# design 1

**src/rtl/control_unit.sv**
```systemverilog
// rtl/control_unit.sv - hardwired Moore control sequencer driving the Datapath control inputs
module control_unit #(
    parameter int MEM_WAIT = 0
) (
    input  logic       clk,
    input  logic       clr,
    input  logic [31:0] ir,
    output logic       PC_out,
    output logic       MAR_enable,
    output logic       IncPC,
    output logic       PC_enable,
    output logic       Read,
    output logic       MDR_enable,
    output logic       MDR_out,
    output logic       IR_enable,
    output logic       Gra,
    output logic       Grb,
    output logic       Grc,
    output logic       R_in,
    output logic       R_out,
    output logic       BA_out,
    output logic       Y_enable,
    output logic       C_out,
    output logic       Z_enable,
    output logic       ZLow_out,
    output logic [4:0] opcode,
    output logic       RAM_write_enable,
    output logic       run,
    output logic       illegal
);

    typedef enum logic [3:0] {
        RST_S,
        T0,
        T1,
        T2,
        T3,
        T4,
        T5,
        T6,
        T7,
        HALT_S
    } state_t;

    localparam logic [3:0] WAIT_INIT = 4'(MEM_WAIT);
    localparam logic [4:0] OP_ADD    = 5'b00011;
    localparam logic [4:0] OP_AND    = 5'b00101;
    localparam logic [4:0] OP_OR     = 5'b00110;

    state_t     state;
    state_t     state_next;
    logic [3:0] wait_cnt;

    logic [4:0] op;
    logic       is_ralu;
    logic       is_imm;
    logic       is_ldi;
    logic       is_ld;
    logic       is_st;
    logic       is_bd;
    logic       is_nop;
    logic       is_halt;
    logic [4:0] imm_alu_op;
    logic       unused_ir_bits;

    assign op             = ir[31:27];
    assign unused_ir_bits = ^ir[26:0];

    // Opcode class decode; only consulted from T3 onward.
    always_comb begin
        is_ralu = (op >= 5'b00011) && (op <= 5'b01011);
        is_imm  = (op >= 5'b01100) && (op <= 5'b01110);
        is_ld   = (op == 5'b00000);
        is_ldi  = (op == 5'b00001);
        is_st   = (op == 5'b00010);
        is_bd   = is_ld || is_ldi || is_st;
        is_nop  = (op == 5'b11010);
        is_halt = (op == 5'b11011);
        case (op)
            5'b01101: imm_alu_op = OP_AND;
            5'b01110: imm_alu_op = OP_OR;
            default:  imm_alu_op = OP_ADD;
        endcase
    end

    // State register and memory wait counter; the counter reloads on entry to a read state.
    always_ff @(posedge clk) begin
        if (clr) begin
            state    <= RST_S;
            wait_cnt <= 4'd0;
        end else begin
            state <= state_next;
            if ((state_next == T1 && state != T1) || (state_next == T6 && state != T6)) begin
                wait_cnt <= WAIT_INIT;
            end else if (wait_cnt != 4'd0) begin
                wait_cnt <= wait_cnt - 4'd1;
            end
        end
    end

    // Next-state and Moore outputs from state, wait counter and opcode.
    always_comb begin
        state_next       = state;
        PC_out           = 1'b0;
        MAR_enable       = 1'b0;
        IncPC            = 1'b0;
        PC_enable        = 1'b0;
        Read             = 1'b0;
        MDR_enable       = 1'b0;
        MDR_out          = 1'b0;
        IR_enable        = 1'b0;
        Gra              = 1'b0;
        Grb              = 1'b0;
        Grc              = 1'b0;
        R_in             = 1'b0;
        R_out            = 1'b0;
        BA_out           = 1'b0;
        Y_enable         = 1'b0;
        C_out            = 1'b0;
        Z_enable         = 1'b0;
        ZLow_out         = 1'b0;
        opcode           = 5'b00000;
        RAM_write_enable = 1'b0;
        run              = 1'b1;
        illegal          = 1'b0;

        case (state)
            RST_S: begin
                run        = 1'b0;
                state_next = T0;
            end
            T0: begin
                PC_out     = 1'b1;
                MAR_enable = 1'b1;
                IncPC      = 1'b1;
                PC_enable  = 1'b1;
                state_next = T1;
            end
            T1: begin
                Read = 1'b1;
                if (wait_cnt == 4'd0) begin
                    MDR_enable = 1'b1;
                    state_next = T2;
                end
            end
            T2: begin
                MDR_out    = 1'b1;
                IR_enable  = 1'b1;
                state_next = T3;
            end
            T3: begin
                if (is_ralu || is_imm) begin
                    Grb        = 1'b1;
                    R_out      = 1'b1;
                    Y_enable   = 1'b1;
                    state_next = T4;
                end else if (is_bd) begin
                    Grb        = 1'b1;
                    BA_out     = 1'b1;
                    Y_enable   = 1'b1;
                    state_next = T4;
                end else if (is_halt) begin
                    state_next = HALT_S;
                end else if (is_nop) begin
                    state_next = T0;
                end else begin
                    illegal    = 1'b1;
                    state_next = T0;
                end
            end
            T4: begin
                Z_enable = 1'b1;
                if (is_ralu) begin
                    Grc    = 1'b1;
                    R_out  = 1'b1;
                    opcode = op;
                end else begin
                    C_out  = 1'b1;
                    opcode = is_imm ? imm_alu_op : OP_ADD;
                end
                state_next = T5;
            end
            T5: begin
                ZLow_out = 1'b1;
                if (is_ld || is_st) begin
                    MAR_enable = 1'b1;
                    state_next = T6;
                end else begin
                    Gra        = 1'b1;
                    R_in       = 1'b1;
                    state_next = T0;
                end
            end
            T6: begin
                if (is_st) begin
                    Gra        = 1'b1;
                    R_out      = 1'b1;
                    MDR_enable = 1'b1;
                    state_next = T7;
                end else begin
                    Read = 1'b1;
                    if (wait_cnt == 4'd0) begin
                        MDR_enable = 1'b1;
                        state_next = T7;
                    end
                end
            end
            T7: begin
                if (is_st) begin
                    RAM_write_enable = 1'b1;
                end else begin
                    MDR_out = 1'b1;
                    Gra     = 1'b1;
                    R_in    = 1'b1;
                end
                state_next = T0;
            end
            HALT_S: begin
                run        = 1'b0;
                state_next = HALT_S;
            end
            default: begin
                run        = 1'b0;
                state_next = RST_S;
            end
        endcase
    end

endmodule

```
**config.mk**
```make
export PLATFORM = sky130hd
export DESIGN_NAME = control_unit
export DESIGN_NICKNAME = d
export VERILOG_FILES = /design/src/rtl/control_unit.sv
export SDC_FILE = /design/constraint.sdc
export NUM_CORES = 1
export LEC_CHECK = 0
export CAP_MARGIN = 20
export CORE_MARGIN = 2
export CORE_UTILIZATION = 37
export CTS_CLUSTER_DIAMETER = 30
export DETAILED_ROUTE_END_ITERATION = 10
export PLACE_DENSITY = 0.9
export RECOVER_POWER = 50
export SKIP_LAST_GASP = 1
export SLEW_MARGIN = 20
export SYNTH_ARGS = -nofsm -noshare
export SYNTH_HDL_FRONTEND = slang
export SYNTH_SLANG_ARGS = --single-unit
```
**constraint.sdc**
```tcl
create_clock -name clk -period 3.9 [get_ports clk]
set_input_delay 0.39 -clock clk [delete_from_list [all_inputs] [get_ports clk]]
set_output_delay 0.39 -clock clk [all_outputs]
set_load 0.02 [all_outputs]
```
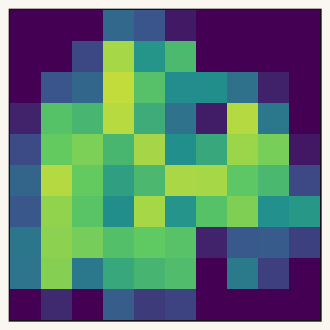
**Above:** design 1 (placement density heat map).
Drawn at 6 px/µm. The die is cut into 10 by 10 equal tiles; dark purple is low, yellow is high, 0 to 100% covered.
densest ninth of the die: centre
tiles over 75% full: 20%
nearly empty tiles: 24%
mean over tiles: 40%
fullest tile: 91%

==> impl_metrics.toml <==
# physical design summary
[synthesis]
yosysCellCount = 117
ys_seq_share_pct = 19.05
netlist_top_cells_area = "dfxtp_1 19%, nor2_1 7.6%, a31oi_1 4.5%, buf_4 4.5%, nand2b_1 4.5%"
post_synth_instance_area_um2 = 840.8

[routing]
wl_met3_um = 127
vias_per_cell = 5.419
drt_iter0_drc = 12

[setup_path]
startpoint = "ir[31]"
cp_max_fo = 11

[place]
hpwl_um = 1547

[finish]
ff_latch_area_um2 = 160.2
biggestCellCategory = "logic gates"
drive_gt1_share_pct = 7.194
clock_buffers = 3

[pwr]
p_leak_nw = 0.4120

[cts]
htree_levels = 1
clk_latency_ns = 0.25
cts_buffers = 3
cts_setup_buffers = 0
clock_sinks = 8

[run_status]
outcome = "finished clean"

[final_timing]
setup_slack_ns = 0.7877
tns_ns = 0

[min_path]
hold_class = "reg -> reg"
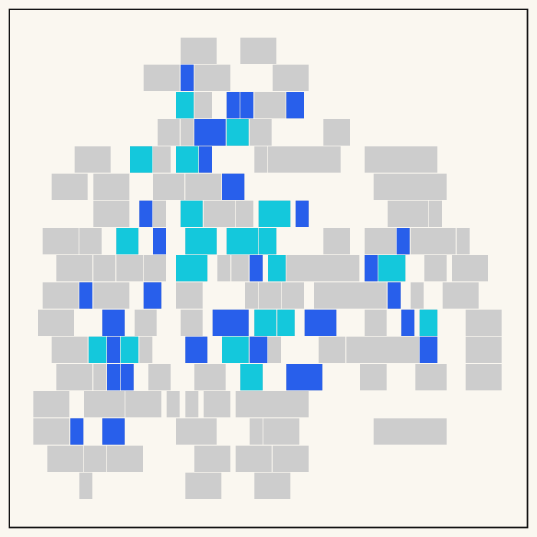
**Above:** design 1 (gate-type map).
Drawn at 10 px/µm.
[NOR gates] blue | cells: 29 | most used: nor2_1
[inverting AOI/OAI gates] cyan | cells: 20 | most used: a31oi_1 | where: centre

metal layers:
layer | up-vias | track usage [%]
li1 | 459 | -
met2 | 33 | 29.49
met4 | 0 | 5.702
met1 | 413 | 18.39
met3 | 0 | 3.161
met5 | - | 0
power breakdown:
group	switching, mW	internal, mW	leakage, nW
Sequential	0.0429	0.102	0.0655
Combinational	0.157	0.140	0.333
Clock	0.0259	0.0351	0.0138
Total	0.226	0.277	0.412
placed cells by master, fill, tap and decap left out, types with 3 or more instances in the layout:
cell type and n:
nand2_1 9, nor3_1 4, clkdlybuf4s50_1 24, a21oi_1 5, a31oi_1 6, nor2_1 17, nor4_1 3, clkbuf_4 3
nand2b_1 6, nand3_1 4, inv_1 4, dlygate4sd3_1 7, dfxtp_1 8, and3_1 3
kinds of logic after synthesis:
| family | Yosys count | synth area share [%] |
|---|---|---|
| other cells | 1 | 0.4460 |
| simple gates | 63 | 44.05 |
| buf+inv | 17 | 11.16 |
| fa+ha+maj | 1 | 1.488 |
| xor+xnor | 3 | 3.126 |
| compound gates | 23 | 19.35 |
| mux | 1 | 1.339 |
| flops | 8 | 19.05 |
flip-flops by register name (all words and copies together) (netlist names):
name and count:
state 4, wait_cnt 4

# design 2

**Design 2: nets reached from selected ports**

Drawn at 6 px/µm.
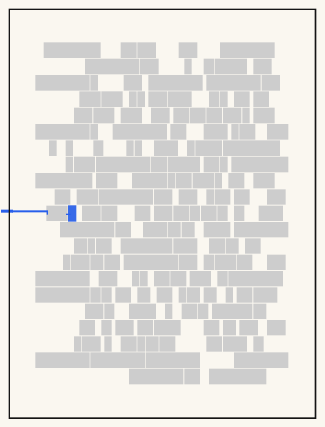
<file path="config.mk">
export PLATFORM = sky130hd
export DESIGN_NAME = counter_stim_gen
export DESIGN_NICKNAME = d
export VERILOG_FILES = /design/src/rtl/counter_stim_gen_pkg.sv /design/src/rtl/counter_stim_gen_lfsr4.sv /design/src/rtl/counter_stim_gen.sv
export SDC_FILE = /design/constraint.sdc
export NUM_CORES = 1
export LEC_CHECK = 0
export CAP_MARGIN = 20
export CORE_ASPECT_RATIO = 1.4
export CORE_MARGIN = 4
export CORE_UTILIZATION = 48
export DETAILED_ROUTE_END_ITERATION = 10
export HOLD_SLACK_MARGIN = 0.12
export PLACE_DENSITY_LB_ADDON = 0.15
export SLEW_MARGIN = 0
export SYNTH_ARGS = -nofsm -noshare
export SYNTH_HDL_FRONTEND = slang
export SYNTH_SLANG_ARGS = --single-unit
export TNS_END_PERCENT = 10
</file>
<file path="constraint.sdc">
create_clock -name clk -period 1.35 [get_ports clk]
set_input_delay 0.2025 -clock clk [delete_from_list [all_inputs] [get_ports clk]]
set_output_delay 0.2025 -clock clk [all_outputs]
set_load 0.02 [all_outputs]
</file>
<file path="src/rtl/counter_stim_gen_pkg.sv">
// Shared definitions for the 4-bit counter stimulus generator, the counter and its checker:
// FSM state/phase encodings, counter mode constants and the LFSR feedback tap.
package counter_stim_gen_pkg;

  typedef enum logic [2:0] {
    ST_IDLE  = 3'd0,
    ST_RST   = 3'd1,
    ST_UP    = 3'd2,
    ST_DOWN  = 3'd3,
    ST_DOWN3 = 3'd4,
    ST_LOAD  = 3'd5,
    ST_DIS   = 3'd6,
    ST_DONE  = 3'd7
  } state_e;

  localparam logic [1:0] MODE_UP    = 2'b00;
  localparam logic [1:0] MODE_DOWN  = 2'b01;
  localparam logic [1:0] MODE_DOWN3 = 2'b10;
  localparam logic [1:0] MODE_LOAD  = 2'b11;

  // Shift left, feedback from bits 3 and 2; maximal length, so a nonzero seed never reaches 0.
  function automatic logic [3:0] lfsr_next(input logic [3:0] v);
    return {v[2:0], v[3] ^ v[2]};
  endfunction

endpackage

</file>
<file path="src/rtl/counter_stim_gen_lfsr4.sv">
// 4-bit Fibonacci LFSR that advances only when step is high; reloads SEED on reset.
module lfsr4
  import counter_stim_gen_pkg::*;
#(
  parameter logic [3:0] SEED = 4'b1001
) (
  input  logic       clk,
  input  logic       reset,
  input  logic       step,
  output logic [3:0] value
);

  logic [3:0] value_q;

  always_ff @(posedge clk or posedge reset) begin
    if (reset) begin
      value_q <= SEED;
    end else if (step) begin
      value_q <= lfsr_next(value_q);
    end
  end

  assign value = value_q;

endmodule

</file>
<file path="src/rtl/counter_stim_gen.sv">
// Stimulus sequencer for a 4-bit up/down/down3/load counter: walks RST, UP, DOWN, DOWN3, LOAD, DIS, DONE
// with fully registered outputs, optionally looping back to RST at the end of each sequence.
module counter_stim_gen
  import counter_stim_gen_pkg::*;
#(
  parameter int unsigned PHASE_LEN = 8,
  parameter int unsigned RST_LEN   = 2,
  parameter logic [3:0]  SEED      = 4'b1001
) (
  input  logic       clk,
  input  logic       reset,
  input  logic       start,
  input  logic       loop,
  output logic       reset_dut,
  output logic       enable_,
  output logic [3:0] D,
  output logic [1:0] mode,
  output logic [2:0] phase,
  output logic       busy,
  output logic       done
);

  localparam logic [7:0] PHASE_LAST = 8'(PHASE_LEN - 1);
  localparam logic [7:0] RST_LAST   = 8'(RST_LEN - 1);

  state_e     state_q, state_d;
  logic [7:0] cnt_q, cnt_d;
  logic       last_cnt;
  logic [3:0] lfsr_val;
  logic       lfsr_step;

  logic       reset_dut_q, reset_dut_d;
  logic       enable_q, enable_d;
  logic [3:0] d_q, d_d;
  logic [1:0] mode_q, mode_d;
  logic [2:0] phase_q, phase_d;
  logic       busy_q, busy_d;
  logic       done_q, done_d;

  assign lfsr_step = (state_q == ST_LOAD);

  lfsr4 #(.SEED(SEED)) u_lfsr (
    .clk   (clk),
    .reset (reset),
    .step  (lfsr_step),
    .value (lfsr_val)
  );

  // State and phase counter register.
  always_ff @(posedge clk or posedge reset) begin
    if (reset) begin
      state_q <= ST_IDLE;
      cnt_q   <= 8'd0;
    end else begin
      // NOTE: non-blocking assignments so every register samples pre-edge values, independent of order.
      state_q <= state_d;
      cnt_q   <= cnt_d;
    end
  end

  // Next-state logic.
  always_comb begin
    // NOTE: defaults first so every path assigns each variable and no latch is inferred.
    state_d  = state_q;
    last_cnt = (state_q == ST_RST) ? (cnt_q == RST_LAST) : (cnt_q == PHASE_LAST);
    unique case (state_q)
      ST_IDLE:  if (start)    state_d = ST_RST;
      ST_RST:   if (last_cnt) state_d = ST_UP;
      ST_UP:    if (last_cnt) state_d = ST_DOWN;
      ST_DOWN:  if (last_cnt) state_d = ST_DOWN3;
      ST_DOWN3: if (last_cnt) state_d = ST_LOAD;
      ST_LOAD:  if (last_cnt) state_d = ST_DIS;
      ST_DIS:   if (last_cnt) state_d = ST_DONE;
      ST_DONE:  state_d = loop ? ST_RST : ST_IDLE;
      default:  state_d = ST_IDLE;
    endcase
    cnt_d = (state_d != state_q || state_q == ST_IDLE) ? 8'd0 : cnt_q + 8'd1;
  end

  // Outputs are decoded from the next state and registered, so they line up with state_q.
  always_comb begin
    reset_dut_d = (state_d == ST_RST);
    enable_d    = 1'b0;
    mode_d      = MODE_UP;
    phase_d     = state_d;
    busy_d      = (state_d != ST_IDLE);
    done_d      = (state_d == ST_DONE);
    d_d         = d_q;
    unique case (state_d)
      ST_UP:    enable_d = 1'b1;
      ST_DOWN:  begin enable_d = 1'b1; mode_d = MODE_DOWN;  end
      ST_DOWN3: begin enable_d = 1'b1; mode_d = MODE_DOWN3; end
      ST_LOAD:  begin enable_d = 1'b1; mode_d = MODE_LOAD;  end
      default:  ;
    endcase
    // While already in LOAD the LFSR steps on this edge, so D must pick up the stepped value.
    if (state_d == ST_LOAD) begin
      d_d = (state_q == ST_LOAD) ? lfsr_next(lfsr_val) : lfsr_val;
    end else if (state_d == ST_IDLE) begin
      d_d = 4'd0;
    end
  end

  always_ff @(posedge clk or posedge reset) begin
    if (reset) begin
      reset_dut_q <= 1'b0;
      enable_q    <= 1'b0;
      d_q         <= 4'd0;
      mode_q      <= MODE_UP;
      phase_q     <= 3'd0;
      busy_q      <= 1'b0;
      done_q      <= 1'b0;
    end else begin
      reset_dut_q <= reset_dut_d;
      enable_q    <= enable_d;
      d_q         <= d_d;
      mode_q      <= mode_d;
      phase_q     <= phase_d;
      busy_q      <= busy_d;
      done_q      <= done_d;
    end
  end

  assign reset_dut = reset_dut_q;
  assign enable_   = enable_q;
  assign D         = d_q;
  assign mode      = mode_q;
  assign phase     = phase_q;
  assign busy      = busy_q;
  assign done      = done_q;

endmodule

</file>
==> impl_metrics.toml <==
# physical design summary
[finish]
buf_share_pct = 24.44
lay_top_count = "buf_4"
flop-count = 25
max_flop_register = "cnt_q"

[final_timing]
setup_violations = 23
setup_slack_ns = -0.1721
finClkSkew_ns = 0.008675
max_freq_mhz = 657.0

[setup_path]
worst-path-buf-inv = 2
crit_required_ns = 1.56
end_kind = "flip-flop"

[synthesis]
compound_area_share_pct = 11.70
synth.avg_cell_area_um2 = 10.25
yosysCellCount = 120
ys.flops = 25
ys_sh_xor_pct = 5.697
synth-main-ff-cell = "dfrtp_1"
syn-instance-count = 120

[routing]
route.top_layer_used = "met4"
ant_nets = 0
vias_per_cell = 5.262
drt_iter0_drc = 7
drc = 0

[die]
chip_area_mm2 = 0.003448
die_w_um = 50.78
die_h_um = 67.90

[cts]
post_cts_resize_count = 28
clk_latency_ns = 0.33
clk_pin_slew_ns = 0.14

[min_path]
hold_class = "in -> async"

[grt]
grt.met1_usage_pct = 22.52
antenna_found_initial = 0
grt.met3_usage_pct = 3.704
track_usage_pct = 20.02

[run_status]
outcome = "complete, but fails checks"
violations = "setup timing"

[place]
post-place-cells = 197
placed_cell_area_mm2 = 0.001653
About 'nets reached from selected ports' of design 2:
[reset] blue | bits: 1 | direction: input | edge: left | end cells: 1 | wire: 6.90 µm

## cells in the mapped netlist, types with 3 or more instances
cell	n	area, µm²
mux2i_1	8	80.08
nand2_1	9	33.78
o21ai_0	3	15.01
nor2b_1	4	25.02
nor2_1	14	52.55
and3_1	3	18.77
nand3_1	6	30.03
buf_2	4	20.02
xor2_1	4	35.03
inv_1	7	26.28
a21oi_1	6	30.03
dfrtp_1	23	575.6
xnor2_1	4	35.03
## power breakdown
part           total, mW  switching (mW)  internal (mW)
logic               2.37            1.18           1.19
clock network      0.345           0.230          0.116
registers           1.13           0.157          0.975
total               3.85            1.57           2.28
## worst max path at each step
| stage | startpoint | end | slack [ns] | cells after the start |
|---|---|---|---|---|
| floorplan | cnt_q[2] | D[0] | -0.11 | 5 |
| global placement | phase[2] | cnt_q[1] | -0.15 | 6 |
| detailed placement | cnt_q[5] | phase[0] | -0.21 | 4 |
| CTS | phase[1] | reset_dut | -0.16 | 6 |
| global route | cnt_q[4] | D[2] | -0.26 | 6 |
| finish | cnt_q[4] | D[3] | -0.17 | 6 |

# design 3

**Design 3: placement density heat map**

Drawn at 1.5 px/µm. The die is cut into 20 by 20 equal tiles; dark purple is low, yellow is high, 0 to 100% covered.
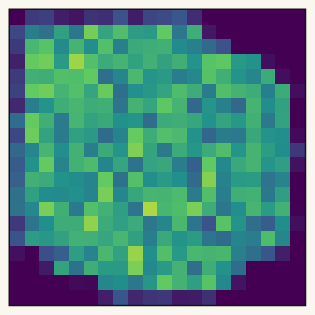
**Design 3: nets reached from selected ports**

Drawn at 2 px/µm.
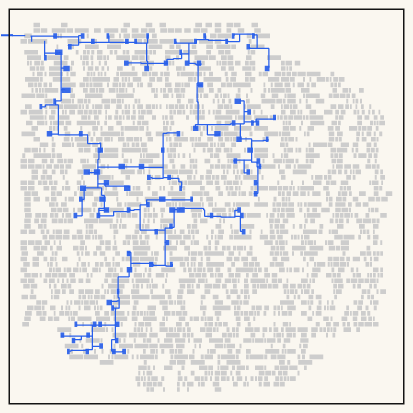
**Design 3: gate-type map**

Drawn at 2 px/µm.
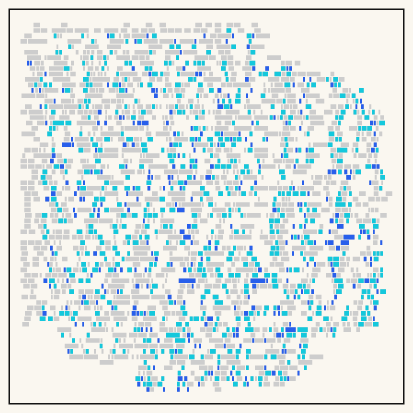
## config.mk

```make
export PLATFORM = sky130hd
export DESIGN_NAME = multdiv_unit
export DESIGN_NICKNAME = d
export VERILOG_FILES = /design/src/rtl/multdiv_pkg.sv /design/src/rtl/multdiv_counter.sv /design/src/rtl/multdiv_unit.sv
export SDC_FILE = /design/constraint.sdc
export NUM_CORES = 1
export LEC_CHECK = 0
export CORE_MARGIN = 5
export CORE_UTILIZATION = 44
export DETAILED_ROUTE_END_ITERATION = 8
export GPL_ROUTABILITY_DRIVEN = 1
export GPL_TIMING_DRIVEN = 0
export PLACE_DENSITY = 0.61
export REMOVE_ABC_BUFFERS = 1
export SLEW_MARGIN = 25
export SYNTH_ARGS = -nofsm -noshare
export SYNTH_HDL_FRONTEND = slang
export SYNTH_SLANG_ARGS = --single-unit
```

## constraint.sdc

```tcl
create_clock -name clk -period 6.85 [get_ports clk]
set_input_delay 1.37 -clock clk [delete_from_list [all_inputs] [get_ports clk]]
set_output_delay 1.37 -clock clk [all_outputs]
set_load 0.02 [all_outputs]
```

## src/rtl/multdiv_pkg.sv

```systemverilog
// Shared constants and FSM encoding for the iterative multiply/divide unit.
package multdiv_pkg;

  localparam int DEF_WIDTH = 32;  // operand/result width
  localparam int DEF_ITER  = 32;  // iteration cycles per operation
  localparam int CNT_W     = 6;   // iteration counter width

  typedef enum logic [1:0] {
    S_IDLE = 2'd0,
    S_MULT = 2'd1,
    S_DIV  = 2'd2,
    S_DONE = 2'd3
  } md_state_e;

  // Two's-complement magnitude; 0x80000000 maps to itself as an unsigned value.
  function automatic logic [DEF_WIDTH-1:0] mag(input logic [DEF_WIDTH-1:0] x);
    return x[DEF_WIDTH-1] ? -x : x;
  endfunction

endpackage

```

## src/rtl/multdiv_counter.sv

```systemverilog
// Iteration counter: counts 0..ITER-1 while enabled, holds at terminal count.
module multdiv_counter
  import multdiv_pkg::*;
#(
  parameter int ITER = DEF_ITER
) (
  input  logic clk,
  input  logic clr,
  input  logic en,
  output logic tc
);

  logic [CNT_W-1:0] cnt;

  assign tc = (cnt == CNT_W'(ITER - 1));

  // Saturate at terminal count so the last iteration never rolls into another.
  always_ff @(posedge clk) begin
    if (clr)
      cnt <= '0;
    else if (en && !tc)
      cnt <= cnt + 1'b1;
  end

endmodule

```

## src/rtl/multdiv_unit.sv

```systemverilog
// Signed 32-bit iterative multiplier / divider, one bit per cycle.
// Multiply: shift-add on magnitudes. Divide: restoring on magnitudes.
// acc doubles as {hi,lo} product for multiply and {remainder,quotient} for divide.
module multdiv_unit
  import multdiv_pkg::*;
#(
  parameter int WIDTH = DEF_WIDTH,
  parameter int ITER  = DEF_ITER
) (
  input  logic             clk,
  input  logic             clr,
  input  logic             ctrl_MULT,
  input  logic             ctrl_DIV,
  input  logic [WIDTH-1:0] data_operandA,
  input  logic [WIDTH-1:0] data_operandB,
  output logic [WIDTH-1:0] data_result,
  output logic             data_exception,
  output logic             data_resultRDY,
  output logic             busy
);

  md_state_e            state;
  logic [2*WIDTH-1:0]   acc;
  logic [WIDTH-1:0]     opnd;   // multiplicand or divisor magnitude
  logic                 neg;    // result sign
  logic                 tc;
  logic                 iter_en;

  logic                 go_mult, go_div;
  logic [WIDTH:0]       mul_sum;
  logic [2*WIDTH-1:0]   mul_nxt, mul_fin;
  logic [WIDTH:0]       rem_sh, rem_diff;
  logic [2*WIDTH-1:0]   div_nxt;
  logic [WIDTH-1:0]     q_fin;

  assign go_mult = ctrl_MULT & ~ctrl_DIV;
  assign go_div  = ctrl_DIV & ~ctrl_MULT;
  assign iter_en = (state == S_MULT) || (state == S_DIV);

  multdiv_counter #(.ITER(ITER)) u_cnt (
    .clk (clk),
    .clr (clr | ~iter_en),
    .en  (iter_en),
    .tc  (tc)
  );

  // One multiply step: conditionally add multiplicand to the high half, shift right.
  always_comb begin
    mul_sum = {1'b0, acc[2*WIDTH-1:WIDTH]} + (acc[0] ? {1'b0, opnd} : '0);
    mul_nxt = {mul_sum, acc[WIDTH-1:1]};
    mul_fin = neg ? -mul_nxt : mul_nxt;
  end

  // One restoring-divide step: shift in next dividend bit, trial subtract.
  always_comb begin
    rem_sh   = {acc[2*WIDTH-1:WIDTH], acc[WIDTH-1]};
    rem_diff = rem_sh - {1'b0, opnd};
    if (rem_diff[WIDTH])
      div_nxt = {rem_sh[WIDTH-1:0], acc[WIDTH-2:0], 1'b0};
    else
      div_nxt = {rem_diff[WIDTH-1:0], acc[WIDTH-2:0], 1'b1};
    q_fin = neg ? -div_nxt[WIDTH-1:0] : div_nxt[WIDTH-1:0];
  end

  // Control FSM with registered outputs; results held until the next completion.
  always_ff @(posedge clk) begin
    if (clr) begin
      state          <= S_IDLE;
      acc            <= '0;
      opnd           <= '0;
      neg            <= 1'b0;
      data_result    <= '0;
      data_exception <= 1'b0;
      data_resultRDY <= 1'b0;
      busy           <= 1'b0;
    end else begin
      data_resultRDY <= 1'b0;
      case (state)
        S_IDLE: begin
          if (go_mult) begin
            state <= S_MULT;
            busy  <= 1'b1;
            acc   <= {{WIDTH{1'b0}}, mag(data_operandB)};
            opnd  <= mag(data_operandA);
            neg   <= data_operandA[WIDTH-1] ^ data_operandB[WIDTH-1];
          end else if (go_div) begin
            busy <= 1'b1;
            acc  <= {{WIDTH{1'b0}}, mag(data_operandA)};
            opnd <= mag(data_operandB);
            neg  <= data_operandA[WIDTH-1] ^ data_operandB[WIDTH-1];
            if (data_operandB == '0) begin
              state          <= S_DONE;
              data_resultRDY <= 1'b1;
              data_result    <= '0;
              data_exception <= 1'b1;
            end else begin
              state <= S_DIV;
            end
          end
        end
        S_MULT: begin
          acc <= mul_nxt;
          if (tc) begin
            state          <= S_DONE;
            data_resultRDY <= 1'b1;
            data_result    <= mul_fin[WIDTH-1:0];
            data_exception <= (mul_fin[2*WIDTH-1:WIDTH] != {WIDTH{mul_fin[WIDTH-1]}});
          end
        end
        S_DIV: begin
          acc <= div_nxt;
          if (tc) begin
            state          <= S_DONE;
            data_resultRDY <= 1'b1;
            data_result    <= q_fin;
            // Only -2^31 / -1 yields a positive quotient with the top bit set.
            data_exception <= ~neg & div_nxt[WIDTH-1];
          end
        end
        default: begin
          state <= S_IDLE;
          busy  <= 1'b0;
        end
      endcase
    end
  end

endmodule
```

==> impl_metrics.toml <==
# physical design summary
[run_status]
outcome = "finished clean"

[cts]
cts_buffers = 17
post_cts_resize_count = 0
cts_tree = "built"

[routing]
ant_nets = 0
wl_met2_um = 25030

[die]
tap_cells = 455

[final_timing]
setup_violations = 0
fin_hold_ws_ns = 0.4528
finClkSkew_ns = 0.01196
slew_headroom_pct = 26.45

[finish]
comb_cells = 1792
clock_buffers = 18
final_area_mm2 = 0.01721
ff_latch_area_mm2 = 0.002806
drive_gt1_share_pct = 6.586
finalNonFillerCells = 2611

[pwr]
power.switching_mw = 1.790
power_mw = 3.867
switching_share_pct = 46.30
max-vdd-ir-drop_mv = 0.1828

[synthesis]
ys_sh_xor_pct = 9.666
top_cell = "nand2_1"
netlist_top_cells_area = "dfxtp_1 18%, nand2_1 6.5%, ha_1 6.1%, xnor2_1 5.8%, a21oi_1 5.3%"
ys_seq_share_pct = 18.30
compound_area_share_pct = 33.23
ys_sh_simple_pct = 24.79
yosysWarningCount = 0

[place]
placed_cell_area_mm2 = 0.01664

[setup_path]
worst-path-buf-inv = 1
critPathKind = "reg -> reg"
cp_slowest_cell = "dfxtp_1"
crit_path_start_kind = "flip-flop"
About 'placement density heat map' of design 3:
fullest tile: 87%
mean over tiles: 43%
nearly empty tiles: 14%
tiles over 75% full: 6.2%

About 'nets reached from selected ports' of design 3:
[clr] blue | bits: 1 | direction: input | edge: left | end cells: 101 | wire: 1040 µm

About 'gate-type map' of design 3:
[inverting AOI/OAI gates] cyan | cells: 605 | most used: a21oi_1 | where: all over the die
[NOR gates] blue | cells: 317 | most used: nor2_1 | where: all over the die

-- power groups by stage --
stage               Sequential [mW]  Clock [mW]  Combinational (mW)
floorplan                      1.06           0                1.19
global placement               1.13           0                1.69
detailed placement             1.11           0                1.80
CTS                            1.09       0.926                1.81
global route                   1.11       0.958                2.00
finish                         1.10       0.917                1.85
-- cell usage in the layout (no fill, tap or decap), types with 18 or more instances in the layout --
cell / n
a211oi_1: 40
a21o_1: 42
a21oi_1: 161
a22oi_1: 39
a311oi_1: 23
clkdlybuf4s50_1: 99
dfxtp_1: 139
ha_1: 71
inv_1: 72
nand2_1: 265
nand2b_1: 18
nand3_1: 51
nand4_1: 20
nor2_1: 201
nor3_1: 61
nor4_1: 20
o211ai_1: 46
o21ai_0: 124
o31ai_1: 33
o41ai_1: 22
or2_2: 26
or3_1: 27
xnor2_1: 99
xor2_1: 67
-- final timing paths --
| kind | start | cells past startpoint | endpoint | slack (ns) |
|---|---|---|---|---|
| worst max-delay path | acc[0] | 15 | data_exception | 0.43 |
| worst min-delay path | opnd[25] | 2 | opnd[25] | 0.45 |
| worst max register to register | acc[0] | 15 | data_exception | 0.43 |
| worst min register to register | opnd[25] | 2 | opnd[25] | 0.45 |

# design 4

**Design 4: placement density heat map**

Drawn at 1.5 px/µm. The die is cut into 17 by 17 equal tiles; dark purple is low, yellow is high, 0 to 100% covered.
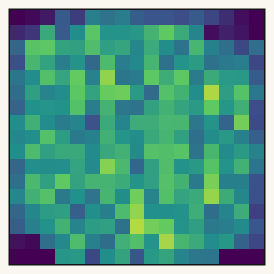
**Design 4: sequential cells grouped by signal name**

Drawn at 2 px/µm.
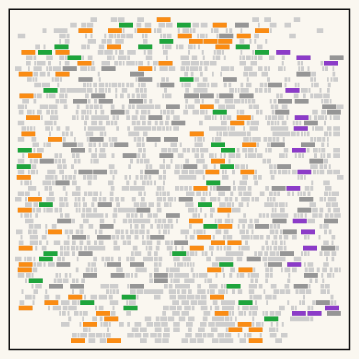
<file path="config.mk">
export PLATFORM = sky130hd
export DESIGN_NAME = mtimer_flat
export DESIGN_NICKNAME = d
export VERILOG_FILES = /design/src/rtl/mtimer_if.sv /design/src/rtl/mtimer.sv /design/src/flat_wrapper.sv
export SDC_FILE = /design/constraint.sdc
export NUM_CORES = 1
export LEC_CHECK = 0
export ABC_CLOCK_PERIOD_IN_PS = 4500
export CORE_MARGIN = 2
export CORE_UTILIZATION = 45
export CTS_CLUSTER_DIAMETER = 60
export CTS_CLUSTER_SIZE = 40
export DETAILED_ROUTE_END_ITERATION = 8
export GPL_TIMING_DRIVEN = 0
export REMOVE_ABC_BUFFERS = 1
export SLEW_MARGIN = 20
export SYNTH_ARGS = -nofsm -noshare
export SYNTH_HDL_FRONTEND = slang
export SYNTH_SLANG_ARGS = --single-unit
</file>
<file path="constraint.sdc">
create_clock -name clk -period 4.5 [get_ports clk]
set_clock_uncertainty 0.05 [all_clocks]
set_input_delay 0.9 -clock clk [delete_from_list [all_inputs] [get_ports clk]]
set_output_delay 0.9 -clock clk [all_outputs]
set_load 0.02 [all_outputs]
</file>
<file path="src/rtl/mtimer_if.sv">
// ============================================================================
//  Module   : mtimer_if
//  Purpose  : Load/store port between the MW stage and the machine timer.
//  Revision : 1.0  initial release
// ============================================================================
`default_nettype none

interface mtimer_if;
    logic [31:0] addr;
    logic [31:0] wdata;
    logic        rd_en;
    logic        wr_en;
    logic [2:0]  mem_acc_mode;
    logic        hit;
    logic [31:0] rdata;

    modport master (
        output addr, wdata, rd_en, wr_en, mem_acc_mode,
        input  hit, rdata
    );

    modport slave (
        input  addr, wdata, rd_en, wr_en, mem_acc_mode,
        output hit, rdata
    );
endinterface

`default_nettype wire

</file>
<file path="src/rtl/mtimer.sv">
// ============================================================================
//  Module   : mtimer
//  Purpose  : Memory-mapped prescaled 64-bit machine timer with compare irq.
//  Revision : 1.0  initial release
// ============================================================================
`default_nettype none

module mtimer #(
    parameter logic [31:0] BASE_ADDR = 32'hFFFF_0000,
    parameter int          PRESC_W   = 16
) (
    input  wire logic clk,
    input  wire logic rst,
    mtimer_if.slave   bus,
    output logic      timer_interrupt
);

    localparam logic [2:0] C_OFF_MTIME_LO = 3'd0;
    localparam logic [2:0] C_OFF_MTIME_HI = 3'd1;
    localparam logic [2:0] C_OFF_CMP_LO   = 3'd2;
    localparam logic [2:0] C_OFF_CMP_HI   = 3'd3;
    localparam logic [2:0] C_OFF_CTRL     = 3'd4;
    localparam logic [2:0] C_OFF_PRESC    = 3'd5;
    localparam logic [2:0] C_OFF_STATUS   = 3'd6;
    localparam logic [2:0] C_MODE_WORD    = 3'b010;

    logic [63:0]        r_mtime;
    logic [63:0]        r_cmp;
    logic [31:0]        r_shadow;
    logic [PRESC_W-1:0] r_presc;
    logic [PRESC_W-1:0] r_pcnt;
    logic               r_en;
    logic               r_ie;
    logic               r_pend;
    logic               r_lvl_d;

    logic [2:0] w_off;
    logic       w_wr;
    logic       w_rd;
    logic       w_tick;
    logic       w_cmp_hit;
    logic       w_irq_lvl;
    logic       w_clr;

    assign w_off     = bus.addr[4:2];
    assign bus.hit   = (bus.addr[31:5] == BASE_ADDR[31:5]);
    assign w_wr      = bus.wr_en & bus.hit & (bus.mem_acc_mode == C_MODE_WORD);
    assign w_rd      = bus.rd_en & bus.hit;
    assign w_tick    = r_en & (r_pcnt == '0);
    assign w_cmp_hit = (r_mtime >= r_cmp);
    assign w_irq_lvl = r_pend & r_ie;
    assign w_clr     = w_wr & (((w_off == C_OFF_STATUS) & bus.wdata[0]) |
                               (w_off == C_OFF_CMP_LO) | (w_off == C_OFF_CMP_HI));

    always_comb begin
        bus.rdata = 32'd0;
        if (w_rd) begin
            case (w_off)
                C_OFF_MTIME_LO: bus.rdata = r_mtime[31:0];
                C_OFF_MTIME_HI: bus.rdata = r_shadow;
                C_OFF_CMP_LO:   bus.rdata = r_cmp[31:0];
                C_OFF_CMP_HI:   bus.rdata = r_cmp[63:32];
                C_OFF_CTRL:     bus.rdata = {30'd0, r_ie, r_en};
                C_OFF_PRESC:    bus.rdata = {{(32-PRESC_W){1'b0}}, r_presc};
                C_OFF_STATUS:   bus.rdata = {31'd0, r_pend};
                default:        bus.rdata = 32'd0;
            endcase
        end
    end

    always_ff @(posedge clk) begin
        if (rst) begin
            r_mtime  <= 64'd0;
            r_cmp    <= {64{1'b1}};
            r_shadow <= 32'd0;
            r_presc  <= '0;
            r_pcnt   <= '0;
            r_en     <= 1'b0;
            r_ie     <= 1'b0;
        end else begin
            // Prescaler: a PRESC write reloads the down-counter immediately
            if (w_wr && (w_off == C_OFF_PRESC)) begin
                r_pcnt <= bus.wdata[PRESC_W-1:0];
            end else if (r_en) begin
                r_pcnt <= (r_pcnt == '0) ? r_presc : r_pcnt - PRESC_W'(1);
            end

            // A software write to either mtime half wins over the tick
            if (w_wr && (w_off == C_OFF_MTIME_LO)) begin
                r_mtime[31:0] <= bus.wdata;
            end else if (w_wr && (w_off == C_OFF_MTIME_HI)) begin
                r_mtime[63:32] <= bus.wdata;
            end else if (w_tick) begin
                r_mtime <= r_mtime + 64'd1;
            end

            if (w_rd && (w_off == C_OFF_MTIME_LO)) begin
                r_shadow <= r_mtime[63:32];
            end

            if (w_wr) begin
                case (w_off)
                    C_OFF_CMP_LO: r_cmp[31:0]  <= bus.wdata;
                    C_OFF_CMP_HI: r_cmp[63:32] <= bus.wdata;
                    C_OFF_CTRL: begin
                        r_en <= bus.wdata[0];
                        r_ie <= bus.wdata[1];
                    end
                    C_OFF_PRESC:  r_presc <= bus.wdata[PRESC_W-1:0];
                    default: ;
                endcase
            end
        end
    end

    // Pending is sticky; a compare hit in the same cycle beats any clear
    always_ff @(posedge clk) begin
        if (rst) begin
            r_pend          <= 1'b0;
            r_lvl_d         <= 1'b0;
            timer_interrupt <= 1'b0;
        end else begin
            if (w_cmp_hit) begin
                r_pend <= 1'b1;
            end else if (w_clr) begin
                r_pend <= 1'b0;
            end
            r_lvl_d         <= w_irq_lvl;
            timer_interrupt <= w_irq_lvl & ~r_lvl_d;
        end
    end

endmodule

`default_nettype wire

</file>
<file path="src/flat_wrapper.sv">
// flat-port wrapper written by rule: the top's interface ports become plain ports
module mtimer_flat 
#(
    parameter logic [31:0] BASE_ADDR = 32'hFFFF_0000,
    parameter int          PRESC_W   = 16
)
  (clk, rst, timer_interrupt, bus_addr, bus_wdata, bus_rd_en, bus_wr_en, bus_mem_acc_mode, bus_hit, bus_rdata);
  mtimer_if bus_i ();
  input  wire logic clk;
  input  wire logic rst;
  output logic timer_interrupt;
  input wire logic [$bits(bus_i.addr)-1:0] bus_addr;
  input wire logic [$bits(bus_i.wdata)-1:0] bus_wdata;
  input wire logic [$bits(bus_i.rd_en)-1:0] bus_rd_en;
  input wire logic [$bits(bus_i.wr_en)-1:0] bus_wr_en;
  input wire logic [$bits(bus_i.mem_acc_mode)-1:0] bus_mem_acc_mode;
  output wire logic [$bits(bus_i.hit)-1:0] bus_hit;
  output wire logic [$bits(bus_i.rdata)-1:0] bus_rdata;
  assign bus_i.addr = bus_addr;
  assign bus_i.wdata = bus_wdata;
  assign bus_i.rd_en = bus_rd_en;
  assign bus_i.wr_en = bus_wr_en;
  assign bus_i.mem_acc_mode = bus_mem_acc_mode;
  assign bus_hit = bus_i.hit;
  assign bus_rdata = bus_i.rdata;
  mtimer #(.BASE_ADDR(BASE_ADDR), .PRESC_W(PRESC_W)) u_core (.clk(clk), .rst(rst), .bus(bus_i), .timer_interrupt(timer_interrupt));
endmodule
</file>
==> impl_metrics.toml <==
# physical design summary
[run_status]
outcome = "finished clean"

[pwr]
maxPowerGroup = "registers"
p_int_mw = 2.575
p_seq_mw = 1.74

[synthesis]
synth-main-ff-cell = "dfxtp_1"
ys_sh_xor_pct = 0.07115
synth.distinct_cells = 73
top_area_cell = "dfxtp_1"
top_cell = "nand2_1"
synth.avg_cell_area_um2 = 7.656
yosysCellCount = 1608
adder_share_pct = 6.810

[final_timing]
setup_slack_ns = 0.1453
max_freq_mhz = 229.6
worst_pin_slew_ns = 1.085
final_period_minus_worst_setup_slack_ns = 4.355
tns_ns = 0

[routing]
wl_met2_um = 21150
vias = 12860
route.top_layer_used = "met4"
ant_nets = 0

[place]
gp_congestion = 0.9195
hpwl_um = 31480
io_buffers = 102

[setup_path]
cp_max_fo = 19

[cts]
clk_path_buf_depth = 2
cts_tree = "built"
clk_pin_slew_ns = 0.07

[grt]
grt.met3_usage_pct = 4.804

[finish]
area_growth_pct = 16.72

[die]
die_w_um = 169.4
## Picture notes: 'placement density heat map' of design 4
mean over tiles: 49%
tiles over 75% full: 5.2%
fullest tile: 89%

## Picture notes: 'sequential cells grouped by signal name' of design 4
[u_core.r_cmp] orange | sequential cells: 64 | where: all over the die
[u_core.r_presc] purple | sequential cells: 16
[u_core.r_shadow] green | sequential cells: 32
not coloured: 85

timing repair:
action / CTS / global route
hold buffers: 0 / 0
setup buffers: 4 / 0
pin swaps: 3 / 0
gates resized: 5 / 4
gates cloned: 1 / 0
setup endpoints to repair: 66 / 32
hold endpoints to repair: 0 / 0
area by class of cell:
type | instances | area (µm²)
Tap cell | 341 | 426.7
Clock buffer | 19 | 452.9
Clock inverter | 12 | 97.59
Multi-Input combinational cell | 1210 | 7729
Inverter | 88 | 332.8
Sequential cell | 197 | 3945
Timing Repair Buffer | 130 | 1385
Fill cell | 2611 | 12510
critical path, cell delays in order:
cell	delay [ns]
clkdlybuf4s50_1	0.46
nand4_1	0.21
or3_4	0.50
nor2_4	0.18
nand3_4	0.13
buf_16	0.19
a21oi_1	0.17
clkdlybuf4s50_1	0.63
stage by stage:
stage / instance area, µm² / util [%] / hold slack [ns] / instances
after floorplan: 11860 / - / 0.3243 / 1494
after global placement: 13310 / 49.52 / 0.3335 / 1937
after detailed placement: 13700 / 50.96 / 0.3378 / 1960
after CTS: 14320 / 53.29 / 0.3485 / 1996
after global routing: 14370 / 53.46 / 0.3828 / 1997
final: 14370 / 53.46 / 0.3475 / 1997

# design 5

`src/rtl/fft_frame_feeder.sv`:
```
// fft_frame_feeder: buffers a mono sample stream in a 2N-entry circular RAM and
// emits overlapping N-sample frames to the FFT load port, advancing by HOP
// samples each time the FFT reports completion.
//
// state        | meaning
// -------------+--------------------------------------------------------------
// ST_IDLE      | waiting until at least N samples are buffered
// ST_SEND      | one start beat per cycle, N beats, oldest sample first
// ST_WAIT_DONE | frame sent, holding until fft_done retires HOP samples
module fft_frame_feeder #(
    parameter int DW     = 16,
    parameter int N      = 8,
    parameter int LOG2_N = 3,
    parameter int HOP    = 4
) (
    input  logic          clk,
    input  logic          rst,
    input  logic          s_valid,
    output logic          s_ready,
    input  logic [DW-1:0] s_sample,
    output logic          start,
    output logic [DW-1:0] real_out,
    output logic [DW-1:0] imag_out,
    input  logic          fft_done,
    output logic          busy,
    output logic [15:0]   frame_cnt
);

    // Pointers carry one extra wrap bit so fill can reach exactly 2N.
    localparam int PW    = LOG2_N + 2;
    localparam int AW    = LOG2_N + 1;
    localparam int DEPTH = 2 * N;

    localparam logic [PW-1:0]     PTR_ONE   = PW'(1);
    localparam logic [PW-1:0]     FILL_FULL = PW'(2 * N);
    localparam logic [PW-1:0]     FILL_N    = PW'(N);
    localparam logic [PW-1:0]     HOP_STEP  = PW'(HOP);
    localparam logic [LOG2_N-1:0] BEAT_ONE  = LOG2_N'(1);
    localparam logic [LOG2_N-1:0] BEAT_LAST = LOG2_N'(N - 1);

    typedef enum logic [1:0] {
        ST_IDLE      = 2'd0,
        ST_SEND      = 2'd1,
        ST_WAIT_DONE = 2'd2
    } state_t;

    state_t            state_q, state_d;
    logic [PW-1:0]     wr_ptr_q;
    logic [PW-1:0]     base_ptr_q, base_ptr_d;
    logic [PW-1:0]     rd_ptr_q, rd_ptr_d;
    logic [LOG2_N-1:0] beat_q, beat_d;
    logic              start_q, start_d;
    logic [DW-1:0]     real_q, real_d;
    logic [15:0]       frame_cnt_q, frame_cnt_d;
    logic [DW-1:0]     mem_q [0:DEPTH-1];
    logic [PW-1:0]     fill;
    logic              wr_en;

    assign fill      = wr_ptr_q - base_ptr_q;
    assign s_ready   = (fill != FILL_FULL);
    assign wr_en     = s_valid && s_ready;
    assign start     = start_q;
    assign real_out  = real_q;
    assign imag_out  = '0;
    assign busy      = (state_q != ST_IDLE);
    assign frame_cnt = frame_cnt_q;

    // Sample storage; contents survive reset but become unreachable once pointers clear.
    always_ff @(posedge clk) begin
        if (wr_en) begin
            mem_q[wr_ptr_q[AW-1:0]] <= s_sample;
        end
    end

    // Write pointer advances on every accepted sample, in any state.
    always_ff @(posedge clk or posedge rst) begin
        if (rst) begin
            wr_ptr_q <= '0;
        end else if (wr_en) begin
            wr_ptr_q <= wr_ptr_q + PTR_ONE;
        end
    end

    // FSM and output registers.
    always_ff @(posedge clk or posedge rst) begin
        if (rst) begin
            state_q     <= ST_IDLE;
            base_ptr_q  <= '0;
            rd_ptr_q    <= '0;
            beat_q      <= '0;
            start_q     <= 1'b0;
            real_q      <= '0;
            frame_cnt_q <= '0;
        end else begin
            state_q     <= state_d;
            base_ptr_q  <= base_ptr_d;
            rd_ptr_q    <= rd_ptr_d;
            beat_q      <= beat_d;
            start_q     <= start_d;
            real_q      <= real_d;
            frame_cnt_q <= frame_cnt_d;
        end
    end

    // Next-state logic; the beat for the coming cycle is fetched one cycle ahead
    // so start/real_out are registered and the frame streams without gaps.
    always_comb begin
        state_d     = state_q;
        base_ptr_d  = base_ptr_q;
        rd_ptr_d    = rd_ptr_q;
        beat_d      = beat_q;
        start_d     = 1'b0;
        real_d      = real_q;
        frame_cnt_d = frame_cnt_q;
        case (state_q)
            ST_IDLE: begin
                if (fill >= FILL_N) begin
                    state_d  = ST_SEND;
                    start_d  = 1'b1;
                    real_d   = mem_q[base_ptr_q[AW-1:0]];
                    rd_ptr_d = base_ptr_q + PTR_ONE;
                    beat_d   = '0;
                end
            end
            ST_SEND: begin
                if (beat_q == BEAT_LAST) begin
                    state_d     = ST_WAIT_DONE;
                    frame_cnt_d = frame_cnt_q + 16'd1;
                end else begin
                    start_d  = 1'b1;
                    real_d   = mem_q[rd_ptr_q[AW-1:0]];
                    rd_ptr_d = rd_ptr_q + PTR_ONE;
                    beat_d   = beat_q + BEAT_ONE;
                end
            end
            ST_WAIT_DONE: begin
                if (fft_done) begin
                    base_ptr_d = base_ptr_q + HOP_STEP;
                    state_d    = ST_IDLE;
                end
            end
            default: begin
                state_d = ST_IDLE;
            end
        endcase
    end

endmodule

```
`config.mk`:
```
export PLATFORM = sky130hd
export DESIGN_NAME = fft_frame_feeder
export DESIGN_NICKNAME = d
export VERILOG_FILES = /design/src/rtl/fft_frame_feeder.sv
export SDC_FILE = /design/constraint.sdc
export NUM_CORES = 1
export LEC_CHECK = 0
export ABC_AREA = 1
export CAP_MARGIN = 20
export CORE_AREA = 2 2 225 227
export CTS_CLUSTER_SIZE = 10
export DETAILED_ROUTE_END_ITERATION = 16
export DIE_AREA = 0 0 227 229
export PLACE_DENSITY = 0.5
export SKIP_LAST_GASP = 1
export SYNTH_ARGS = -nofsm -noshare
export SYNTH_HDL_FRONTEND = slang
export SYNTH_SLANG_ARGS = --single-unit
```
`constraint.sdc`:
```
create_clock -name clk -period 6.3 [get_ports clk]
set_clock_uncertainty 0.05 [all_clocks]
set_input_delay 0.63 -clock clk [delete_from_list [all_inputs] [get_ports clk]]
set_output_delay 0.63 -clock clk [all_outputs]
set_load 0.02 [all_outputs]
```
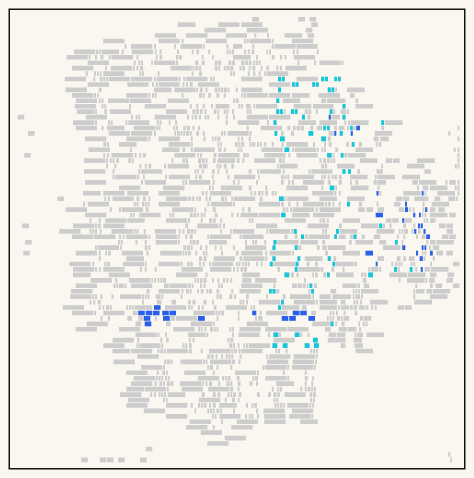
**Above:** design 5 (gate-type map).
Drawn at 2 px/µm.
[inverting AOI/OAI gates] cyan | cells: 78 | most used: o21ai_0
[NOR gates] blue | cells: 43 | most used: nor2_1

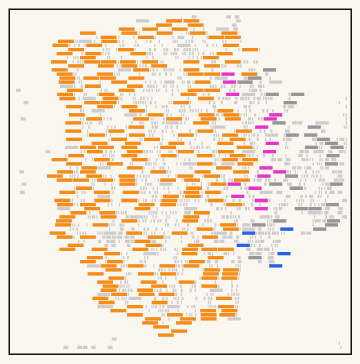
**Above:** design 5 (sequential cells grouped by signal name).
Drawn at 1.5 px/µm.
[wr_ptr_q] blue | sequential cells: 5
[mem_q] orange | sequential cells: 256
[real_out] magenta | sequential cells: 16 | where: middle right
not coloured: 29

==> impl_metrics.toml <==
# physical design summary
[final_timing]
setup_slack_ns = 2.668
tns_ns = 0
hold_viol_final = 0
setup_violations = 0
worst_pin_slew_ns = 0.9935

[synthesis]
yosysWarningCount = 0
yosys-stat-area_mm2 = 0.01427
yosysCellCount = 1493
async_reset_ff_share_pct = 16.34

[cts]
clockRootBuffer = "clkbuf_16"
htree_levels = 2

[setup_path]
end_kind = "primary output"
worstRegToRegCells = 12
critPathKind = "reg -> out"
critical_path.max_stage_delay_ns = 0.67
worst-path-buf-inv = 3
crit_required_ns = 5.62
r2r_end = "mem_q[11][3]"
crit_top_cell = "nand2_1"
startpoint = "wr_ptr_q[2]"
reg2reg_slack_ns = 3.02

[finish]
final_core_util_pct = 33.47
buf_share_pct = 4.532
lay_top_count = "nand2_1"
area_growth_pct = 16.44
drive_gt1_share_pct = 6.568

[run_status]
outcome = "finished clean"

[die]
die_h_um = 229
chip_area_mm2 = 0.05198

[pwr]
max-vdd-ir-drop_mv = 0.2074
switching_share_pct = 40.14
power_frac_seq_pct = 35.6

[grt]
grt_pass1_wl_um = 61090
grt_pass1_vias = 9636
grt-ovfl-total = 0

[routing]
drc = 0
drt-total-wl_um = 40120

[place]
io_buffers = 54

[run]
warnings = 29
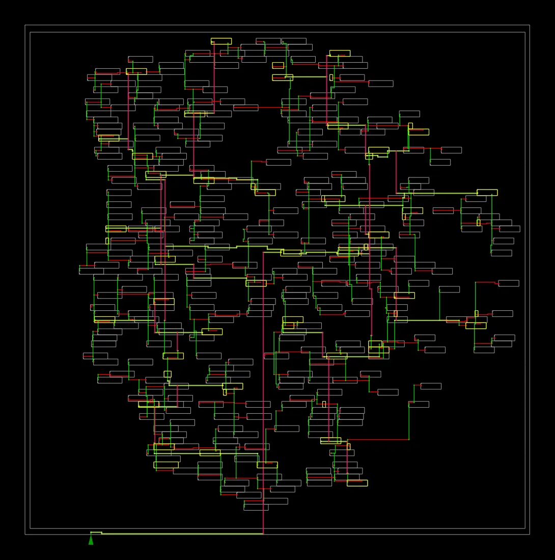
**Above:** design 5 (the clock network).
Sinks on Clock Net: 306
TritonCTS Buffers: 38
clk pwr: 1.99 mW
registers: 306
Clock buffer cells: 50

[how the worst min path moves through the flow]
stage,startpoint,endpoint,slack [ns],cells after the start
3_5_place_dp,base_ptr_q[4],base_ptr_q[4],0.43,1
2_1_floorplan,base_ptr_q[4],base_ptr_q[4],0.41,1
6_report,rst,state_q[1],0.37,2
4_1_cts,rst,wr_ptr_q[1],0.37,2
5_1_grt,rst,state_q[1],0.41,2
3_3_place_gp,beat_q[2],beat_q[2],0.44,2
[registers in the layout, indices dropped and copies added (netlist names)]
| name | count |
|---|---|
| wr_ptr_q | 5 |
| state_q | 2 |
| mem_q | 256 |
| base_ptr_q | 3 |
| start | 1 |
| frame_cnt | 16 |
| real_out | 16 |
| rd_ptr_q | 4 |
| beat_q | 3 |
[kinds of logic after synthesis]
group	share of synthesized area (%)
DFF	62.63
AOI/OAI and AO/OA	3.033
muxes	0.07889
and+or+nand+nor	21.85
xor gates and xnor gates	1.289
buffers and inverters	10.07
adders and majority gates	1.017
other	0.02627
[metal layers]
layer	GRT usage [%]	part of all wire, %	wire length (µm)
met5	0	0	0
met4	4.473	1.9	753
met3	2.514	6.6	2650
met2	22.52	42	16850
met1	24.08	50	19860

# design 6

**Design 6: gate-type map**

Drawn at 8 px/µm.
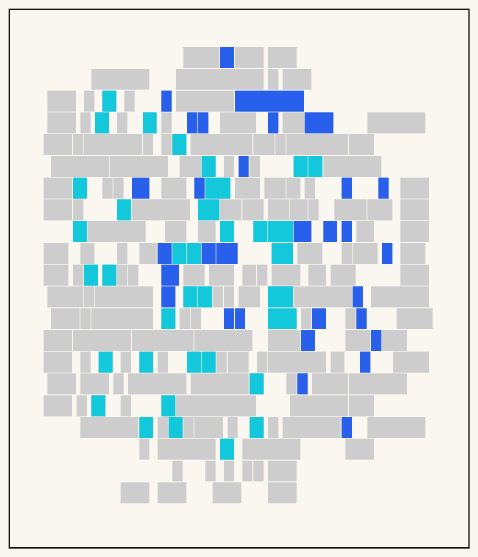
**Design 6: placement density heat map**

Drawn at 4 px/µm. The die is cut into 6 by 7 equal tiles; dark purple is low, yellow is high, 0 to 100% covered.
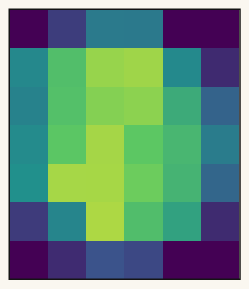
### config.mk
export PLATFORM = sky130hd
export DESIGN_NAME = multicycle_control
export DESIGN_NICKNAME = d
export VERILOG_FILES = /design/src/rtl/multicycle_control.sv
export SDC_FILE = /design/constraint.sdc
export NUM_CORES = 1
export LEC_CHECK = 0
export CORE_ASPECT_RATIO = 1.2
export CORE_MARGIN = 4
export CORE_UTILIZATION = 47
export CTS_CLUSTER_DIAMETER = 80
export DETAILED_ROUTE_END_ITERATION = 10
export PLACE_DENSITY = 0.88
export SLEW_MARGIN = 20
export SYNTH_ARGS = -nofsm -noshare
export SYNTH_HDL_FRONTEND = slang
export SYNTH_SLANG_ARGS = --single-unit
### constraint.sdc
create_clock -name clk -period 2.7 [get_ports clk]
set_clock_uncertainty 0.15 [all_clocks]
set_input_delay 0.405 -clock clk [delete_from_list [all_inputs] [get_ports clk]]
set_output_delay 0.405 -clock clk [all_outputs]
set_load 0.01 [all_outputs]
### src/rtl/multicycle_control.sv
// rtl/multicycle_control.sv - RV32I multicycle control FSM (IF-ID-EX-MEM-WB) with memory wait timeout
module multicycle_control #(
  parameter int MEM_TIMEOUT = 15
) (
  input  logic        clk,
  input  logic        rst,
  input  logic [31:0] instr,
  input  logic        instr_valid,
  input  logic        Zero,
  input  logic        mem_ready,
  output logic        PCSrc,
  output logic        ALUSrc,
  output logic        RegWrite,
  output logic        MemToReg,
  output logic [3:0]  ALUCtrl,
  output logic        loadPC,
  output logic        MemRead,
  output logic        MemWrite,
  output logic        illegal,
  output logic        mem_timeout
);

  typedef enum logic [2:0] {S_IF, S_ID, S_EX, S_MEM, S_WB} state_t;
  typedef enum logic [2:0] {C_R, C_I, C_LW, C_SW, C_BEQ} iclass_t;

  localparam logic [3:0] ALU_ADD = 4'b0010, ALU_SUB = 4'b0110, ALU_AND = 4'b0000,
                         ALU_OR  = 4'b0001, ALU_XOR = 4'b0011, ALU_SLT = 4'b0111,
                         ALU_SLL = 4'b1000, ALU_SRL = 4'b1001, ALU_SRA = 4'b1010;
  localparam logic [7:0] TIMEOUT_CNT = 8'(MEM_TIMEOUT);

  state_t      state_q, state_d;
  // Only funct7, funct3 and opcode steer control; operand fields belong to the datapath.
  logic [16:0] ir_q, ir_d;
  logic [7:0]  cnt_q, cnt_d;

  logic [6:0]  op;
  logic [2:0]  f3;
  logic [6:0]  f7;
  logic        dec_legal;
  logic [3:0]  dec_alu;
  iclass_t     dec_cls;
  logic        unused_instr_bits;

  assign unused_instr_bits = ^{instr[24:15], instr[11:7]};
  assign f7 = ir_q[16:10];
  assign f3 = ir_q[9:7];
  assign op = ir_q[6:0];

  always_comb begin
    dec_legal = 1'b0;
    dec_alu   = ALU_ADD;
    dec_cls   = C_R;
    case (op)
      7'b0110011: begin
        dec_cls = C_R;
        case (f3)
          3'b000: begin
            dec_legal = (f7 == 7'b0000000) || (f7 == 7'b0100000);
            dec_alu   = f7[5] ? ALU_SUB : ALU_ADD;
          end
          3'b001: begin dec_legal = (f7 == 7'b0000000); dec_alu = ALU_SLL; end
          3'b010: begin dec_legal = (f7 == 7'b0000000); dec_alu = ALU_SLT; end
          3'b100: begin dec_legal = (f7 == 7'b0000000); dec_alu = ALU_XOR; end
          3'b101: begin
            dec_legal = (f7 == 7'b0000000) || (f7 == 7'b0100000);
            dec_alu   = f7[5] ? ALU_SRA : ALU_SRL;
          end
          3'b110: begin dec_legal = (f7 == 7'b0000000); dec_alu = ALU_OR; end
          3'b111: begin dec_legal = (f7 == 7'b0000000); dec_alu = ALU_AND; end
          default: dec_legal = 1'b0;
        endcase
      end
      7'b0010011: begin
        dec_cls = C_I;
        case (f3)
          3'b000: begin dec_legal = 1'b1; dec_alu = ALU_ADD; end
          3'b010: begin dec_legal = 1'b1; dec_alu = ALU_SLT; end
          3'b100: begin dec_legal = 1'b1; dec_alu = ALU_XOR; end
          3'b110: begin dec_legal = 1'b1; dec_alu = ALU_OR;  end
          3'b111: begin dec_legal = 1'b1; dec_alu = ALU_AND; end
          3'b001: begin dec_legal = (f7 == 7'b0000000); dec_alu = ALU_SLL; end
          3'b101: begin
            dec_legal = (f7 == 7'b0000000) || (f7 == 7'b0100000);
            dec_alu   = f7[5] ? ALU_SRA : ALU_SRL;
          end
          default: dec_legal = 1'b0;
        endcase
      end
      7'b0000011: begin dec_cls = C_LW;  dec_legal = (f3 == 3'b010); dec_alu = ALU_ADD; end
      7'b0100011: begin dec_cls = C_SW;  dec_legal = (f3 == 3'b010); dec_alu = ALU_ADD; end
      7'b1100011: begin dec_cls = C_BEQ; dec_legal = (f3 == 3'b000); dec_alu = ALU_SUB; end
      default:    dec_legal = 1'b0;
    endcase
  end

  always_ff @(posedge clk) begin
    if (!rst) begin
      state_q <= S_IF;
      ir_q    <= '0;
      cnt_q   <= '0;
    end else begin
      state_q <= state_d;
      ir_q    <= ir_d;
      cnt_q   <= cnt_d;
    end
  end

  always_comb begin
    state_d     = state_q;
    ir_d        = ir_q;
    cnt_d       = '0;
    PCSrc       = 1'b0;
    ALUSrc      = 1'b0;
    RegWrite    = 1'b0;
    MemToReg    = 1'b0;
    ALUCtrl     = 4'b0000;
    loadPC      = 1'b0;
    MemRead     = 1'b0;
    MemWrite    = 1'b0;
    illegal     = 1'b0;
    mem_timeout = 1'b0;
    case (state_q)
      S_IF: begin
        if (instr_valid) begin
          ir_d    = {instr[31:25], instr[14:12], instr[6:0]};
          state_d = S_ID;
        end
      end
      S_ID: begin
        if (dec_legal) begin
          state_d = S_EX;
        end else begin
          illegal = 1'b1;
          state_d = S_IF;
        end
      end
      S_EX: begin
        ALUCtrl = dec_alu;
        ALUSrc  = (dec_cls == C_I) || (dec_cls == C_LW) || (dec_cls == C_SW);
        case (dec_cls)
          C_R, C_I:   state_d = S_WB;
          C_LW, C_SW: state_d = S_MEM;
          C_BEQ: begin
            loadPC  = 1'b1;
            PCSrc   = Zero;
            state_d = S_IF;
          end
          default:    state_d = S_IF;
        endcase
      end
      S_MEM: begin
        // Timeout wins over a late mem_ready: the access is abandoned and the PC moves on.
        if (cnt_q == TIMEOUT_CNT) begin
          mem_timeout = 1'b1;
          loadPC      = 1'b1;
          state_d     = S_IF;
        end else begin
          MemRead  = (dec_cls == C_LW);
          MemWrite = (dec_cls == C_SW);
          if (mem_ready) begin
            if (dec_cls == C_SW) begin
              loadPC  = 1'b1;
              state_d = S_IF;
            end else begin
              state_d = S_WB;
            end
          end else begin
            cnt_d = cnt_q + 8'd1;
          end
        end
      end
      S_WB: begin
        RegWrite = 1'b1;
        MemToReg = (dec_cls == C_LW);
        loadPC   = 1'b1;
        state_d  = S_IF;
      end
      default: state_d = S_IF;
    endcase
  end

endmodule

==> impl_metrics.toml <==
# physical design summary
[run_status]
outcome = "finished clean"

[die]
die_h_um = 67.15
tap_cells = 34

[cts]
clk_pin_slew_ns = 0.16
cts_tree = "built"

[routing]
vias_per_cell = 5.285
wl_per_cell_um = 12.50
drt_iter0_drc = 30

[final_timing]
slew_headroom_pct = 58.59
final_period_minus_worst_setup_slack_ns = 2.564
worst_pin_slew_ns = 0.6192

[finish]
flop-count = 28
finalNonFillerCells = 249
diodes = 0
comb_share_pct = 42.35

[place]
post-place-cells = 245
io_buffers = 34

[synthesis]
synth.distinct_cells = 39
edf_count = 0
top_cell = "nand2_1"
ys_seq_share_pct = 40.91

[min_path]
min_from = "ir_q[14]"

[pwr]
powerClk_uw = 277

[setup_path]
cp.arrival_ns = 2.01

[grt]
track_usage_pct = 16.65
## Picture notes: 'gate-type map' of design 6
[NOR gates] blue | cells: 31 | most used: nor2_1
[inverting AOI/OAI gates] cyan | cells: 36 | most used: a21oi_1

## Picture notes: 'placement density heat map' of design 6
nearly empty tiles: 14%
mean over tiles: 47%
densest ninth of the die: centre
emptiest ninth of the die: upper right
fullest tile: 88%
tiles over 75% full: 21%

## worst max-delay path by stage
stage	startpoint	to	depth (start not counted)	slack, ns
floorplan	state_q[2]	ALUSrc	4	0.54
global placement	ir_q[3]	ALUCtrl[2]	6	0.15
finish	cnt_q[4]	mem_timeout	3	0.14
CTS	cnt_q[0]	MemRead	6	0.008
global route	cnt_q[4]	mem_timeout	3	0.02
detailed placement	ir_q[3]	ALUCtrl[2]	6	0.14
## critical path, stage by stage, from the launching register on
cell             delay (ns)
dfxtp_1                0.37
or4_4                  0.54
nor3_1                 0.20
clkdlybuf4s50_1        0.56
## per-layer routing
metal / part of all wire [%] / vias to the layer above / GRT usage (%) / wire (µm)
li1: - / 681 / - / -
met1: 44 / 599 / 18.85 / 1363
met2: 50 / 31 / 32.00 / 1570
met3: 4.8 / 5 / 2.486 / 149
met4: 0.93 / 0 / 4.928 / 29
met5: 0 / - / 0 / 0

# design 7

**Design 7: gate-type map**

Drawn at 4 px/µm.
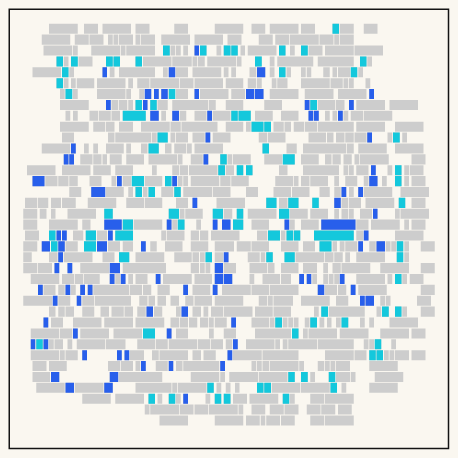
**Design 7: placement density heat map**

Drawn at 2 px/µm. The die is cut into 11 by 11 equal tiles; dark purple is low, yellow is high, 0 to 100% covered.
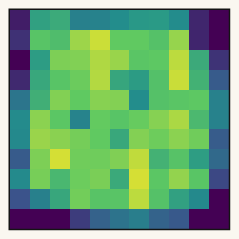
[src/rtl/color_detect_seq.sv]
// Filter sequencer, synchronised edge counter and dominant-colour classifier for a TCS3200-type sensor.
// Optional build macro: CLEAR_CHANNEL_EN (adds a clear-filter window and the clear_cnt output).
module color_detect_seq #(
    parameter int WINDOW  = 500,
    parameter int SETTLE  = 4,
    parameter int CNT_W   = 16,
    parameter int MIN_CNT = 16
) (
    input  logic             clk_1MHz,
    input  logic             rst,
    input  logic             enable,
    input  logic             cs_out,
    output logic [1:0]       filter,
    output logic [1:0]       color,
    output logic             color_valid,
    output logic [CNT_W-1:0] red_cnt,
    output logic [CNT_W-1:0] green_cnt,
    output logic [CNT_W-1:0] blue_cnt,
`ifdef CLEAR_CHANNEL_EN
    output logic [CNT_W-1:0] clear_cnt,
`endif
    output logic [2:0]       dbg_state
);

    localparam int PH_W    = $clog2(SETTLE + WINDOW + 1);
    localparam int PH_LAST = SETTLE + WINDOW - 1;
    localparam logic [CNT_W:0] MIN_V = (CNT_W + 1)'(MIN_CNT);

    typedef enum logic [2:0] {
        S_IDLE   = 3'd0,
        S_G      = 3'd1,
        S_R      = 3'd2,
        S_B      = 3'd3,
        S_C      = 3'd4,
        S_DECIDE = 3'd5
    } state_t;

    state_t           r_state;
    state_t           w_next;
    logic [PH_W-1:0]  r_phase;
    logic [1:0]       r_sync;
    logic             r_prev;
    logic [CNT_W-1:0] r_wr, r_wg, r_wb;
    logic [CNT_W-1:0] r_red, r_green, r_blue;
    logic [1:0]       r_color;
    logic             r_color_valid;
    logic             w_edge, w_in_window, w_last, w_count;
    logic [1:0]       w_win_color, w_decided;
    logic [CNT_W-1:0] w_gate;
`ifdef CLEAR_CHANNEL_EN
    logic [CNT_W-1:0] r_wc, r_clear;
`endif

    function automatic logic [CNT_W-1:0] sat_inc(input logic [CNT_W-1:0] v);
        return (&v) ? v : v + 1'b1;
    endfunction

    always_comb begin
        w_edge      = r_sync[1] & ~r_prev;
        w_in_window = r_phase >= PH_W'(SETTLE);
        w_last      = r_phase == PH_W'(PH_LAST);
        w_count     = w_edge & w_in_window;
    end

    always_comb begin
        w_next = r_state;
        case (r_state)
            S_IDLE:   if (enable) w_next = S_G;
            S_G:      if (!enable) w_next = S_IDLE; else if (w_last) w_next = S_R;
            S_R:      if (!enable) w_next = S_IDLE; else if (w_last) w_next = S_B;
`ifdef CLEAR_CHANNEL_EN
            S_B:      if (!enable) w_next = S_IDLE; else if (w_last) w_next = S_C;
            S_C:      if (!enable) w_next = S_IDLE; else if (w_last) w_next = S_DECIDE;
`else
            S_B:      if (!enable) w_next = S_IDLE; else if (w_last) w_next = S_DECIDE;
`endif
            S_DECIDE: w_next = enable ? S_G : S_IDLE;
            default:  w_next = S_IDLE;
        endcase
    end

    // S2S3 codes: red=0, blue=1, clear/idle=2, green=3
    always_comb begin
        filter = 2'd2;
        case (r_state)
            S_G:     filter = 2'd3;
            S_R:     filter = 2'd0;
            S_B:     filter = 2'd1;
            default: filter = 2'd2;
        endcase
    end

    // Ties resolve red > blue > green
    always_comb begin
        w_win_color = 2'd2;
        w_gate      = r_wg;
        if (r_wr >= r_wg && r_wr >= r_wb) begin
            w_win_color = 2'd1;
            w_gate      = r_wr;
        end else if (r_wb >= r_wg) begin
            w_win_color = 2'd3;
            w_gate      = r_wb;
        end
`ifdef CLEAR_CHANNEL_EN
        w_gate = r_wc;
`endif
        w_decided = ({1'b0, w_gate} < MIN_V) ? 2'd0 : w_win_color;
    end

    always_ff @(posedge clk_1MHz) begin
        if (rst) begin
            r_state       <= S_IDLE;
            r_phase       <= '0;
            r_sync        <= '0;
            r_prev        <= 1'b0;
            r_wr          <= '0;
            r_wg          <= '0;
            r_wb          <= '0;
            r_red         <= '0;
            r_green       <= '0;
            r_blue        <= '0;
            r_color       <= 2'd0;
            r_color_valid <= 1'b0;
`ifdef CLEAR_CHANNEL_EN
            r_wc          <= '0;
            r_clear       <= '0;
`endif
        end else begin
            r_state       <= w_next;
            r_sync        <= {r_sync[0], cs_out};
            r_prev        <= r_sync[1];
            r_color_valid <= 1'b0;

            if (w_next != r_state)
                r_phase <= '0;
            else if (r_state != S_IDLE)
                r_phase <= r_phase + 1'b1;

            if (w_next == S_G && r_state != S_G) r_wg <= '0;
            else if (r_state == S_G && w_count) r_wg <= sat_inc(r_wg);
            if (w_next == S_R && r_state != S_R) r_wr <= '0;
            else if (r_state == S_R && w_count) r_wr <= sat_inc(r_wr);
            if (w_next == S_B && r_state != S_B) r_wb <= '0;
            else if (r_state == S_B && w_count) r_wb <= sat_inc(r_wb);
`ifdef CLEAR_CHANNEL_EN
            if (w_next == S_C && r_state != S_C) r_wc <= '0;
            else if (r_state == S_C && w_count) r_wc <= sat_inc(r_wc);
`endif

            if (r_state == S_DECIDE) begin
                r_red         <= r_wr;
                r_green       <= r_wg;
                r_blue        <= r_wb;
                r_color       <= w_decided;
                r_color_valid <= 1'b1;
`ifdef CLEAR_CHANNEL_EN
                r_clear       <= r_wc;
`endif
            end
        end
    end

    assign color       = r_color;
    assign color_valid = r_color_valid;
    assign red_cnt     = r_red;
    assign green_cnt   = r_green;
    assign blue_cnt    = r_blue;
    assign dbg_state   = r_state;
`ifdef CLEAR_CHANNEL_EN
    assign clear_cnt   = r_clear;
`endif

endmodule

[config.mk]
export PLATFORM = sky130hd
export DESIGN_NAME = color_detect_seq
export DESIGN_NICKNAME = d
export VERILOG_FILES = /design/src/rtl/color_detect_seq.sv
export SDC_FILE = /design/constraint.sdc
export NUM_CORES = 1
export LEC_CHECK = 0
export ABC_AREA = 0
export CAP_MARGIN = 25
export CORE_MARGIN = 3
export CORE_UTILIZATION = 55
export DETAILED_ROUTE_END_ITERATION = 10
export PLACE_DENSITY = 0.78
export SYNTH_ARGS = -nofsm -noshare
export SYNTH_HDL_FRONTEND = slang
export SYNTH_SLANG_ARGS = --single-unit
[constraint.sdc]
create_clock -name clk_1MHz -period 5.94 [get_ports clk_1MHz]
set_clock_uncertainty 0.1 [all_clocks]
set_input_delay 0.891 -clock clk_1MHz [delete_from_list [all_inputs] [get_ports clk_1MHz]]
set_output_delay 0.891 -clock clk_1MHz [all_outputs]
set_load 0.03 [all_outputs]
==> impl_metrics.toml <==
# physical design summary
[cts]
cts_tree = "built"
clk_pin_slew_ns = 0.05
clk_path_buf_depth = 2
clk_latency_ns = 0.52

[setup_path]
cp_max_fo = 13
r2r_end = "color[0]"
path_cells = "nor2b_1 > clkdlybuf4s50_1"
crit_required_ns = 4.95
cp_slowest_cell = "clkdlybuf4s50_1"
r2r_start = "r_wg[14]"

[pwr]
p_leak_nw = 2.656
pwr-share-comb_pct = 1.5
p_seq_uw = 768
power_mw = 1.801
clock_power_share_pct = 55.8
p_comb_uw = 27.3

[finish]
comb_cells = 530
clock_buffers = 20
buf_share_pct = 8.706
final_core_util_pct = 68.74

[run_status]
outcome = "finished clean"

[synthesis]
edf_count = 0
synth_nets = 768
ys_sh_simple_pct = 25.23
async_reset_ff_share_pct = 0
adder_share_pct = 11.27
top_area_cell = "dfxtp_1"
compound_area_share_pct = 11.93
yosysWarningCount = 0
synth.distinct_cells = 57

[place]
gp_congestion = 0.8847
io_buffers = 59
post-place-cells = 878

[final_timing]
period_used_pct = 50.93
max_freq_mhz = 330.5
slew_viol_final = 0
fin_hold_ws_ns = 0.3328
setup_violations = 0

[routing]
drt_iter0_drc = 413

[grt]
track_usage_pct = 27.07
antenna_found_initial = 0
grt_pass1_vias = 5321

[min_path]
min_from = "r_sync[0]"

[run]
maxCapViolCount = 0
## Picture notes: 'gate-type map' of design 7
[NOR gates] blue | cells: 101 | most used: nor2_1
[inverting AOI/OAI gates] cyan | cells: 97 | most used: a21oi_1 | where: all over the die

## Picture notes: 'placement density heat map' of design 7
fullest tile: 94%
mean over tiles: 58%
tiles over 75% full: 36%
nearly empty tiles: 7.4%

==> worst max-delay path: cells and delay by family, from the launching register on <==
kind	cells	cell delay [ns]
buffers and inverters	1	0.71
DFF	1	0.54
and+or+nand+nor	1	0.27
==> per-layer routing <==
metal	global-route usage (%)	share of wire [%]	vias up
met5	0	0	-
met4	12.29	3.1	0
met3	6.459	7.0	52
met2	47.08	49	206
met1	31.45	41	2501
li1	-	-	2551
==> layout by cell type, fill, tap and decap left out, types with 3 or more instances in the layout <==
cell type	instances
clkdlybuf4s50_1	58
o21ai_0	6
nor2b_1	5
o211ai_1	4
mux2i_1	3
a21oi_1	66
nand3b_1	3
xor2_1	18
clkinv_2	6
dfxtp_1	114
inv_1	37
ha_1	53
a221oi_1	3
xnor2_1	33
a211oi_1	3
and4_1	4
a21o_1	7
nor3_1	9
nand2_1	124
nor4_1	11
nand4_1	28
bufinv_16	3
and3_1	11
nor2_1	70
or3_1	4
nand3_1	25
nand2b_1	5
clkbuf_16	16
clkbuf_8	4

# design 8

**Design 8: gate-type map**

Drawn at 4 px/µm.
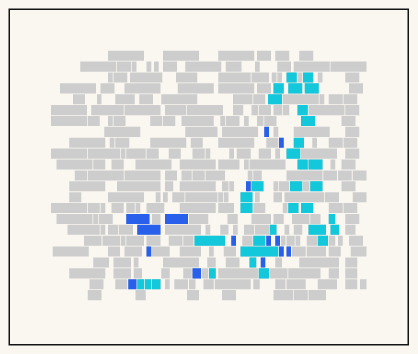
[config.mk]
export PLATFORM = sky130hd
export DESIGN_NAME = microseq_next_addr
export DESIGN_NICKNAME = d
export VERILOG_FILES = /design/src/rtl/microseq_next_addr.sv
export SDC_FILE = /design/constraint.sdc
export NUM_CORES = 1
export LEC_CHECK = 0
export CORE_ASPECT_RATIO = 0.8
export CORE_MARGIN = 10
export CORE_UTILIZATION = 53
export CTS_CLUSTER_SIZE = 24
export DETAILED_ROUTE_END_ITERATION = 10
export GPL_TIMING_DRIVEN = 0
export PLACE_DENSITY_LB_ADDON = 0.05
export SLEW_MARGIN = 20
export SYNTH_ARGS = -nofsm -noshare
export SYNTH_HDL_FRONTEND = slang
export SYNTH_SLANG_ARGS = --single-unit
[constraint.sdc]
create_clock -name clk -period 3 [get_ports clk]
set_input_delay 0.6 -clock clk [delete_from_list [all_inputs] [get_ports clk]]
set_output_delay 0.6 -clock clk [all_outputs]
set_load 0.03 [all_outputs]
[src/rtl/microseq_next_addr.sv]
// -----------------------------------------------------------------------------
// microseq_next_addr
//
// Next-address generator for a microprogram sequencer with a small return
// stack.
//
// On every rising clk with en=1, the sequencer picks a next microaddress and
// loads it into state. A 3-bit next-state code (ns) and a selected, optionally
// inverted, status condition choose where that address comes from:
//   - the instruction encoder
//   - zero
//   - the pipeline register
//   - the incrementer (state+1)
//   - the top of the return stack
// A call pushes state+1 on jumps to the encoder or pipeline target.
// Stack overflow and underflow set a sticky error flag.
//
// Ports
//   clk        in   system clock, rising edge
//   clr        in   asynchronous active-low reset
//   en         in   advance enable; 0 holds every register
//   ns         in   [2:0] next-state code
//   cond_sel   in   [log2(NCOND)-1:0] selects the tested condition bit
//   inv        in   inverts the selected condition
//   cond       in   [NCOND-1:0] status condition vector
//   call       in   push a return address on an encoder/pipeline jump
//   enc_addr   in   [AW-1:0] encoder target
//   pipe_addr  in   [AW-1:0] pipeline target
//   state      out  [AW-1:0] registered current microaddress
//   m          out  [2:0] source select (combinational)
//                   000 encoder, 001 zero, 010 pipeline, 011 incr, 100 stack
//   sp         out  [log2(DEPTH):0] stack occupancy, 0..DEPTH
//   full       out  sp == DEPTH
//   empty      out  sp == 0
//   err        out  sticky overflow/underflow flag, cleared only by clr
// -----------------------------------------------------------------------------
module microseq_next_addr #(
  parameter int AW    = 8,
  parameter int NCOND = 4,
  parameter int DEPTH = 4,
  localparam int CW   = $clog2(NCOND),
  localparam int IW   = $clog2(DEPTH),
  localparam int SPW  = IW + 1
) (
  input  logic             clk,
  input  logic             clr,
  input  logic             en,
  input  logic [2:0]       ns,
  input  logic [CW-1:0]    cond_sel,
  input  logic             inv,
  input  logic [NCOND-1:0] cond,
  input  logic             call,
  input  logic [AW-1:0]    enc_addr,
  input  logic [AW-1:0]    pipe_addr,
  output logic [AW-1:0]    state,
  output logic [2:0]       m,
  output logic [SPW-1:0]   sp,
  output logic             full,
  output logic             empty,
  output logic             err
);

  localparam logic [2:0] M_ENC  = 3'b000;
  localparam logic [2:0] M_ZERO = 3'b001;
  localparam logic [2:0] M_PIPE = 3'b010;
  localparam logic [2:0] M_INC  = 3'b011;
  localparam logic [2:0] M_STK  = 3'b100;

  logic [AW-1:0] stk [DEPTH];
  logic          sts;
  logic [AW-1:0] state_inc;
  logic [IW-1:0] top_idx;
  logic [AW-1:0] top;
  logic          is_empty;
  logic          is_full;
  logic          do_pop;
  logic          do_push;
  logic [AW-1:0] next_state;

  assign sts = cond[cond_sel] ^ inv;

  // Source select decode
  always_comb begin
    m = M_ENC;
    case (ns)
      3'b000:  m = M_ENC;
      3'b001:  m = M_ZERO;
      3'b010:  m = M_PIPE;
      3'b011:  m = M_INC;
      3'b100:  m = sts ? M_PIPE : M_ENC;
      3'b101:  m = sts ? M_PIPE : M_INC;
      3'b110:  m = sts ? M_ENC  : M_INC;
      default: m = sts ? M_PIPE : M_STK;
    endcase
  end

  assign state_inc = state + AW'(1);
  assign is_empty  = (sp == '0);
  assign is_full   = (sp == SPW'(DEPTH));

  // With sp == DEPTH the low IW bits are zero, so the subtraction wraps to
  // DEPTH-1, which is the correct top slot. When sp == 0 the slot is
  // meaningless; every use of it is guarded by is_empty.
  assign top_idx = sp[IW-1:0] - IW'(1);
  assign top     = stk[top_idx];

  assign do_pop  = en && (m == M_STK);
  assign do_push = en && call && ((m == M_ENC) || (m == M_PIPE));

  // Next-address mux. An underflowing pop returns to address 0.
  always_comb begin
    next_state = '0;
    case (m)
      M_ENC:   next_state = enc_addr;
      M_ZERO:  next_state = '0;
      M_PIPE:  next_state = pipe_addr;
      M_INC:   next_state = state_inc;
      M_STK:   next_state = is_empty ? '0 : top;
      default: next_state = '0;
    endcase
  end

  always_ff @(posedge clk or negedge clr) begin
    if (!clr) begin
      state <= '0;
      sp    <= '0;
      err   <= 1'b0;
      for (int i = 0; i < DEPTH; i++) begin
        stk[i] <= '0;
      end
    end else if (en) begin
      state <= next_state;
      if (do_pop) begin
        if (is_empty) begin
          // Underflow. A simultaneous call is dropped: there is no frame to
          // overwrite for a tail return.
          err <= 1'b1;
        end else if (call) begin
          // Tail return: replace the frame we return through, sp unchanged.
          stk[top_idx] <= state_inc;
        end else begin
          sp <= sp - SPW'(1);
        end
      end else if (do_push) begin
        if (is_full) begin
          err <= 1'b1;
        end else begin
          stk[sp[IW-1:0]] <= state_inc;
          sp              <= sp + SPW'(1);
        end
      end
    end
  end

  assign full  = is_full;
  assign empty = is_empty;

endmodule

==> impl_metrics.toml <==
# physical design summary
[run_status]
outcome = "finished clean"

[cts]
cts_setup_buffers = 4
clock_sinks = 44

[finish]
nFillCells = 385
seq-cell-share_pct = 31.94
comb_share_pct = 44.14
most-common-layout-cells = "44 x dfrtp_1, 33 x clkdlybuf4s50_1, 20 x nand2_1"

[routing]
vias_per_cell = 5.842
drc = 0
wl_met1_um = 3254
wl_per_cell_um = 18.71

[final_timing]
setup_slack_ns = 0.08414
max_freq_mhz = 343.0

[run]
maxCapViolCount = 0

[pwr]
switching_share_pct = 38.92
p_int_mw = 1.824
clock_power_share_pct = 15.9

[synthesis]
synth-main-ff-cell = "dfrtp_1"

[setup_path]
reg2reg_slack_ns = 0.24
r2r_end = "state[2]"

[grt]
grt_max_degree = 24
Notes on 'gate-type map' of design 8 above:
[NOR gates] blue | cells: 15 | most used: nor2_1
[inverting AOI/OAI gates] cyan | cells: 33

-- worst max-delay path, cell delays in order --
cell	delay, ns
clkdlybuf4s50_1	0.44
mux4_2	0.59
xnor2_4	0.23
nand2_2	0.08
a21oi_1	0.15
a31oi_1	0.05
buf_4	0.18
-- Yosys cell counts, types with 2 or more instances --
library cell	instances
xnor2_1	6
mux4_2	9
nand2_1	21
dfrtp_1	44
a21o_1	2
mux2_4	4
or2_2	4
inv_1	19
mux2_2	3
o32ai_1	2
xor2_1	3
o22a_1	19
nor2_1	10
mux2i_1	16
nand4_1	3
a221oi_1	2
nand2b_1	2
nand3b_1	4
a222oi_1	6
nand3_1	6
a21oi_1	4
ha_1	9
o21ai_0	3
nor3_4	3
clkbuf_1	9
o211ai_1	6
-- logic make-up after synthesis --
logic type	after synthesis
AOI/OAI and AO/OA	55
xor gates and xnor gates	9
adders and majority gates	9
buffers and inverters	30
DFF	44
muxes	33
and+or+nand+nor	59
-- worst min path at each step --
stage               from  endpoint  slack [ns]
floorplan            clr       err        0.30
global placement     err       err        0.44
detailed placement   err       err        0.45
CTS                  clr  state[5]        0.29
global route         clr   stk[23]        0.31
finish               clr  state[5]        0.28

# design 9

## src/rtl/arbitro_ram.sv

```systemverilog
// Purpose: fixed-priority read arbiter and access sequencer for the shared async cellular RAM (audio over video, with starvation guard).
// Latency: gnt combinational in IDLE; read data + valido pulse WAIT_CYC+2 cycles after gnt; one read per WAIT_CYC+2 cycles.
// Backpressure: requesters hold req/addr until gnt; requests seen while ocupado=1 simply wait; valido has no ready (must be taken).
//
// Ports:
//   clk, reset                    : clock, synchronous active-high reset
//   audio_req/addr -> audio_gnt   : audio request channel; audio_dato/audio_valido return the read word
//   video_req/addr -> video_gnt   : video/note-chart request channel; video_dato/video_valido return the read word
//   ram_addr, ram_*_n, ram_dq     : RAM address, active-low strobes and data bus
//   ocupado                       : high while a RAM access is in progress
module arbitro_ram #(
   parameter int ADDR_W     = 26,
   parameter int DATA_W     = 16,
   parameter int WAIT_CYC   = 6,
   parameter int MAX_STARVE = 4
) (
   input  logic              clk,
   input  logic              reset,
   input  logic              audio_req,
   input  logic [ADDR_W-1:0] audio_addr,
   output logic              audio_gnt,
   output logic [DATA_W-1:0] audio_dato,
   output logic              audio_valido,
   input  logic              video_req,
   input  logic [ADDR_W-1:0] video_addr,
   output logic              video_gnt,
   output logic [DATA_W-1:0] video_dato,
   output logic              video_valido,
   output logic [ADDR_W-1:0] ram_addr,
   output logic              ram_ce_n,
   output logic              ram_oe_n,
   output logic              ram_we_n,
   output logic              ram_adv_n,
   input  logic [DATA_W-1:0] ram_dq,
   output logic              ocupado
);

   localparam int CNT_W = (WAIT_CYC > 1) ? $clog2(WAIT_CYC) : 1;

   typedef enum logic [1:0] {
      IDLE    = 2'd0,
      ACCESO  = 2'd1,
      CAPTURA = 2'd2
   } state_t;

   state_t              state_q, state_d;
   logic [CNT_W-1:0]    cnt_q, cnt_d;
   logic [2:0]          starve_q, starve_d;
   logic                owner_q, owner_d;      // 1 = video owns the current access
   logic [ADDR_W-1:0]   addr_q, addr_d;
   logic                ce_n_q, ce_n_d;
   logic                oe_n_q, oe_n_d;
   logic [DATA_W-1:0]   audio_dat_q, audio_dat_d;
   logic [DATA_W-1:0]   video_dat_q, video_dat_d;
   logic                audio_vld_q, audio_vld_d;
   logic                video_vld_q, video_vld_d;

   logic                video_wins;
   logic                a_gnt, v_gnt;

   always_comb begin
      state_d     = state_q;
      cnt_d       = cnt_q;
      starve_d    = starve_q;
      owner_d     = owner_q;
      addr_d      = addr_q;
      ce_n_d      = ce_n_q;
      oe_n_d      = oe_n_q;
      audio_dat_d = audio_dat_q;
      video_dat_d = video_dat_q;
      audio_vld_d = 1'b0;
      video_vld_d = 1'b0;
      a_gnt       = 1'b0;
      v_gnt       = 1'b0;

      // Video takes the port when audio is absent, or when audio has had
      // MAX_STARVE consecutive grants while video was waiting.
      video_wins = video_req && (!audio_req || (starve_q == 3'(MAX_STARVE)));

      case (state_q)
         IDLE: begin
            if (audio_req || video_req) begin
               v_gnt   = video_wins;
               a_gnt   = !video_wins;
               owner_d = video_wins;
               addr_d  = video_wins ? video_addr : audio_addr;
               cnt_d   = CNT_W'(WAIT_CYC - 1);
               ce_n_d  = 1'b0;
               oe_n_d  = 1'b0;
               state_d = ACCESO;
            end
         end
         ACCESO: begin
            if (cnt_q == '0) begin
               state_d = CAPTURA;
            end else begin
               cnt_d = cnt_q - 1'b1;
            end
         end
         CAPTURA: begin
            // Strobes are still low during this cycle, so ram_dq is valid
            // at the closing edge; release them together with the capture.
            if (owner_q) begin
               video_dat_d = ram_dq;
               video_vld_d = 1'b1;
            end else begin
               audio_dat_d = ram_dq;
               audio_vld_d = 1'b1;
            end
            ce_n_d  = 1'b1;
            oe_n_d  = 1'b1;
            state_d = IDLE;
         end
         default: begin
            state_d = IDLE;
         end
      endcase

      if (!video_req || v_gnt) begin
         starve_d = 3'd0;
      end else if (a_gnt && (starve_q < 3'(MAX_STARVE))) begin
         starve_d = starve_q + 3'd1;
      end
   end

   always_ff @(posedge clk) begin
      if (reset) begin
         state_q     <= IDLE;
         cnt_q       <= '0;
         starve_q    <= 3'd0;
         owner_q     <= 1'b0;
         addr_q      <= '0;
         ce_n_q      <= 1'b1;
         oe_n_q      <= 1'b1;
         audio_dat_q <= '0;
         video_dat_q <= '0;
         audio_vld_q <= 1'b0;
         video_vld_q <= 1'b0;
      end else begin
         state_q     <= state_d;
         cnt_q       <= cnt_d;
         starve_q    <= starve_d;
         owner_q     <= owner_d;
         addr_q      <= addr_d;
         ce_n_q      <= ce_n_d;
         oe_n_q      <= oe_n_d;
         audio_dat_q <= audio_dat_d;
         video_dat_q <= video_dat_d;
         audio_vld_q <= audio_vld_d;
         video_vld_q <= video_vld_d;
      end
   end

   // Grants are suppressed while reset is asserted so nothing is handed out
   // in a cycle whose state update is about to be discarded.
   assign audio_gnt    = a_gnt && !reset;
   assign video_gnt    = v_gnt && !reset;
   assign audio_dato   = audio_dat_q;
   assign audio_valido = audio_vld_q;
   assign video_dato   = video_dat_q;
   assign video_valido = video_vld_q;
   assign ram_addr     = addr_q;
   assign ram_ce_n     = ce_n_q;
   assign ram_oe_n     = oe_n_q;
   assign ram_we_n     = 1'b1;
   assign ram_adv_n    = 1'b0;
   assign ocupado      = (state_q != IDLE);

endmodule

```

## config.mk

```make
export PLATFORM = sky130hd
export DESIGN_NAME = arbitro_ram
export DESIGN_NICKNAME = d
export VERILOG_FILES = /design/src/rtl/arbitro_ram.sv
export SDC_FILE = /design/constraint.sdc
export NUM_CORES = 1
export LEC_CHECK = 0
export ABC_AREA = 1
export CAP_MARGIN = 20
export CELL_PAD_IN_SITES_DETAIL_PLACEMENT = 1
export CELL_PAD_IN_SITES_GLOBAL_PLACEMENT = 1
export CORE_MARGIN = 4
export CORE_UTILIZATION = 30
export CTS_CLUSTER_SIZE = 24
export DETAILED_ROUTE_END_ITERATION = 6
export PLACE_DENSITY_LB_ADDON = 0.12
export SLEW_MARGIN = 20
export SYNTH_ARGS = -nofsm -noshare
export SYNTH_HDL_FRONTEND = slang
export SYNTH_SLANG_ARGS = --single-unit
```

## constraint.sdc

```tcl
create_clock -name clk -period 2.3 [get_ports clk]
set_input_delay 0.23 -clock clk [delete_from_list [all_inputs] [get_ports clk]]
set_output_delay 0.23 -clock clk [all_outputs]
set_load 0.01 [all_outputs]
```

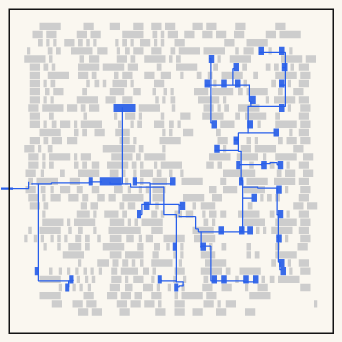
**Above:** design 9 (nets reached from selected ports).
Drawn at 3 px/µm.
[reset] blue | bits: 1 | direction: input | edge: left | end cells: 48 | wire: 491 µm

==> impl_metrics.toml <==
# physical design summary
[grt]
grt_max_degree = 40

[place]
placed_cell_area_mm2 = 0.004443
pre_cts_slack_ns = 0.1156
post-place-cells = 647

[finish]
biggestCellCategory = "non-clock buffers"
most-common-layout-cells = "134 x clkdlybuf4s50_1, 99 x nand2_1, 70 x dfxtp_1"
drive_gt1_share_pct = 8.989
comb_share_pct = 28.24

[synthesis]
netlist_top_cells_area = "dfxtp_1 47%, nand2_1 13%, nand3_1 12%, a21oi_1 6.4%, nor2_1 3.7%"
yosys-stat-area_mm2 = 0.002968
synth_nets = 465
synth.avg_cell_area_um2 = 7.629
syn-instance-count = 389
top_area_cell = "dfxtp_1"
synthMuxAreaShare_pct = 0

[pwr]
pwr-share-comb_pct = 21.0
power_mw = 3.311

[setup_path]
crit_path_start_kind = "flip-flop"

[routing]
vias = 3029
wl_per_cell_um = 14.40
vias_per_cell = 4.541

[run_status]
outcome = "finished clean"

[cts]
ctsHoldBuffers = 0

[final_timing]
setup_slack_ns = 0.1412
worst paths after layout:
path                 startpoint       endpoint  depth (start not counted)  slack [ns]
hold / removal            reset   ram_addr[10]                          2        0.29
setup / recovery    starve_q[0]      video_gnt                          7        0.14
setup reg to reg    starve_q[0]    ram_addr[0]                         10        0.69
hold reg to reg   audio_dato[4]  audio_dato[4]                          2        0.46
layer usage:
| metal | global-route usage, % | vias to the layer above | routed length, µm |
|---|---|---|---|
| met3 | 5.099 | 13 | 633 |
| li1 | - | 1546 | - |
| met5 | 0 | - | 0 |
| met2 | 29.31 | 82 | 4765 |
| met1 | 19.87 | 1388 | 3996 |
| met4 | 5.771 | 0 | 206 |
cell usage after synthesis:
master / n
buf_4: 7
o21ai_0: 4
clkinv_1: 2
nand3_4: 1
clkbuf_1: 4
nand3_1: 69
inv_1: 22
nor3_1: 1
a21oi_1: 38
buf_2: 8
inv_2: 2
conb_1: 2
nand2_4: 2
o21ai_4: 1
nand2_2: 4
buf_1: 2
nor2_8: 3
nor2_4: 2
nand4_1: 11
nor2_1: 29
buf_6: 2
nand2_1: 99
dfxtp_1: 70
ha_1: 4

# design 10

**Design 10: the clock network**

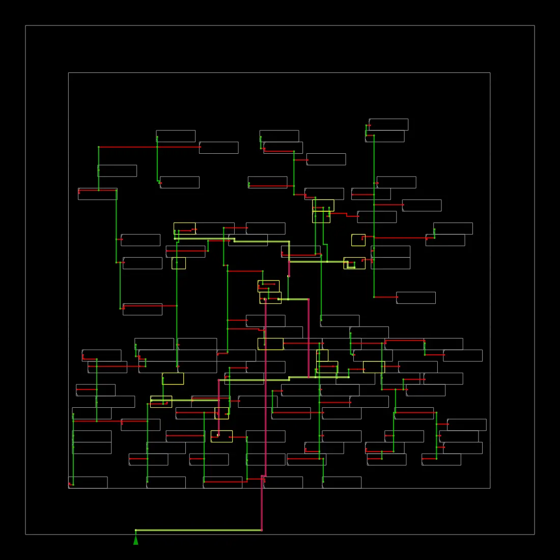
[src/rtl/lvds_rx_frame_align.sv]
// Frame aligner for a 9-channel x6 LVDS deserializer. It issues bit-slip pulses until
// channel 8 carries the alternating PAT_A/PAT_B frame pattern, then forwards the data channels.
module lvds_rx_frame_align #(
  parameter logic [5:0]  PAT_A       = 6'b111100,
  parameter logic [5:0]  PAT_B       = 6'b000000,
  parameter int unsigned ALIGN_PULSE = 2,
  parameter int unsigned SETTLE      = 4,
  parameter int unsigned CHECK_WORDS = 8,
  parameter int unsigned ERR_LIMIT   = 4,
  parameter int unsigned MAX_SLIPS   = 12
) (
  input  logic        rx_clk,
  input  logic        reset_n,
  input  logic        rx_locked,
  input  logic [53:0] rx_data,
  output logic        rx_data_align,
  output logic        aligned,
  output logic [47:0] out_data,
  output logic        out_valid,
  output logic        out_first,
  output logic [3:0]  slip_count,
  output logic [7:0]  relock_count,
  output logic        align_error
);

  typedef enum logic [2:0] {
    S_IDLE,
    S_SLIP,
    S_SETTLE,
    S_CHECK,
    S_LOCKED
  } state_t;

  localparam logic [3:0] PULSE_LAST  = 4'(ALIGN_PULSE - 1);
  localparam logic [3:0] SETTLE_LAST = 4'(SETTLE - 1);
  localparam logic [7:0] CHECK_LAST  = 8'(CHECK_WORDS - 1);
  localparam logic [3:0] ERR_LAST    = 4'(ERR_LIMIT - 1);
  localparam logic [3:0] SLIP_MAX    = 4'(MAX_SLIPS);

  state_t      state_q;
  logic [3:0]  timer_q;
  logic [7:0]  good_cnt_q;
  logic [3:0]  err_cnt_q;
  logic [3:0]  slip_cnt_q;
  logic [7:0]  relock_cnt_q;
  logic        align_q;
  logic        aligned_q;
  logic        align_err_q;
  logic [5:0]  prev_ch8_q;
  logic [47:0] out_data_q;
  logic        out_valid_q;
  logic        out_first_q;

  logic [5:0]  ch8;
  logic        word_good;
  logic [3:0]  slip_inc;

  assign ch8       = rx_data[53:48];
  // A word is good only if it forms an A/B pair with the word before it.
  assign word_good = ((ch8 == PAT_A) && (prev_ch8_q == PAT_B)) ||
                     ((ch8 == PAT_B) && (prev_ch8_q == PAT_A));
  assign slip_inc  = (slip_cnt_q == 4'hF) ? 4'hF : slip_cnt_q + 4'd1;

  // NOTE: every register here uses non-blocking assignment so all state updates
  // see the pre-edge values, regardless of statement order.
  always_ff @(posedge rx_clk or negedge reset_n) begin
    if (!reset_n) begin
      state_q      <= S_IDLE;
      timer_q      <= '0;
      good_cnt_q   <= '0;
      err_cnt_q    <= '0;
      slip_cnt_q   <= '0;
      relock_cnt_q <= '0;
      align_q      <= 1'b0;
      aligned_q    <= 1'b0;
      align_err_q  <= 1'b0;
    end else if (!rx_locked) begin
      state_q    <= S_IDLE;
      timer_q    <= '0;
      good_cnt_q <= '0;
      err_cnt_q  <= '0;
      slip_cnt_q <= '0;
      align_q    <= 1'b0;
      aligned_q  <= 1'b0;
    end else begin
      unique case (state_q)
        // First check after PLL lock happens without slipping.
        S_IDLE: begin
          state_q <= S_SETTLE;
          timer_q <= '0;
        end
        S_SLIP: begin
          if (timer_q == PULSE_LAST) begin
            align_q <= 1'b0;
            timer_q <= '0;
            state_q <= S_SETTLE;
          end else begin
            timer_q <= timer_q + 4'd1;
          end
        end
        S_SETTLE: begin
          if (timer_q == SETTLE_LAST) begin
            good_cnt_q <= '0;
            state_q    <= S_CHECK;
          end else begin
            timer_q <= timer_q + 4'd1;
          end
        end
        S_CHECK: begin
          if (word_good) begin
            if (good_cnt_q == CHECK_LAST) begin
              state_q     <= S_LOCKED;
              aligned_q   <= 1'b1;
              slip_cnt_q  <= '0;
              align_err_q <= 1'b0;
              err_cnt_q   <= '0;
            end else begin
              good_cnt_q <= good_cnt_q + 8'd1;
            end
          end else begin
            state_q    <= S_SLIP;
            align_q    <= 1'b1;
            timer_q    <= '0;
            slip_cnt_q <= slip_inc;
            if (slip_inc == SLIP_MAX) align_err_q <= 1'b1;
          end
        end
        S_LOCKED: begin
          if (word_good) begin
            err_cnt_q <= '0;
          end else if (err_cnt_q == ERR_LAST) begin
            // Count restarts from zero and the slip on entry makes it one.
            state_q      <= S_SLIP;
            aligned_q    <= 1'b0;
            align_q      <= 1'b1;
            timer_q      <= '0;
            err_cnt_q    <= '0;
            slip_cnt_q   <= 4'd1;
            relock_cnt_q <= (relock_cnt_q == 8'hFF) ? 8'hFF : relock_cnt_q + 8'd1;
          end else begin
            err_cnt_q <= err_cnt_q + 4'd1;
          end
        end
        default: state_q <= S_IDLE;
      endcase
    end
  end

  // NOTE: datapath registers are reset as well so every output reads 0 out of reset.
  always_ff @(posedge rx_clk or negedge reset_n) begin
    if (!reset_n) begin
      prev_ch8_q  <= '0;
      out_data_q  <= '0;
      out_valid_q <= 1'b0;
      out_first_q <= 1'b0;
    end else begin
      prev_ch8_q  <= ch8;
      out_data_q  <= rx_data[47:0];
      out_valid_q <= (state_q == S_LOCKED);
      out_first_q <= (state_q == S_LOCKED) && (ch8 == PAT_A);
    end
  end

  assign rx_data_align = align_q;
  assign aligned       = aligned_q;
  assign out_data      = out_data_q;
  assign out_valid     = out_valid_q;
  assign out_first     = out_first_q;
  assign slip_count    = slip_cnt_q;
  assign relock_count  = relock_cnt_q;
  assign align_error   = align_err_q;

endmodule
[config.mk]
export PLATFORM = sky130hd
export DESIGN_NAME = lvds_rx_frame_align
export DESIGN_NICKNAME = d
export VERILOG_FILES = /design/src/rtl/lvds_rx_frame_align.sv
export SDC_FILE = /design/constraint.sdc
export NUM_CORES = 1
export LEC_CHECK = 0
export CAP_MARGIN = 20
export CORE_MARGIN = 10
export CORE_UTILIZATION = 35
export CTS_CLUSTER_DIAMETER = 100
export DETAILED_ROUTE_END_ITERATION = 12
export PLACE_DENSITY = 0.67
export SLEW_MARGIN = 40
export SYNTH_ARGS = -nofsm -noshare
export SYNTH_HDL_FRONTEND = slang
export SYNTH_SLANG_ARGS = --single-unit
[constraint.sdc]
create_clock -name rx_clk -period 1.87 [get_ports rx_clk]
set_input_delay 0.2805 -clock rx_clk [delete_from_list [all_inputs] [get_ports rx_clk]]
set_output_delay 0.2805 -clock rx_clk [all_outputs]
set_load 0.005 [all_outputs]
==> impl_metrics.toml <==
# physical design summary
[run_status]
outcome = "complete, but fails checks"
violations = "setup timing"

[finish]
biggestCellCategory = "sequential cells"
nets = 526
seq-cell-share_pct = 39.69
mi_logic_area_mm2 = 0.001348
n_all_inverters = 8
final_area_mm2 = 0.005674

[setup_path]
r2r_end = "err_cnt_q[2]"
crit_path_start_kind = "flip-flop"
end_kind = "flip-flop"
crit_required_ns = 2.13
cp.arrival_ns = 2.27
r2r_start = "good_cnt_q[3]"
cp_slowest_cell = "or4_4"
cp_max_fo = 7

[synthesis]
synth.avg_cell_area_um2 = 12.48
yosysWarningCount = 0
synthMuxAreaShare_pct = 3.294

[die]
fp_util_pct = 35.92
design.core.area_mm2 = 0.009729

[routing]
wl_met1_um = 3744
drt_iter0_drc = 248
drtPass1Iterations = 4
vias_per_cell = 4.942

[final_timing]
worst_pin_slew_ns = 0.4205
setup_violations = 25
final_period_minus_worst_setup_slack_ns = 2.013
slew_headroom_pct = 71.67
setup_slack_ns = -0.1433

[pwr]
p_comb_uw = 563
pwr-share-comb_pct = 14.2
maxPowerGroup = "registers"

[grt]
grt-ovfl-total = 0

[cts]
clk_latency_ns = 0.36
About 'the clock network' of design 10:
clk pwr: 1.31 mW
Setup Skew: 0.008999 ns
Sinks on Clock Net: 90
Clock buffer cells: 10

-- repair_timing --
item | CTS | global route
hold buffers | 1 | 0
pin swaps | 15 | 12
hold endpoints to repair | 22 | 0
buffers inserted | 4 | 6
setup endpoints to repair | 26 | 29
gates resized | 17 | 15
-- worst max path at each step --
stage,start,end,slack [ns],cells past startpoint
after floorplan,good_cnt_q[3],err_cnt_q[2],-0.10,5
after global placement,rx_data[51],good_cnt_q[0],-0.42,7
after detailed placement,rx_data[51],good_cnt_q[0],-0.47,7
after CTS,good_cnt_q[3],err_cnt_q[2],-0.13,5
after global routing,prev_ch8_q[2],good_cnt_q[3],-0.21,8
final,good_cnt_q[3],err_cnt_q[2],-0.14,5
-- sequential cells by signal (all words and copies together) (netlist names), 3 cells and up --
signal        cells
prev_ch8_q        6
out_data         48
state_q           3
err_cnt_q         4
good_cnt_q        8
relock_count      8
timer_q           4
slip_count        4
-- stage by stage --
step	hold WS (ns)	power (mW)	instances	setup TNS [ns]
after floorplan	-0.01509	2.266	280	-0.2850
after global placement	0.1998	2.661	575	-10.73
after detailed placement	0.2084	2.670	575	-11.53
after CTS	0.3307	3.999	596	-0.9774
after global routing	0.3249	4.140	601	-3.881
final	0.3393	3.964	601	-1.706

# design 11

[src/rtl/pipeline_seq_pkg.sv]
// Shared types and helpers for the pipeline sequencer and its window timer.
package pipeline_seq_pkg;

    typedef enum logic [2:0] {
        ST_IDLE  = 3'd0,
        ST_FILL  = 3'd1,
        ST_RUN   = 3'd2,
        ST_DRAIN = 3'd3,
        ST_DONE  = 3'd4
    } seq_state_e;

    // Bit `pos` of a thermometer code with the low `n` bits set.
    function automatic logic therm_bit(input int unsigned pos, input int unsigned n);
        return pos < n;
    endfunction

endpackage

[src/rtl/window_timer.sv]
// Free-running in-window cycle counter: counts 0..length-1 while enabled, flags the last cycle.
module window_timer #(
    parameter int unsigned CNT_W = 11
) (
    input  logic             clk,
    input  logic             reset,
    input  logic             clear,
    input  logic             enable,
    input  logic [CNT_W-1:0] length,
    output logic [CNT_W-1:0] wcnt,
    output logic             last
);

    logic [CNT_W-1:0] wcnt_q;
    logic [CNT_W-1:0] wcnt_d;

    // length is guaranteed >= 1 by the caller
    assign last = (wcnt_q == length - CNT_W'(1));
    assign wcnt = wcnt_q;

    always_comb begin
        wcnt_d = wcnt_q;
        if (clear) begin
            wcnt_d = '0;
        end else if (enable) begin
            wcnt_d = last ? '0 : wcnt_q + CNT_W'(1);
        end
    end

    always_ff @(posedge clk or posedge reset) begin
        if (reset) begin
            wcnt_q <= '0;
        end else begin
            wcnt_q <= wcnt_d;
        end
    end

endmodule

[src/rtl/pipeline_sequencer.sv]
// Fill / run / drain sequencer for the link-test harness stage enables, with pause and abort.
module pipeline_sequencer
    import pipeline_seq_pkg::*;
#(
    parameter int unsigned NUM_STAGES = 5,
    parameter int unsigned CNT_W      = 11,
    parameter int unsigned WIN_W      = 16,
    parameter int unsigned TRIG_START = 1,
    parameter int unsigned TRIG_LEN   = 3
) (
    input  logic                  clk,
    input  logic                  reset,
    input  logic                  start,
    output logic                  ready,
    input  logic [CNT_W-1:0]      cfg_len,
    input  logic [WIN_W-1:0]      cfg_windows,
    input  logic                  pause,
    input  logic                  abort,
    output logic [NUM_STAGES-1:0] stage_en,
    output logic                  trigger,
    output logic                  window_end,
    output logic                  busy,
    output logic                  done,
    output logic                  aborted
);

    localparam int unsigned IDX_W = (NUM_STAGES > 2) ? $clog2(NUM_STAGES) : 1;
    localparam int unsigned CW1   = CNT_W + 1;
    localparam logic [CW1-1:0]   TRIG_LO        = CW1'(TRIG_START);
    localparam logic [CW1-1:0]   TRIG_HI        = CW1'(TRIG_START + TRIG_LEN);
    localparam logic [IDX_W-1:0] IDX_FILL_LAST  = IDX_W'(NUM_STAGES - 1);
    localparam logic [IDX_W-1:0] IDX_DRAIN_LAST = IDX_W'(NUM_STAGES - 2);

    seq_state_e       state_q, state_d;
    logic [CNT_W-1:0] len_q, len_d;
    logic [WIN_W-1:0] win_q, win_d;
    logic [WIN_W-1:0] run_q, run_d;
    logic [IDX_W-1:0] idx_q, idx_d;
    logic             aborted_q, aborted_d;

    logic             active_c;
    logic             timer_clear_c;
    logic             timer_en_c;
    logic             win_end_c;
    logic             last_c;
    logic [CNT_W-1:0] wcnt_c;
    logic [NUM_STAGES-1:0] therm_c;

    assign active_c      = (state_q == ST_FILL) || (state_q == ST_RUN) || (state_q == ST_DRAIN);
    assign timer_clear_c = ~active_c;
    assign timer_en_c    = active_c & ~pause;
    assign win_end_c     = active_c & last_c & ~pause;

    window_timer #(
        .CNT_W (CNT_W)
    ) u_window_timer (
        .clk    (clk),
        .reset  (reset),
        .clear  (timer_clear_c),
        .enable (timer_en_c),
        .length (len_q),
        .wcnt   (wcnt_c),
        .last   (last_c)
    );

    // Next-state logic and decoded outputs
    always_comb begin
        state_d    = state_q;
        len_d      = len_q;
        win_d      = win_q;
        run_d      = run_q;
        idx_d      = idx_q;
        aborted_d  = aborted_q;
        ready      = 1'b0;
        busy       = 1'b1;
        done       = 1'b0;
        aborted    = 1'b0;
        stage_en   = '0;
        window_end = win_end_c;
        trigger    = active_c & ~pause & ({1'b0, wcnt_c} >= TRIG_LO) & ({1'b0, wcnt_c} < TRIG_HI);

        for (int unsigned i = 0; i < NUM_STAGES; i++) begin
            therm_c[i] = therm_bit(i, 32'(idx_q) + 32'd1);
        end

        case (state_q)
            ST_IDLE: begin
                ready = 1'b1;
                busy  = 1'b0;
                if (start) begin
                    len_d     = (cfg_len == '0) ? CNT_W'(1) : cfg_len;
                    win_d     = cfg_windows;
                    idx_d     = '0;
                    aborted_d = 1'b0;
                    state_d   = ST_FILL;
                end
            end
            ST_FILL: begin
                stage_en = therm_c;
                if (win_end_c) begin
                    if (idx_q == IDX_FILL_LAST) begin
                        idx_d   = '0;
                        run_d   = win_q;
                        state_d = (win_q != '0) ? ST_RUN : ST_DRAIN;
                    end else begin
                        idx_d = idx_q + IDX_W'(1);
                    end
                end
            end
            ST_RUN: begin
                stage_en = '1;
                if (win_end_c) begin
                    run_d = run_q - WIN_W'(1);
                    if (run_q == WIN_W'(1)) begin
                        idx_d   = '0;
                        state_d = ST_DRAIN;
                    end
                end
            end
            ST_DRAIN: begin
                stage_en = ~therm_c;
                if (win_end_c) begin
                    if (idx_q == IDX_DRAIN_LAST) begin
                        state_d = ST_DONE;
                    end else begin
                        idx_d = idx_q + IDX_W'(1);
                    end
                end
            end
            ST_DONE: begin
                done    = 1'b1;
                aborted = aborted_q;
                state_d = ST_IDLE;
            end
            default: begin
                state_d = ST_IDLE;
            end
        endcase

        // abort outranks pause and window completion
        if (active_c && abort) begin
            state_d   = ST_DONE;
            aborted_d = 1'b1;
        end
    end

    always_ff @(posedge clk or posedge reset) begin
        if (reset) begin
            state_q   <= ST_IDLE;
            len_q     <= CNT_W'(1);
            win_q     <= '0;
            run_q     <= '0;
            idx_q     <= '0;
            aborted_q <= 1'b0;
        end else begin
            state_q   <= state_d;
            len_q     <= len_d;
            win_q     <= win_d;
            run_q     <= run_d;
            idx_q     <= idx_d;
            aborted_q <= aborted_d;
        end
    end

endmodule

[config.mk]
export PLATFORM = sky130hd
export DESIGN_NAME = pipeline_sequencer
export DESIGN_NICKNAME = d
export VERILOG_FILES = /design/src/rtl/pipeline_seq_pkg.sv /design/src/rtl/window_timer.sv /design/src/rtl/pipeline_sequencer.sv
export SDC_FILE = /design/constraint.sdc
export NUM_CORES = 1
export LEC_CHECK = 0
export ABC_AREA = 1
export CAP_MARGIN = 0
export CORE_ASPECT_RATIO = 1.1
export CORE_UTILIZATION = 57
export CTS_BUF_LIST = sky130_fd_sc_hd__clkbuf_4 sky130_fd_sc_hd__clkbuf_8
export DETAILED_ROUTE_END_ITERATION = 16
export PLACE_DENSITY = 0.86
export SYNTH_ARGS = -nofsm -noshare
export SYNTH_HDL_FRONTEND = slang
export SYNTH_SLANG_ARGS = --single-unit
[constraint.sdc]
create_clock -name clk -period 3 [get_ports clk]
set_input_delay 0.9 -clock clk [delete_from_list [all_inputs] [get_ports clk]]
set_output_delay 0.9 -clock clk [all_outputs]
set_load 0.02 [all_outputs]
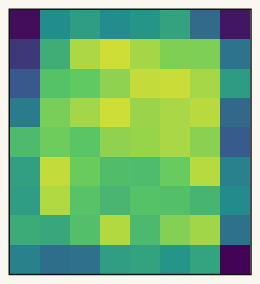
**Above:** design 11 (placement density heat map).
Drawn at 3 px/µm. The die is cut into 8 by 9 equal tiles; dark purple is low, yellow is high, 0 to 100% covered.
nearly empty tiles: 1.4%
fullest tile: 93%
tiles over 75% full: 40%

==> impl_metrics.toml <==
# physical design summary
[synthesis]
yosys-stat-area_mm2 = 0.003825
edf_count = 0
adder_share_pct = 2.944
synth-main-ff-cell = "dfrtp_1"
netlist_top_cells_area = "dfrtp_1 39%, nand2_1 16%, inv_1 6.6%, o21ai_0 5.2%, nor2_1 4.8%"
common_cells = "165 x nand2_1, 67 x inv_1, 60 x dfrtp_1"
synth.avg_cell_area_um2 = 7.123
ys_top_logic_family = "simple AND/OR/NAND/NOR gates"
synth_nets = 578
ys.flops = 61
top_area_cell = "dfrtp_1"
ys_seq_share_pct = 39.94

[final_timing]
rsz0062_at_grt = "yes"
period_used_pct = 99.97
slew_headroom_pct = 63.82
setup_violations = 0
hold_viol_final = 0
finClkSkew_ns = 0.009607

[place]
io_buffers = 42

[setup_path]
worst-path-buf-inv = 4
cp_max_fo = 2
critical_path.max_stage_delay_ns = 0.54
crit_required_ns = 2.10
path_cells = "inv_2 > ha_4 > nand2_2 > inv_2 > nor2_1 > nand3_1 > nor2_1 > nand3_1 > nor2_4 > nand4_4 > inv_2 > buf_6"
cp.arrival_ns = 2.10

[pwr]
power_mw = 3.886
p_leak_nw = 2.254

[routing]
wl_per_cell_um = 13.88
drt-total-wl_um = 9423
drtPass1Iterations = 5

[run_status]
outcome = "finished clean"

[finish]
finalNonFillerCells = 679
area_growth_pct = 20.54
diodes = 0
final_core_util_pct = 73.12
nets = 635
most-common-layout-cells = "164 x nand2_1, 65 x inv_1, 59 x dfrtp_1"

[die]
fp-row-count = 30
fp_util_pct = 60.65
ios = 43

[cts]
cts_buffers = 9
cts_setup_buffers = 0
cts_tree = "built"
clockRootBuffer = "clkbuf_8"

[grt]
track_usage_pct = 29.55
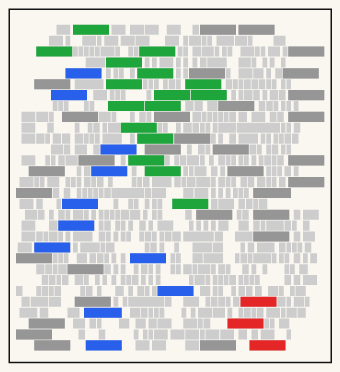
**Above:** design 11 (sequential cells grouped by signal name).
Drawn at 4 px/µm.
[win_q] green | sequential cells: 16
[len_q] blue | sequential cells: 11
[state_q] red | sequential cells: 3
not coloured: 31

[final timing paths]
kind | cells after the start | start | endpoint | slack, ns
min in group asynchronous | 2 | reset | win_q[0] | 0.88
hold reg to reg | 2 | run_q[9] | run_q[9] | 0.51
setup / recovery | 12 | len_q[0] | window_end | 0.001
hold / removal | 2 | run_q[9] | run_q[9] | 0.51
max in group asynchronous | 3 | reset | len_q[0] | 1.48
setup reg to reg | 17 | len_q[0] | run_q[11] | 0.60
[layer usage]
layer	share of wire, %	global-route usage, %
met5	0	0
met4	2.1	10.71
met3	5.2	6.771
met2	49	49.42
met1	44	37.54
[area by class of cell]
cell class              instances  area [µm²]
clock inverters                 6       63.81
flip-flops and latches         61        1529
repair buffers                 55       510.5
multi-input cells             393        1998
well taps                      80       100.1
clock buffers                  10       131.4
fillers                       521        1695
inverters                      74       277.8
[state kept, by name, summed over array words and instances, names as in the netlist]
| signal | flops |
|---|---|
| aborted_q | 1 |
| u_window_timer.wcnt | 11 |
| run_q | 16 |
| idx_q | 3 |
| len_q | 11 |
| win_q | 16 |
| state_q | 3 |
[power by group]
part / switching (mW) / internal, mW
Sequential: 0.264 / 1.08
Combinational: 1.13 / 0.679
Clock: 0.343 / 0.391

# design 12

**Design 12: cells by drive strength**

Drawn at 3 px/µm.
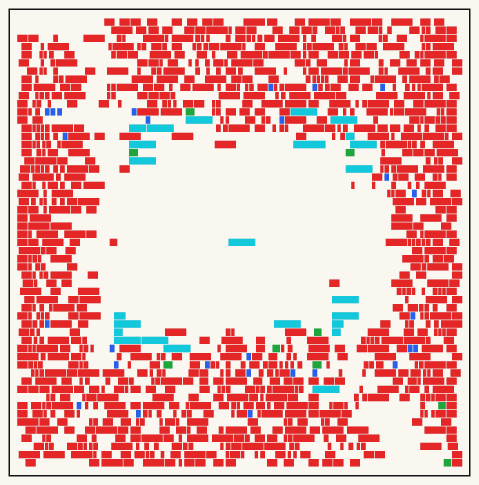
**Design 12: placement density heat map**

Drawn at 2 px/µm. The die is cut into 15 by 16 equal tiles; dark purple is low, yellow is high, 0 to 100% covered.
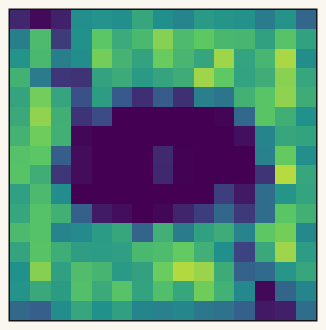
**Design 12: gate-type map**

Drawn at 3 px/µm.
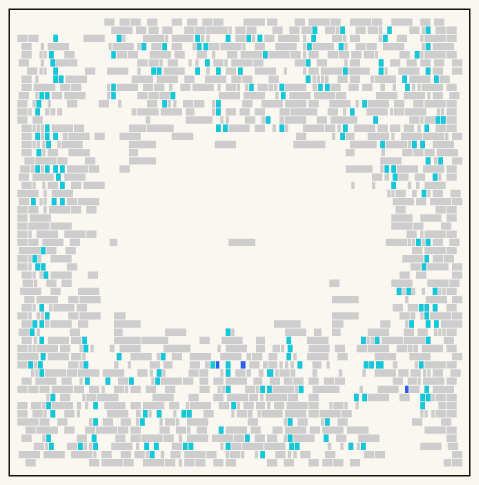
## src/rtl/pipeline_pkg.sv

```systemverilog
// Shared definitions for the RV32I pipeline: result-source selects, ALU
// operation encodings and the packed control bundle carried from D to E.
package pipeline_pkg;

    // Write-back result source select
    localparam logic [1:0] RESULT_SRC_ALU = 2'b00;
    localparam logic [1:0] RESULT_SRC_MEM = 2'b01;
    localparam logic [1:0] RESULT_SRC_PC4 = 2'b10;

    // ALU operation encodings
    localparam logic [3:0] ALU_ADD  = 4'b0000;
    localparam logic [3:0] ALU_SUB  = 4'b0001;
    localparam logic [3:0] ALU_AND  = 4'b0010;
    localparam logic [3:0] ALU_OR   = 4'b0011;
    localparam logic [3:0] ALU_XOR  = 4'b0100;
    localparam logic [3:0] ALU_SLT  = 4'b0101;
    localparam logic [3:0] ALU_SLTU = 4'b0110;
    localparam logic [3:0] ALU_SLL  = 4'b0111;
    localparam logic [3:0] ALU_SRL  = 4'b1000;
    localparam logic [3:0] ALU_SRA  = 4'b1001;

    // Decoded control fields that travel together from D into E
    typedef struct packed {
        logic       reg_write;
        logic       mem_write;
        logic       jump;
        logic       branch;
        logic       alu_src;
        logic       jalr;
        logic [1:0] result_src;
        logic [3:0] alu_control;
        logic [2:0] funct3;
    } id_ex_ctrl_t;

    // A bubble does nothing: no writes, no memory, no control transfer
    localparam id_ex_ctrl_t CTRL_BUBBLE = '{
        reg_write:   1'b0,
        mem_write:   1'b0,
        jump:        1'b0,
        branch:      1'b0,
        alu_src:     1'b0,
        jalr:        1'b0,
        result_src:  RESULT_SRC_ALU,
        alu_control: ALU_ADD,
        funct3:      3'b000
    };

endpackage

```

## src/rtl/hazard_detect.sv

```systemverilog
// Load-use hazard detection and fetch/decode stall/flush generation.
// Purely combinational. A redirect from execute wins over a load-use stall:
// the decode instruction is then wrong-path, so it is flushed, not held.
module hazard_detect
    import pipeline_pkg::*;
#(
    parameter int REG_AW = 5
) (
    input  logic [1:0]        result_src_e_i,
    input  logic              valid_e_i,
    input  logic [REG_AW-1:0] rd_e_i,
    input  logic [REG_AW-1:0] rs1_d_i,
    input  logic [REG_AW-1:0] rs2_d_i,
    input  logic              pc_src_e_i,
    output logic              lw_stall_o,
    output logic              stall_f_o,
    output logic              stall_d_o,
    output logic              flush_d_o
);

    // Source compares are unconditional; a spurious stall costs one cycle
    // because the bubble it inserts clears ValidE.
    assign lw_stall_o = (result_src_e_i == RESULT_SRC_MEM) & valid_e_i &
                        (rd_e_i != '0) &
                        ((rd_e_i == rs1_d_i) | (rd_e_i == rs2_d_i));

    assign stall_f_o = lw_stall_o & ~pc_src_e_i;
    assign stall_d_o = lw_stall_o & ~pc_src_e_i;
    assign flush_d_o = pc_src_e_i;

endmodule

```

## src/rtl/id_ex_stage.sv

```systemverilog
// ID/EX pipeline register with load-use and redirect bubble insertion.
// Optional macro ID_EX_PERF_EN adds BubbleCntE/FlushCntE event counters.
module id_ex_stage
    import pipeline_pkg::*;
#(
    parameter int XLEN   = 32,
    parameter int REG_AW = 5
) (
    input  logic              clk,
    input  logic              rst,
    input  logic              RegWriteD,
    input  logic              MemWriteD,
    input  logic              JumpD,
    input  logic              BranchD,
    input  logic              ALUSrcD,
    input  logic              JALRD,
    input  logic [1:0]        ResultSrcD,
    input  logic [3:0]        ALUControlD,
    input  logic [2:0]        funct3D,
    input  logic [XLEN-1:0]   RD1D,
    input  logic [XLEN-1:0]   RD2D,
    input  logic [XLEN-1:0]   PCD,
    input  logic [XLEN-1:0]   PCPlus4D,
    input  logic [XLEN-1:0]   ImmExtD,
    input  logic [REG_AW-1:0] Rs1D,
    input  logic [REG_AW-1:0] Rs2D,
    input  logic [REG_AW-1:0] RdD,
    input  logic              PCSrcE,
    output logic              RegWriteE,
    output logic              MemWriteE,
    output logic              JumpE,
    output logic              BranchE,
    output logic              ALUSrcE,
    output logic              JALRE,
    output logic [1:0]        ResultSrcE,
    output logic [3:0]        ALUControlE,
    output logic [2:0]        funct3E,
    output logic [XLEN-1:0]   RD1E,
    output logic [XLEN-1:0]   RD2E,
    output logic [XLEN-1:0]   PCE,
    output logic [XLEN-1:0]   PCPlus4E,
    output logic [XLEN-1:0]   ImmExtE,
    output logic [REG_AW-1:0] Rs1E,
    output logic [REG_AW-1:0] Rs2E,
    output logic [REG_AW-1:0] RdE,
    output logic              ValidE,
    output logic              StallF,
    output logic              StallD,
    output logic              FlushD
`ifdef ID_EX_PERF_EN
    ,
    output logic [31:0]       BubbleCntE,
    output logic [31:0]       FlushCntE
`endif
);

    id_ex_ctrl_t       ctrl_d, ctrl_q;
    logic [XLEN-1:0]   rd1_d, rd1_q, rd2_d, rd2_q, pc_d, pc_q;
    logic [XLEN-1:0]   pc4_d, pc4_q, imm_d, imm_q;
    logic [REG_AW-1:0] rs1_d, rs1_q, rs2_d, rs2_q, rd_d, rd_q;
    logic              valid_d, valid_q;
    logic              lw_stall;
    logic              bubble;

    hazard_detect #(
        .REG_AW (REG_AW)
    ) u_hazard_detect (
        .result_src_e_i (ctrl_q.result_src),
        .valid_e_i      (valid_q),
        .rd_e_i         (rd_q),
        .rs1_d_i        (Rs1D),
        .rs2_d_i        (Rs2D),
        .pc_src_e_i     (PCSrcE),
        .lw_stall_o     (lw_stall),
        .stall_f_o      (StallF),
        .stall_d_o      (StallD),
        .flush_d_o      (FlushD)
    );

    assign bubble = PCSrcE | lw_stall;

    // Next E contents: capture the decode bundle, or a cleared bubble
    always_comb begin
        // NOTE: every signal gets its default first so no path through this block can infer a latch.
        ctrl_d = '{
            reg_write:   RegWriteD,
            mem_write:   MemWriteD,
            jump:        JumpD,
            branch:      BranchD,
            alu_src:     ALUSrcD,
            jalr:        JALRD,
            result_src:  ResultSrcD,
            alu_control: ALUControlD,
            funct3:      funct3D
        };
        rd1_d   = RD1D;
        rd2_d   = RD2D;
        pc_d    = PCD;
        pc4_d   = PCPlus4D;
        imm_d   = ImmExtD;
        rs1_d   = Rs1D;
        rs2_d   = Rs2D;
        rd_d    = RdD;
        valid_d = 1'b1;
        if (bubble) begin
            ctrl_d  = CTRL_BUBBLE;
            rd1_d   = '0;
            rd2_d   = '0;
            pc_d    = '0;
            pc4_d   = '0;
            imm_d   = '0;
            rs1_d   = '0;
            rs2_d   = '0;
            rd_d    = '0;
            valid_d = 1'b0;
        end
    end

    // E-stage register bank; reset overrides bubble and capture
    always_ff @(posedge clk) begin
        // NOTE: non-blocking assignments so every register samples pre-edge values, independent of statement order.
        if (rst) begin
            ctrl_q  <= CTRL_BUBBLE;
            rd1_q   <= '0;
            rd2_q   <= '0;
            pc_q    <= '0;
            pc4_q   <= '0;
            imm_q   <= '0;
            rs1_q   <= '0;
            rs2_q   <= '0;
            rd_q    <= '0;
            valid_q <= 1'b0;
        end else begin
            ctrl_q  <= ctrl_d;
            rd1_q   <= rd1_d;
            rd2_q   <= rd2_d;
            pc_q    <= pc_d;
            pc4_q   <= pc4_d;
            imm_q   <= imm_d;
            rs1_q   <= rs1_d;
            rs2_q   <= rs2_d;
            rd_q    <= rd_d;
            valid_q <= valid_d;
        end
    end

    assign RegWriteE   = ctrl_q.reg_write;
    assign MemWriteE   = ctrl_q.mem_write;
    assign JumpE       = ctrl_q.jump;
    assign BranchE     = ctrl_q.branch;
    assign ALUSrcE     = ctrl_q.alu_src;
    assign JALRE       = ctrl_q.jalr;
    assign ResultSrcE  = ctrl_q.result_src;
    assign ALUControlE = ctrl_q.alu_control;
    assign funct3E     = ctrl_q.funct3;
    assign RD1E        = rd1_q;
    assign RD2E        = rd2_q;
    assign PCE         = pc_q;
    assign PCPlus4E    = pc4_q;
    assign ImmExtE     = imm_q;
    assign Rs1E        = rs1_q;
    assign Rs2E        = rs2_q;
    assign RdE         = rd_q;
    assign ValidE      = valid_q;

`ifdef ID_EX_PERF_EN
    logic [31:0] bubble_cnt_q, flush_cnt_q;

    // Event counters; a redirect coinciding with a load-use counts as a flush only
    always_ff @(posedge clk) begin
        if (rst) begin
            bubble_cnt_q <= '0;
            flush_cnt_q  <= '0;
        end else if (PCSrcE) begin
            flush_cnt_q  <= flush_cnt_q + 32'd1;
        end else if (lw_stall) begin
            bubble_cnt_q <= bubble_cnt_q + 32'd1;
        end
    end

    assign BubbleCntE = bubble_cnt_q;
    assign FlushCntE  = flush_cnt_q;
`endif

endmodule
```

## config.mk

```make
export PLATFORM = sky130hd
export DESIGN_NAME = id_ex_stage
export DESIGN_NICKNAME = d
export VERILOG_FILES = /design/src/rtl/pipeline_pkg.sv /design/src/rtl/hazard_detect.sv /design/src/rtl/id_ex_stage.sv
export SDC_FILE = /design/constraint.sdc
export NUM_CORES = 1
export LEC_CHECK = 0
export CORE_AREA = 2 2 151 153
export DETAILED_ROUTE_END_ITERATION = 16
export DIE_AREA = 0 0 153 155
export GPL_ROUTABILITY_DRIVEN = 1
export GPL_TIMING_DRIVEN = 0
export PLACE_DENSITY = 0.73
export SLEW_MARGIN = 20
export SYNTH_ARGS = -nofsm -noshare
export SYNTH_HDL_FRONTEND = slang
export SYNTH_SLANG_ARGS = --single-unit
```

## constraint.sdc

```tcl
create_clock -name clk -period 3.1 [get_ports clk]
set_input_delay 0.31 -clock clk [delete_from_list [all_inputs] [get_ports clk]]
set_output_delay 0.31 -clock clk [all_outputs]
set_load 0.02 [all_outputs]
```

==> impl_metrics.toml <==
# physical design summary
[run_status]
outcome = "finished clean"

[cts]
clock_sinks = 191
clockRootBuffer = "clkbuf_16"
clk_pin_slew_ns = 0.08

[setup_path]
critPathKind = "reg -> out"
critical_path.max_stage_delay_ns = 0.58
end_kind = "primary output"
cp_max_fo = 10
cp_slowest_cell = "clkdlybuf4s50_1"

[final_timing]
fin_hold_ws_ns = 0.4025
period_used_pct = 94.38
tns_ns = 0
slew_headroom_pct = 56.54

[synthesis]
yosysWarningCount = 0
ys_top_logic_family = "AND-OR/OR-AND gates"
post_synth_instance_area_mm2 = 0.005926
synth.avg_cell_area_um2 = 9.006

[grt]
grt.met1_usage_pct = 18.59
grt.busiest_layer = "met2"
antenna_found_initial = 0
grt_max_degree = 19
grt_pass1_wl_um = 31330

[place]
post-place-cells = 1329
hpwl_um = 16340

[die]
fp-row-count = 55
ios = 387
die_w_um = 153

[finish]
buf_share_pct = 38.69
drive_gt1_share_pct = 5.576
comb_cells = 402
comb_share_pct = 16.93
ff_latch_area_mm2 = 0.003824
seq-cell-share_pct = 35.64
n_all_inverters = 0
lay_top_count = "clkdlybuf4s50_1"

[min_path]
min_to = "PCPlus4E[6]"

[routing]
vias_per_cell = 4.329
vias = 5892

[pwr]
p_per_area_mw_per_mm2 = 518.2
## Picture notes: 'cells by drive strength' of design 12
[drive 6 and up] cyan | cells: 24 | share: 2.2% | most used: clkbuf_16
[drive 2] blue | cells: 27 | share: 2.5% | most used: buf_2
[drive 1 or less] red | cells: 1016 | share: 94% | most used: clkdlybuf4s50_1
[drive 3 to 4] green | cells: 9 | share: 0.84% | most used: clkinv_4

## Picture notes: 'placement density heat map' of design 12
nearly empty tiles: 15%
fullest tile: 89%
emptiest ninth of the die: centre
mean over tiles: 44%

## Picture notes: 'gate-type map' of design 12
[NOR gates] blue | cells: 3 | most used: nor2_1
[inverting AOI/OAI gates] cyan | cells: 193 | most used: a21oi_1 | where: all over the die

## layer usage
metal / part of all wire, % / routed length [µm]
met1: 40 / 8453
met2: 49 / 10260
met3: 8.6 / 1815
met4: 2.7 / 568
met5: 0 / 0
## stage by stage
stage	power, mW	setup WS [ns]
finish	5.560	0.1742
global route	5.780	0.00008726
CTS	5.612	0.03633
detailed placement	3.443	0.2266
global placement	3.436	0.2249
floorplan	2.933	1.219
## where the power goes
part	internal (mW)	switching, mW	leakage [nW]
Clock	1.14	1.03	0.282
Combinational	0.442	0.361	2.37
Sequential	2.55	0.0305	1.57
## synthesized netlist by cell type
master | instances | share of area, %
a21boi_0 | 1 | 0.13
a21oi_1 | 191 | 16
and3b_1 | 1 | 0.15
buf_1 | 1 | 0.063
buf_2 | 27 | 2.3
buf_4 | 2 | 0.25
clkbuf_1 | 35 | 2.2
dfxtp_1 | 191 | 65
nand2_1 | 192 | 12
nand3_1 | 2 | 0.17
nand3b_1 | 1 | 0.13
nor2_1 | 2 | 0.13
nor3_1 | 1 | 0.084
o22ai_1 | 1 | 0.11
xnor2_1 | 10 | 1.5


## Gallery

Placement density heat map.
(a)
Drawn at 4 px/µm. The die is cut into 5 by 7 equal tiles; dark purple is low, yellow is high, 0 to 100% covered.
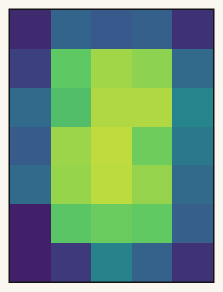
(b)
Drawn at 2 px/µm. The die is cut into 12 by 12 equal tiles; dark purple is low, yellow is high, 0 to 100% covered.
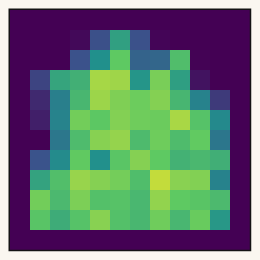
(c)
Drawn at 2 px/µm. The die is cut into 11 by 11 equal tiles; dark purple is low, yellow is high, 0 to 100% covered.
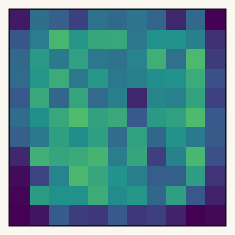
(d)
Drawn at 1 px/µm. The die is cut into 23 by 23 equal tiles; dark purple is low, yellow is high, 0 to 100% covered.
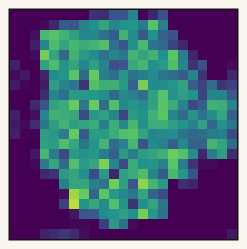
(e)
Drawn at 3 px/µm. The die is cut into 10 by 8 equal tiles; dark purple is low, yellow is high, 0 to 100% covered.
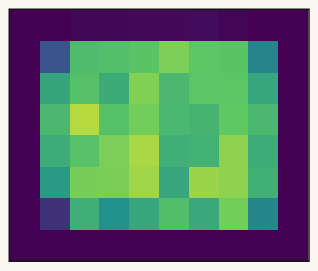
(d) is design 5.
(e) is design 8.
(c) is design 9.
(b) is design 10.
(a) is design 2.


==> gallery <==
Sequential cells grouped by signal name.
Plate I
Drawn at 4 px/µm.
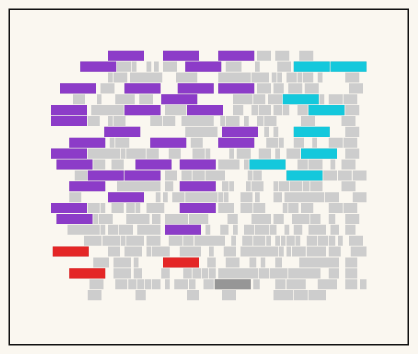
Plate II
Drawn at 6 px/µm.
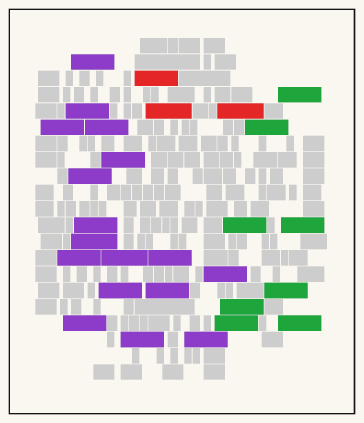
Plate III
Drawn at 2 px/µm.
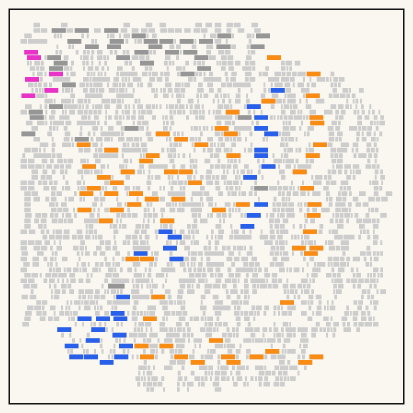
Plate IV
Drawn at 6 px/µm.
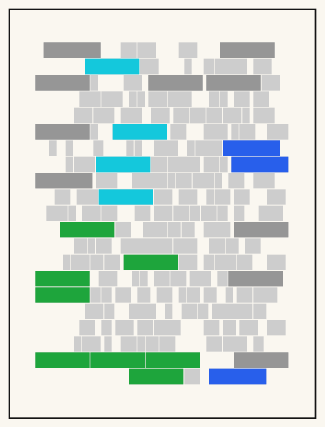
Plate V
Drawn at 3 px/µm.
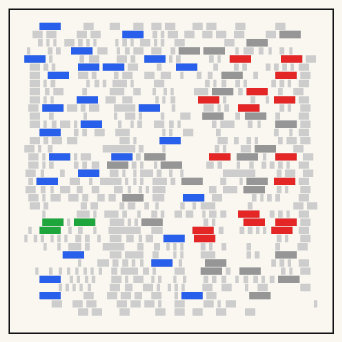
Plate VI
Drawn at 3 px/µm.
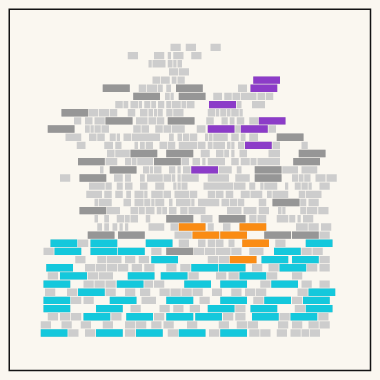
Plate V comes from design 9.
Plate II comes from design 6.
Plate IV comes from design 2.
Plate III comes from design 3.
Plate VI comes from design 10.
Plate I comes from design 8.
Of these, fewest cells: Plate IV

Key to Plate III:
[opnd] blue | sequential cells: 32
[u_cnt.cnt] magenta | sequential cells: 6 | where: upper left
[acc] orange | sequential cells: 64
not coloured: 38

Power and IR drop assume default switching activity.
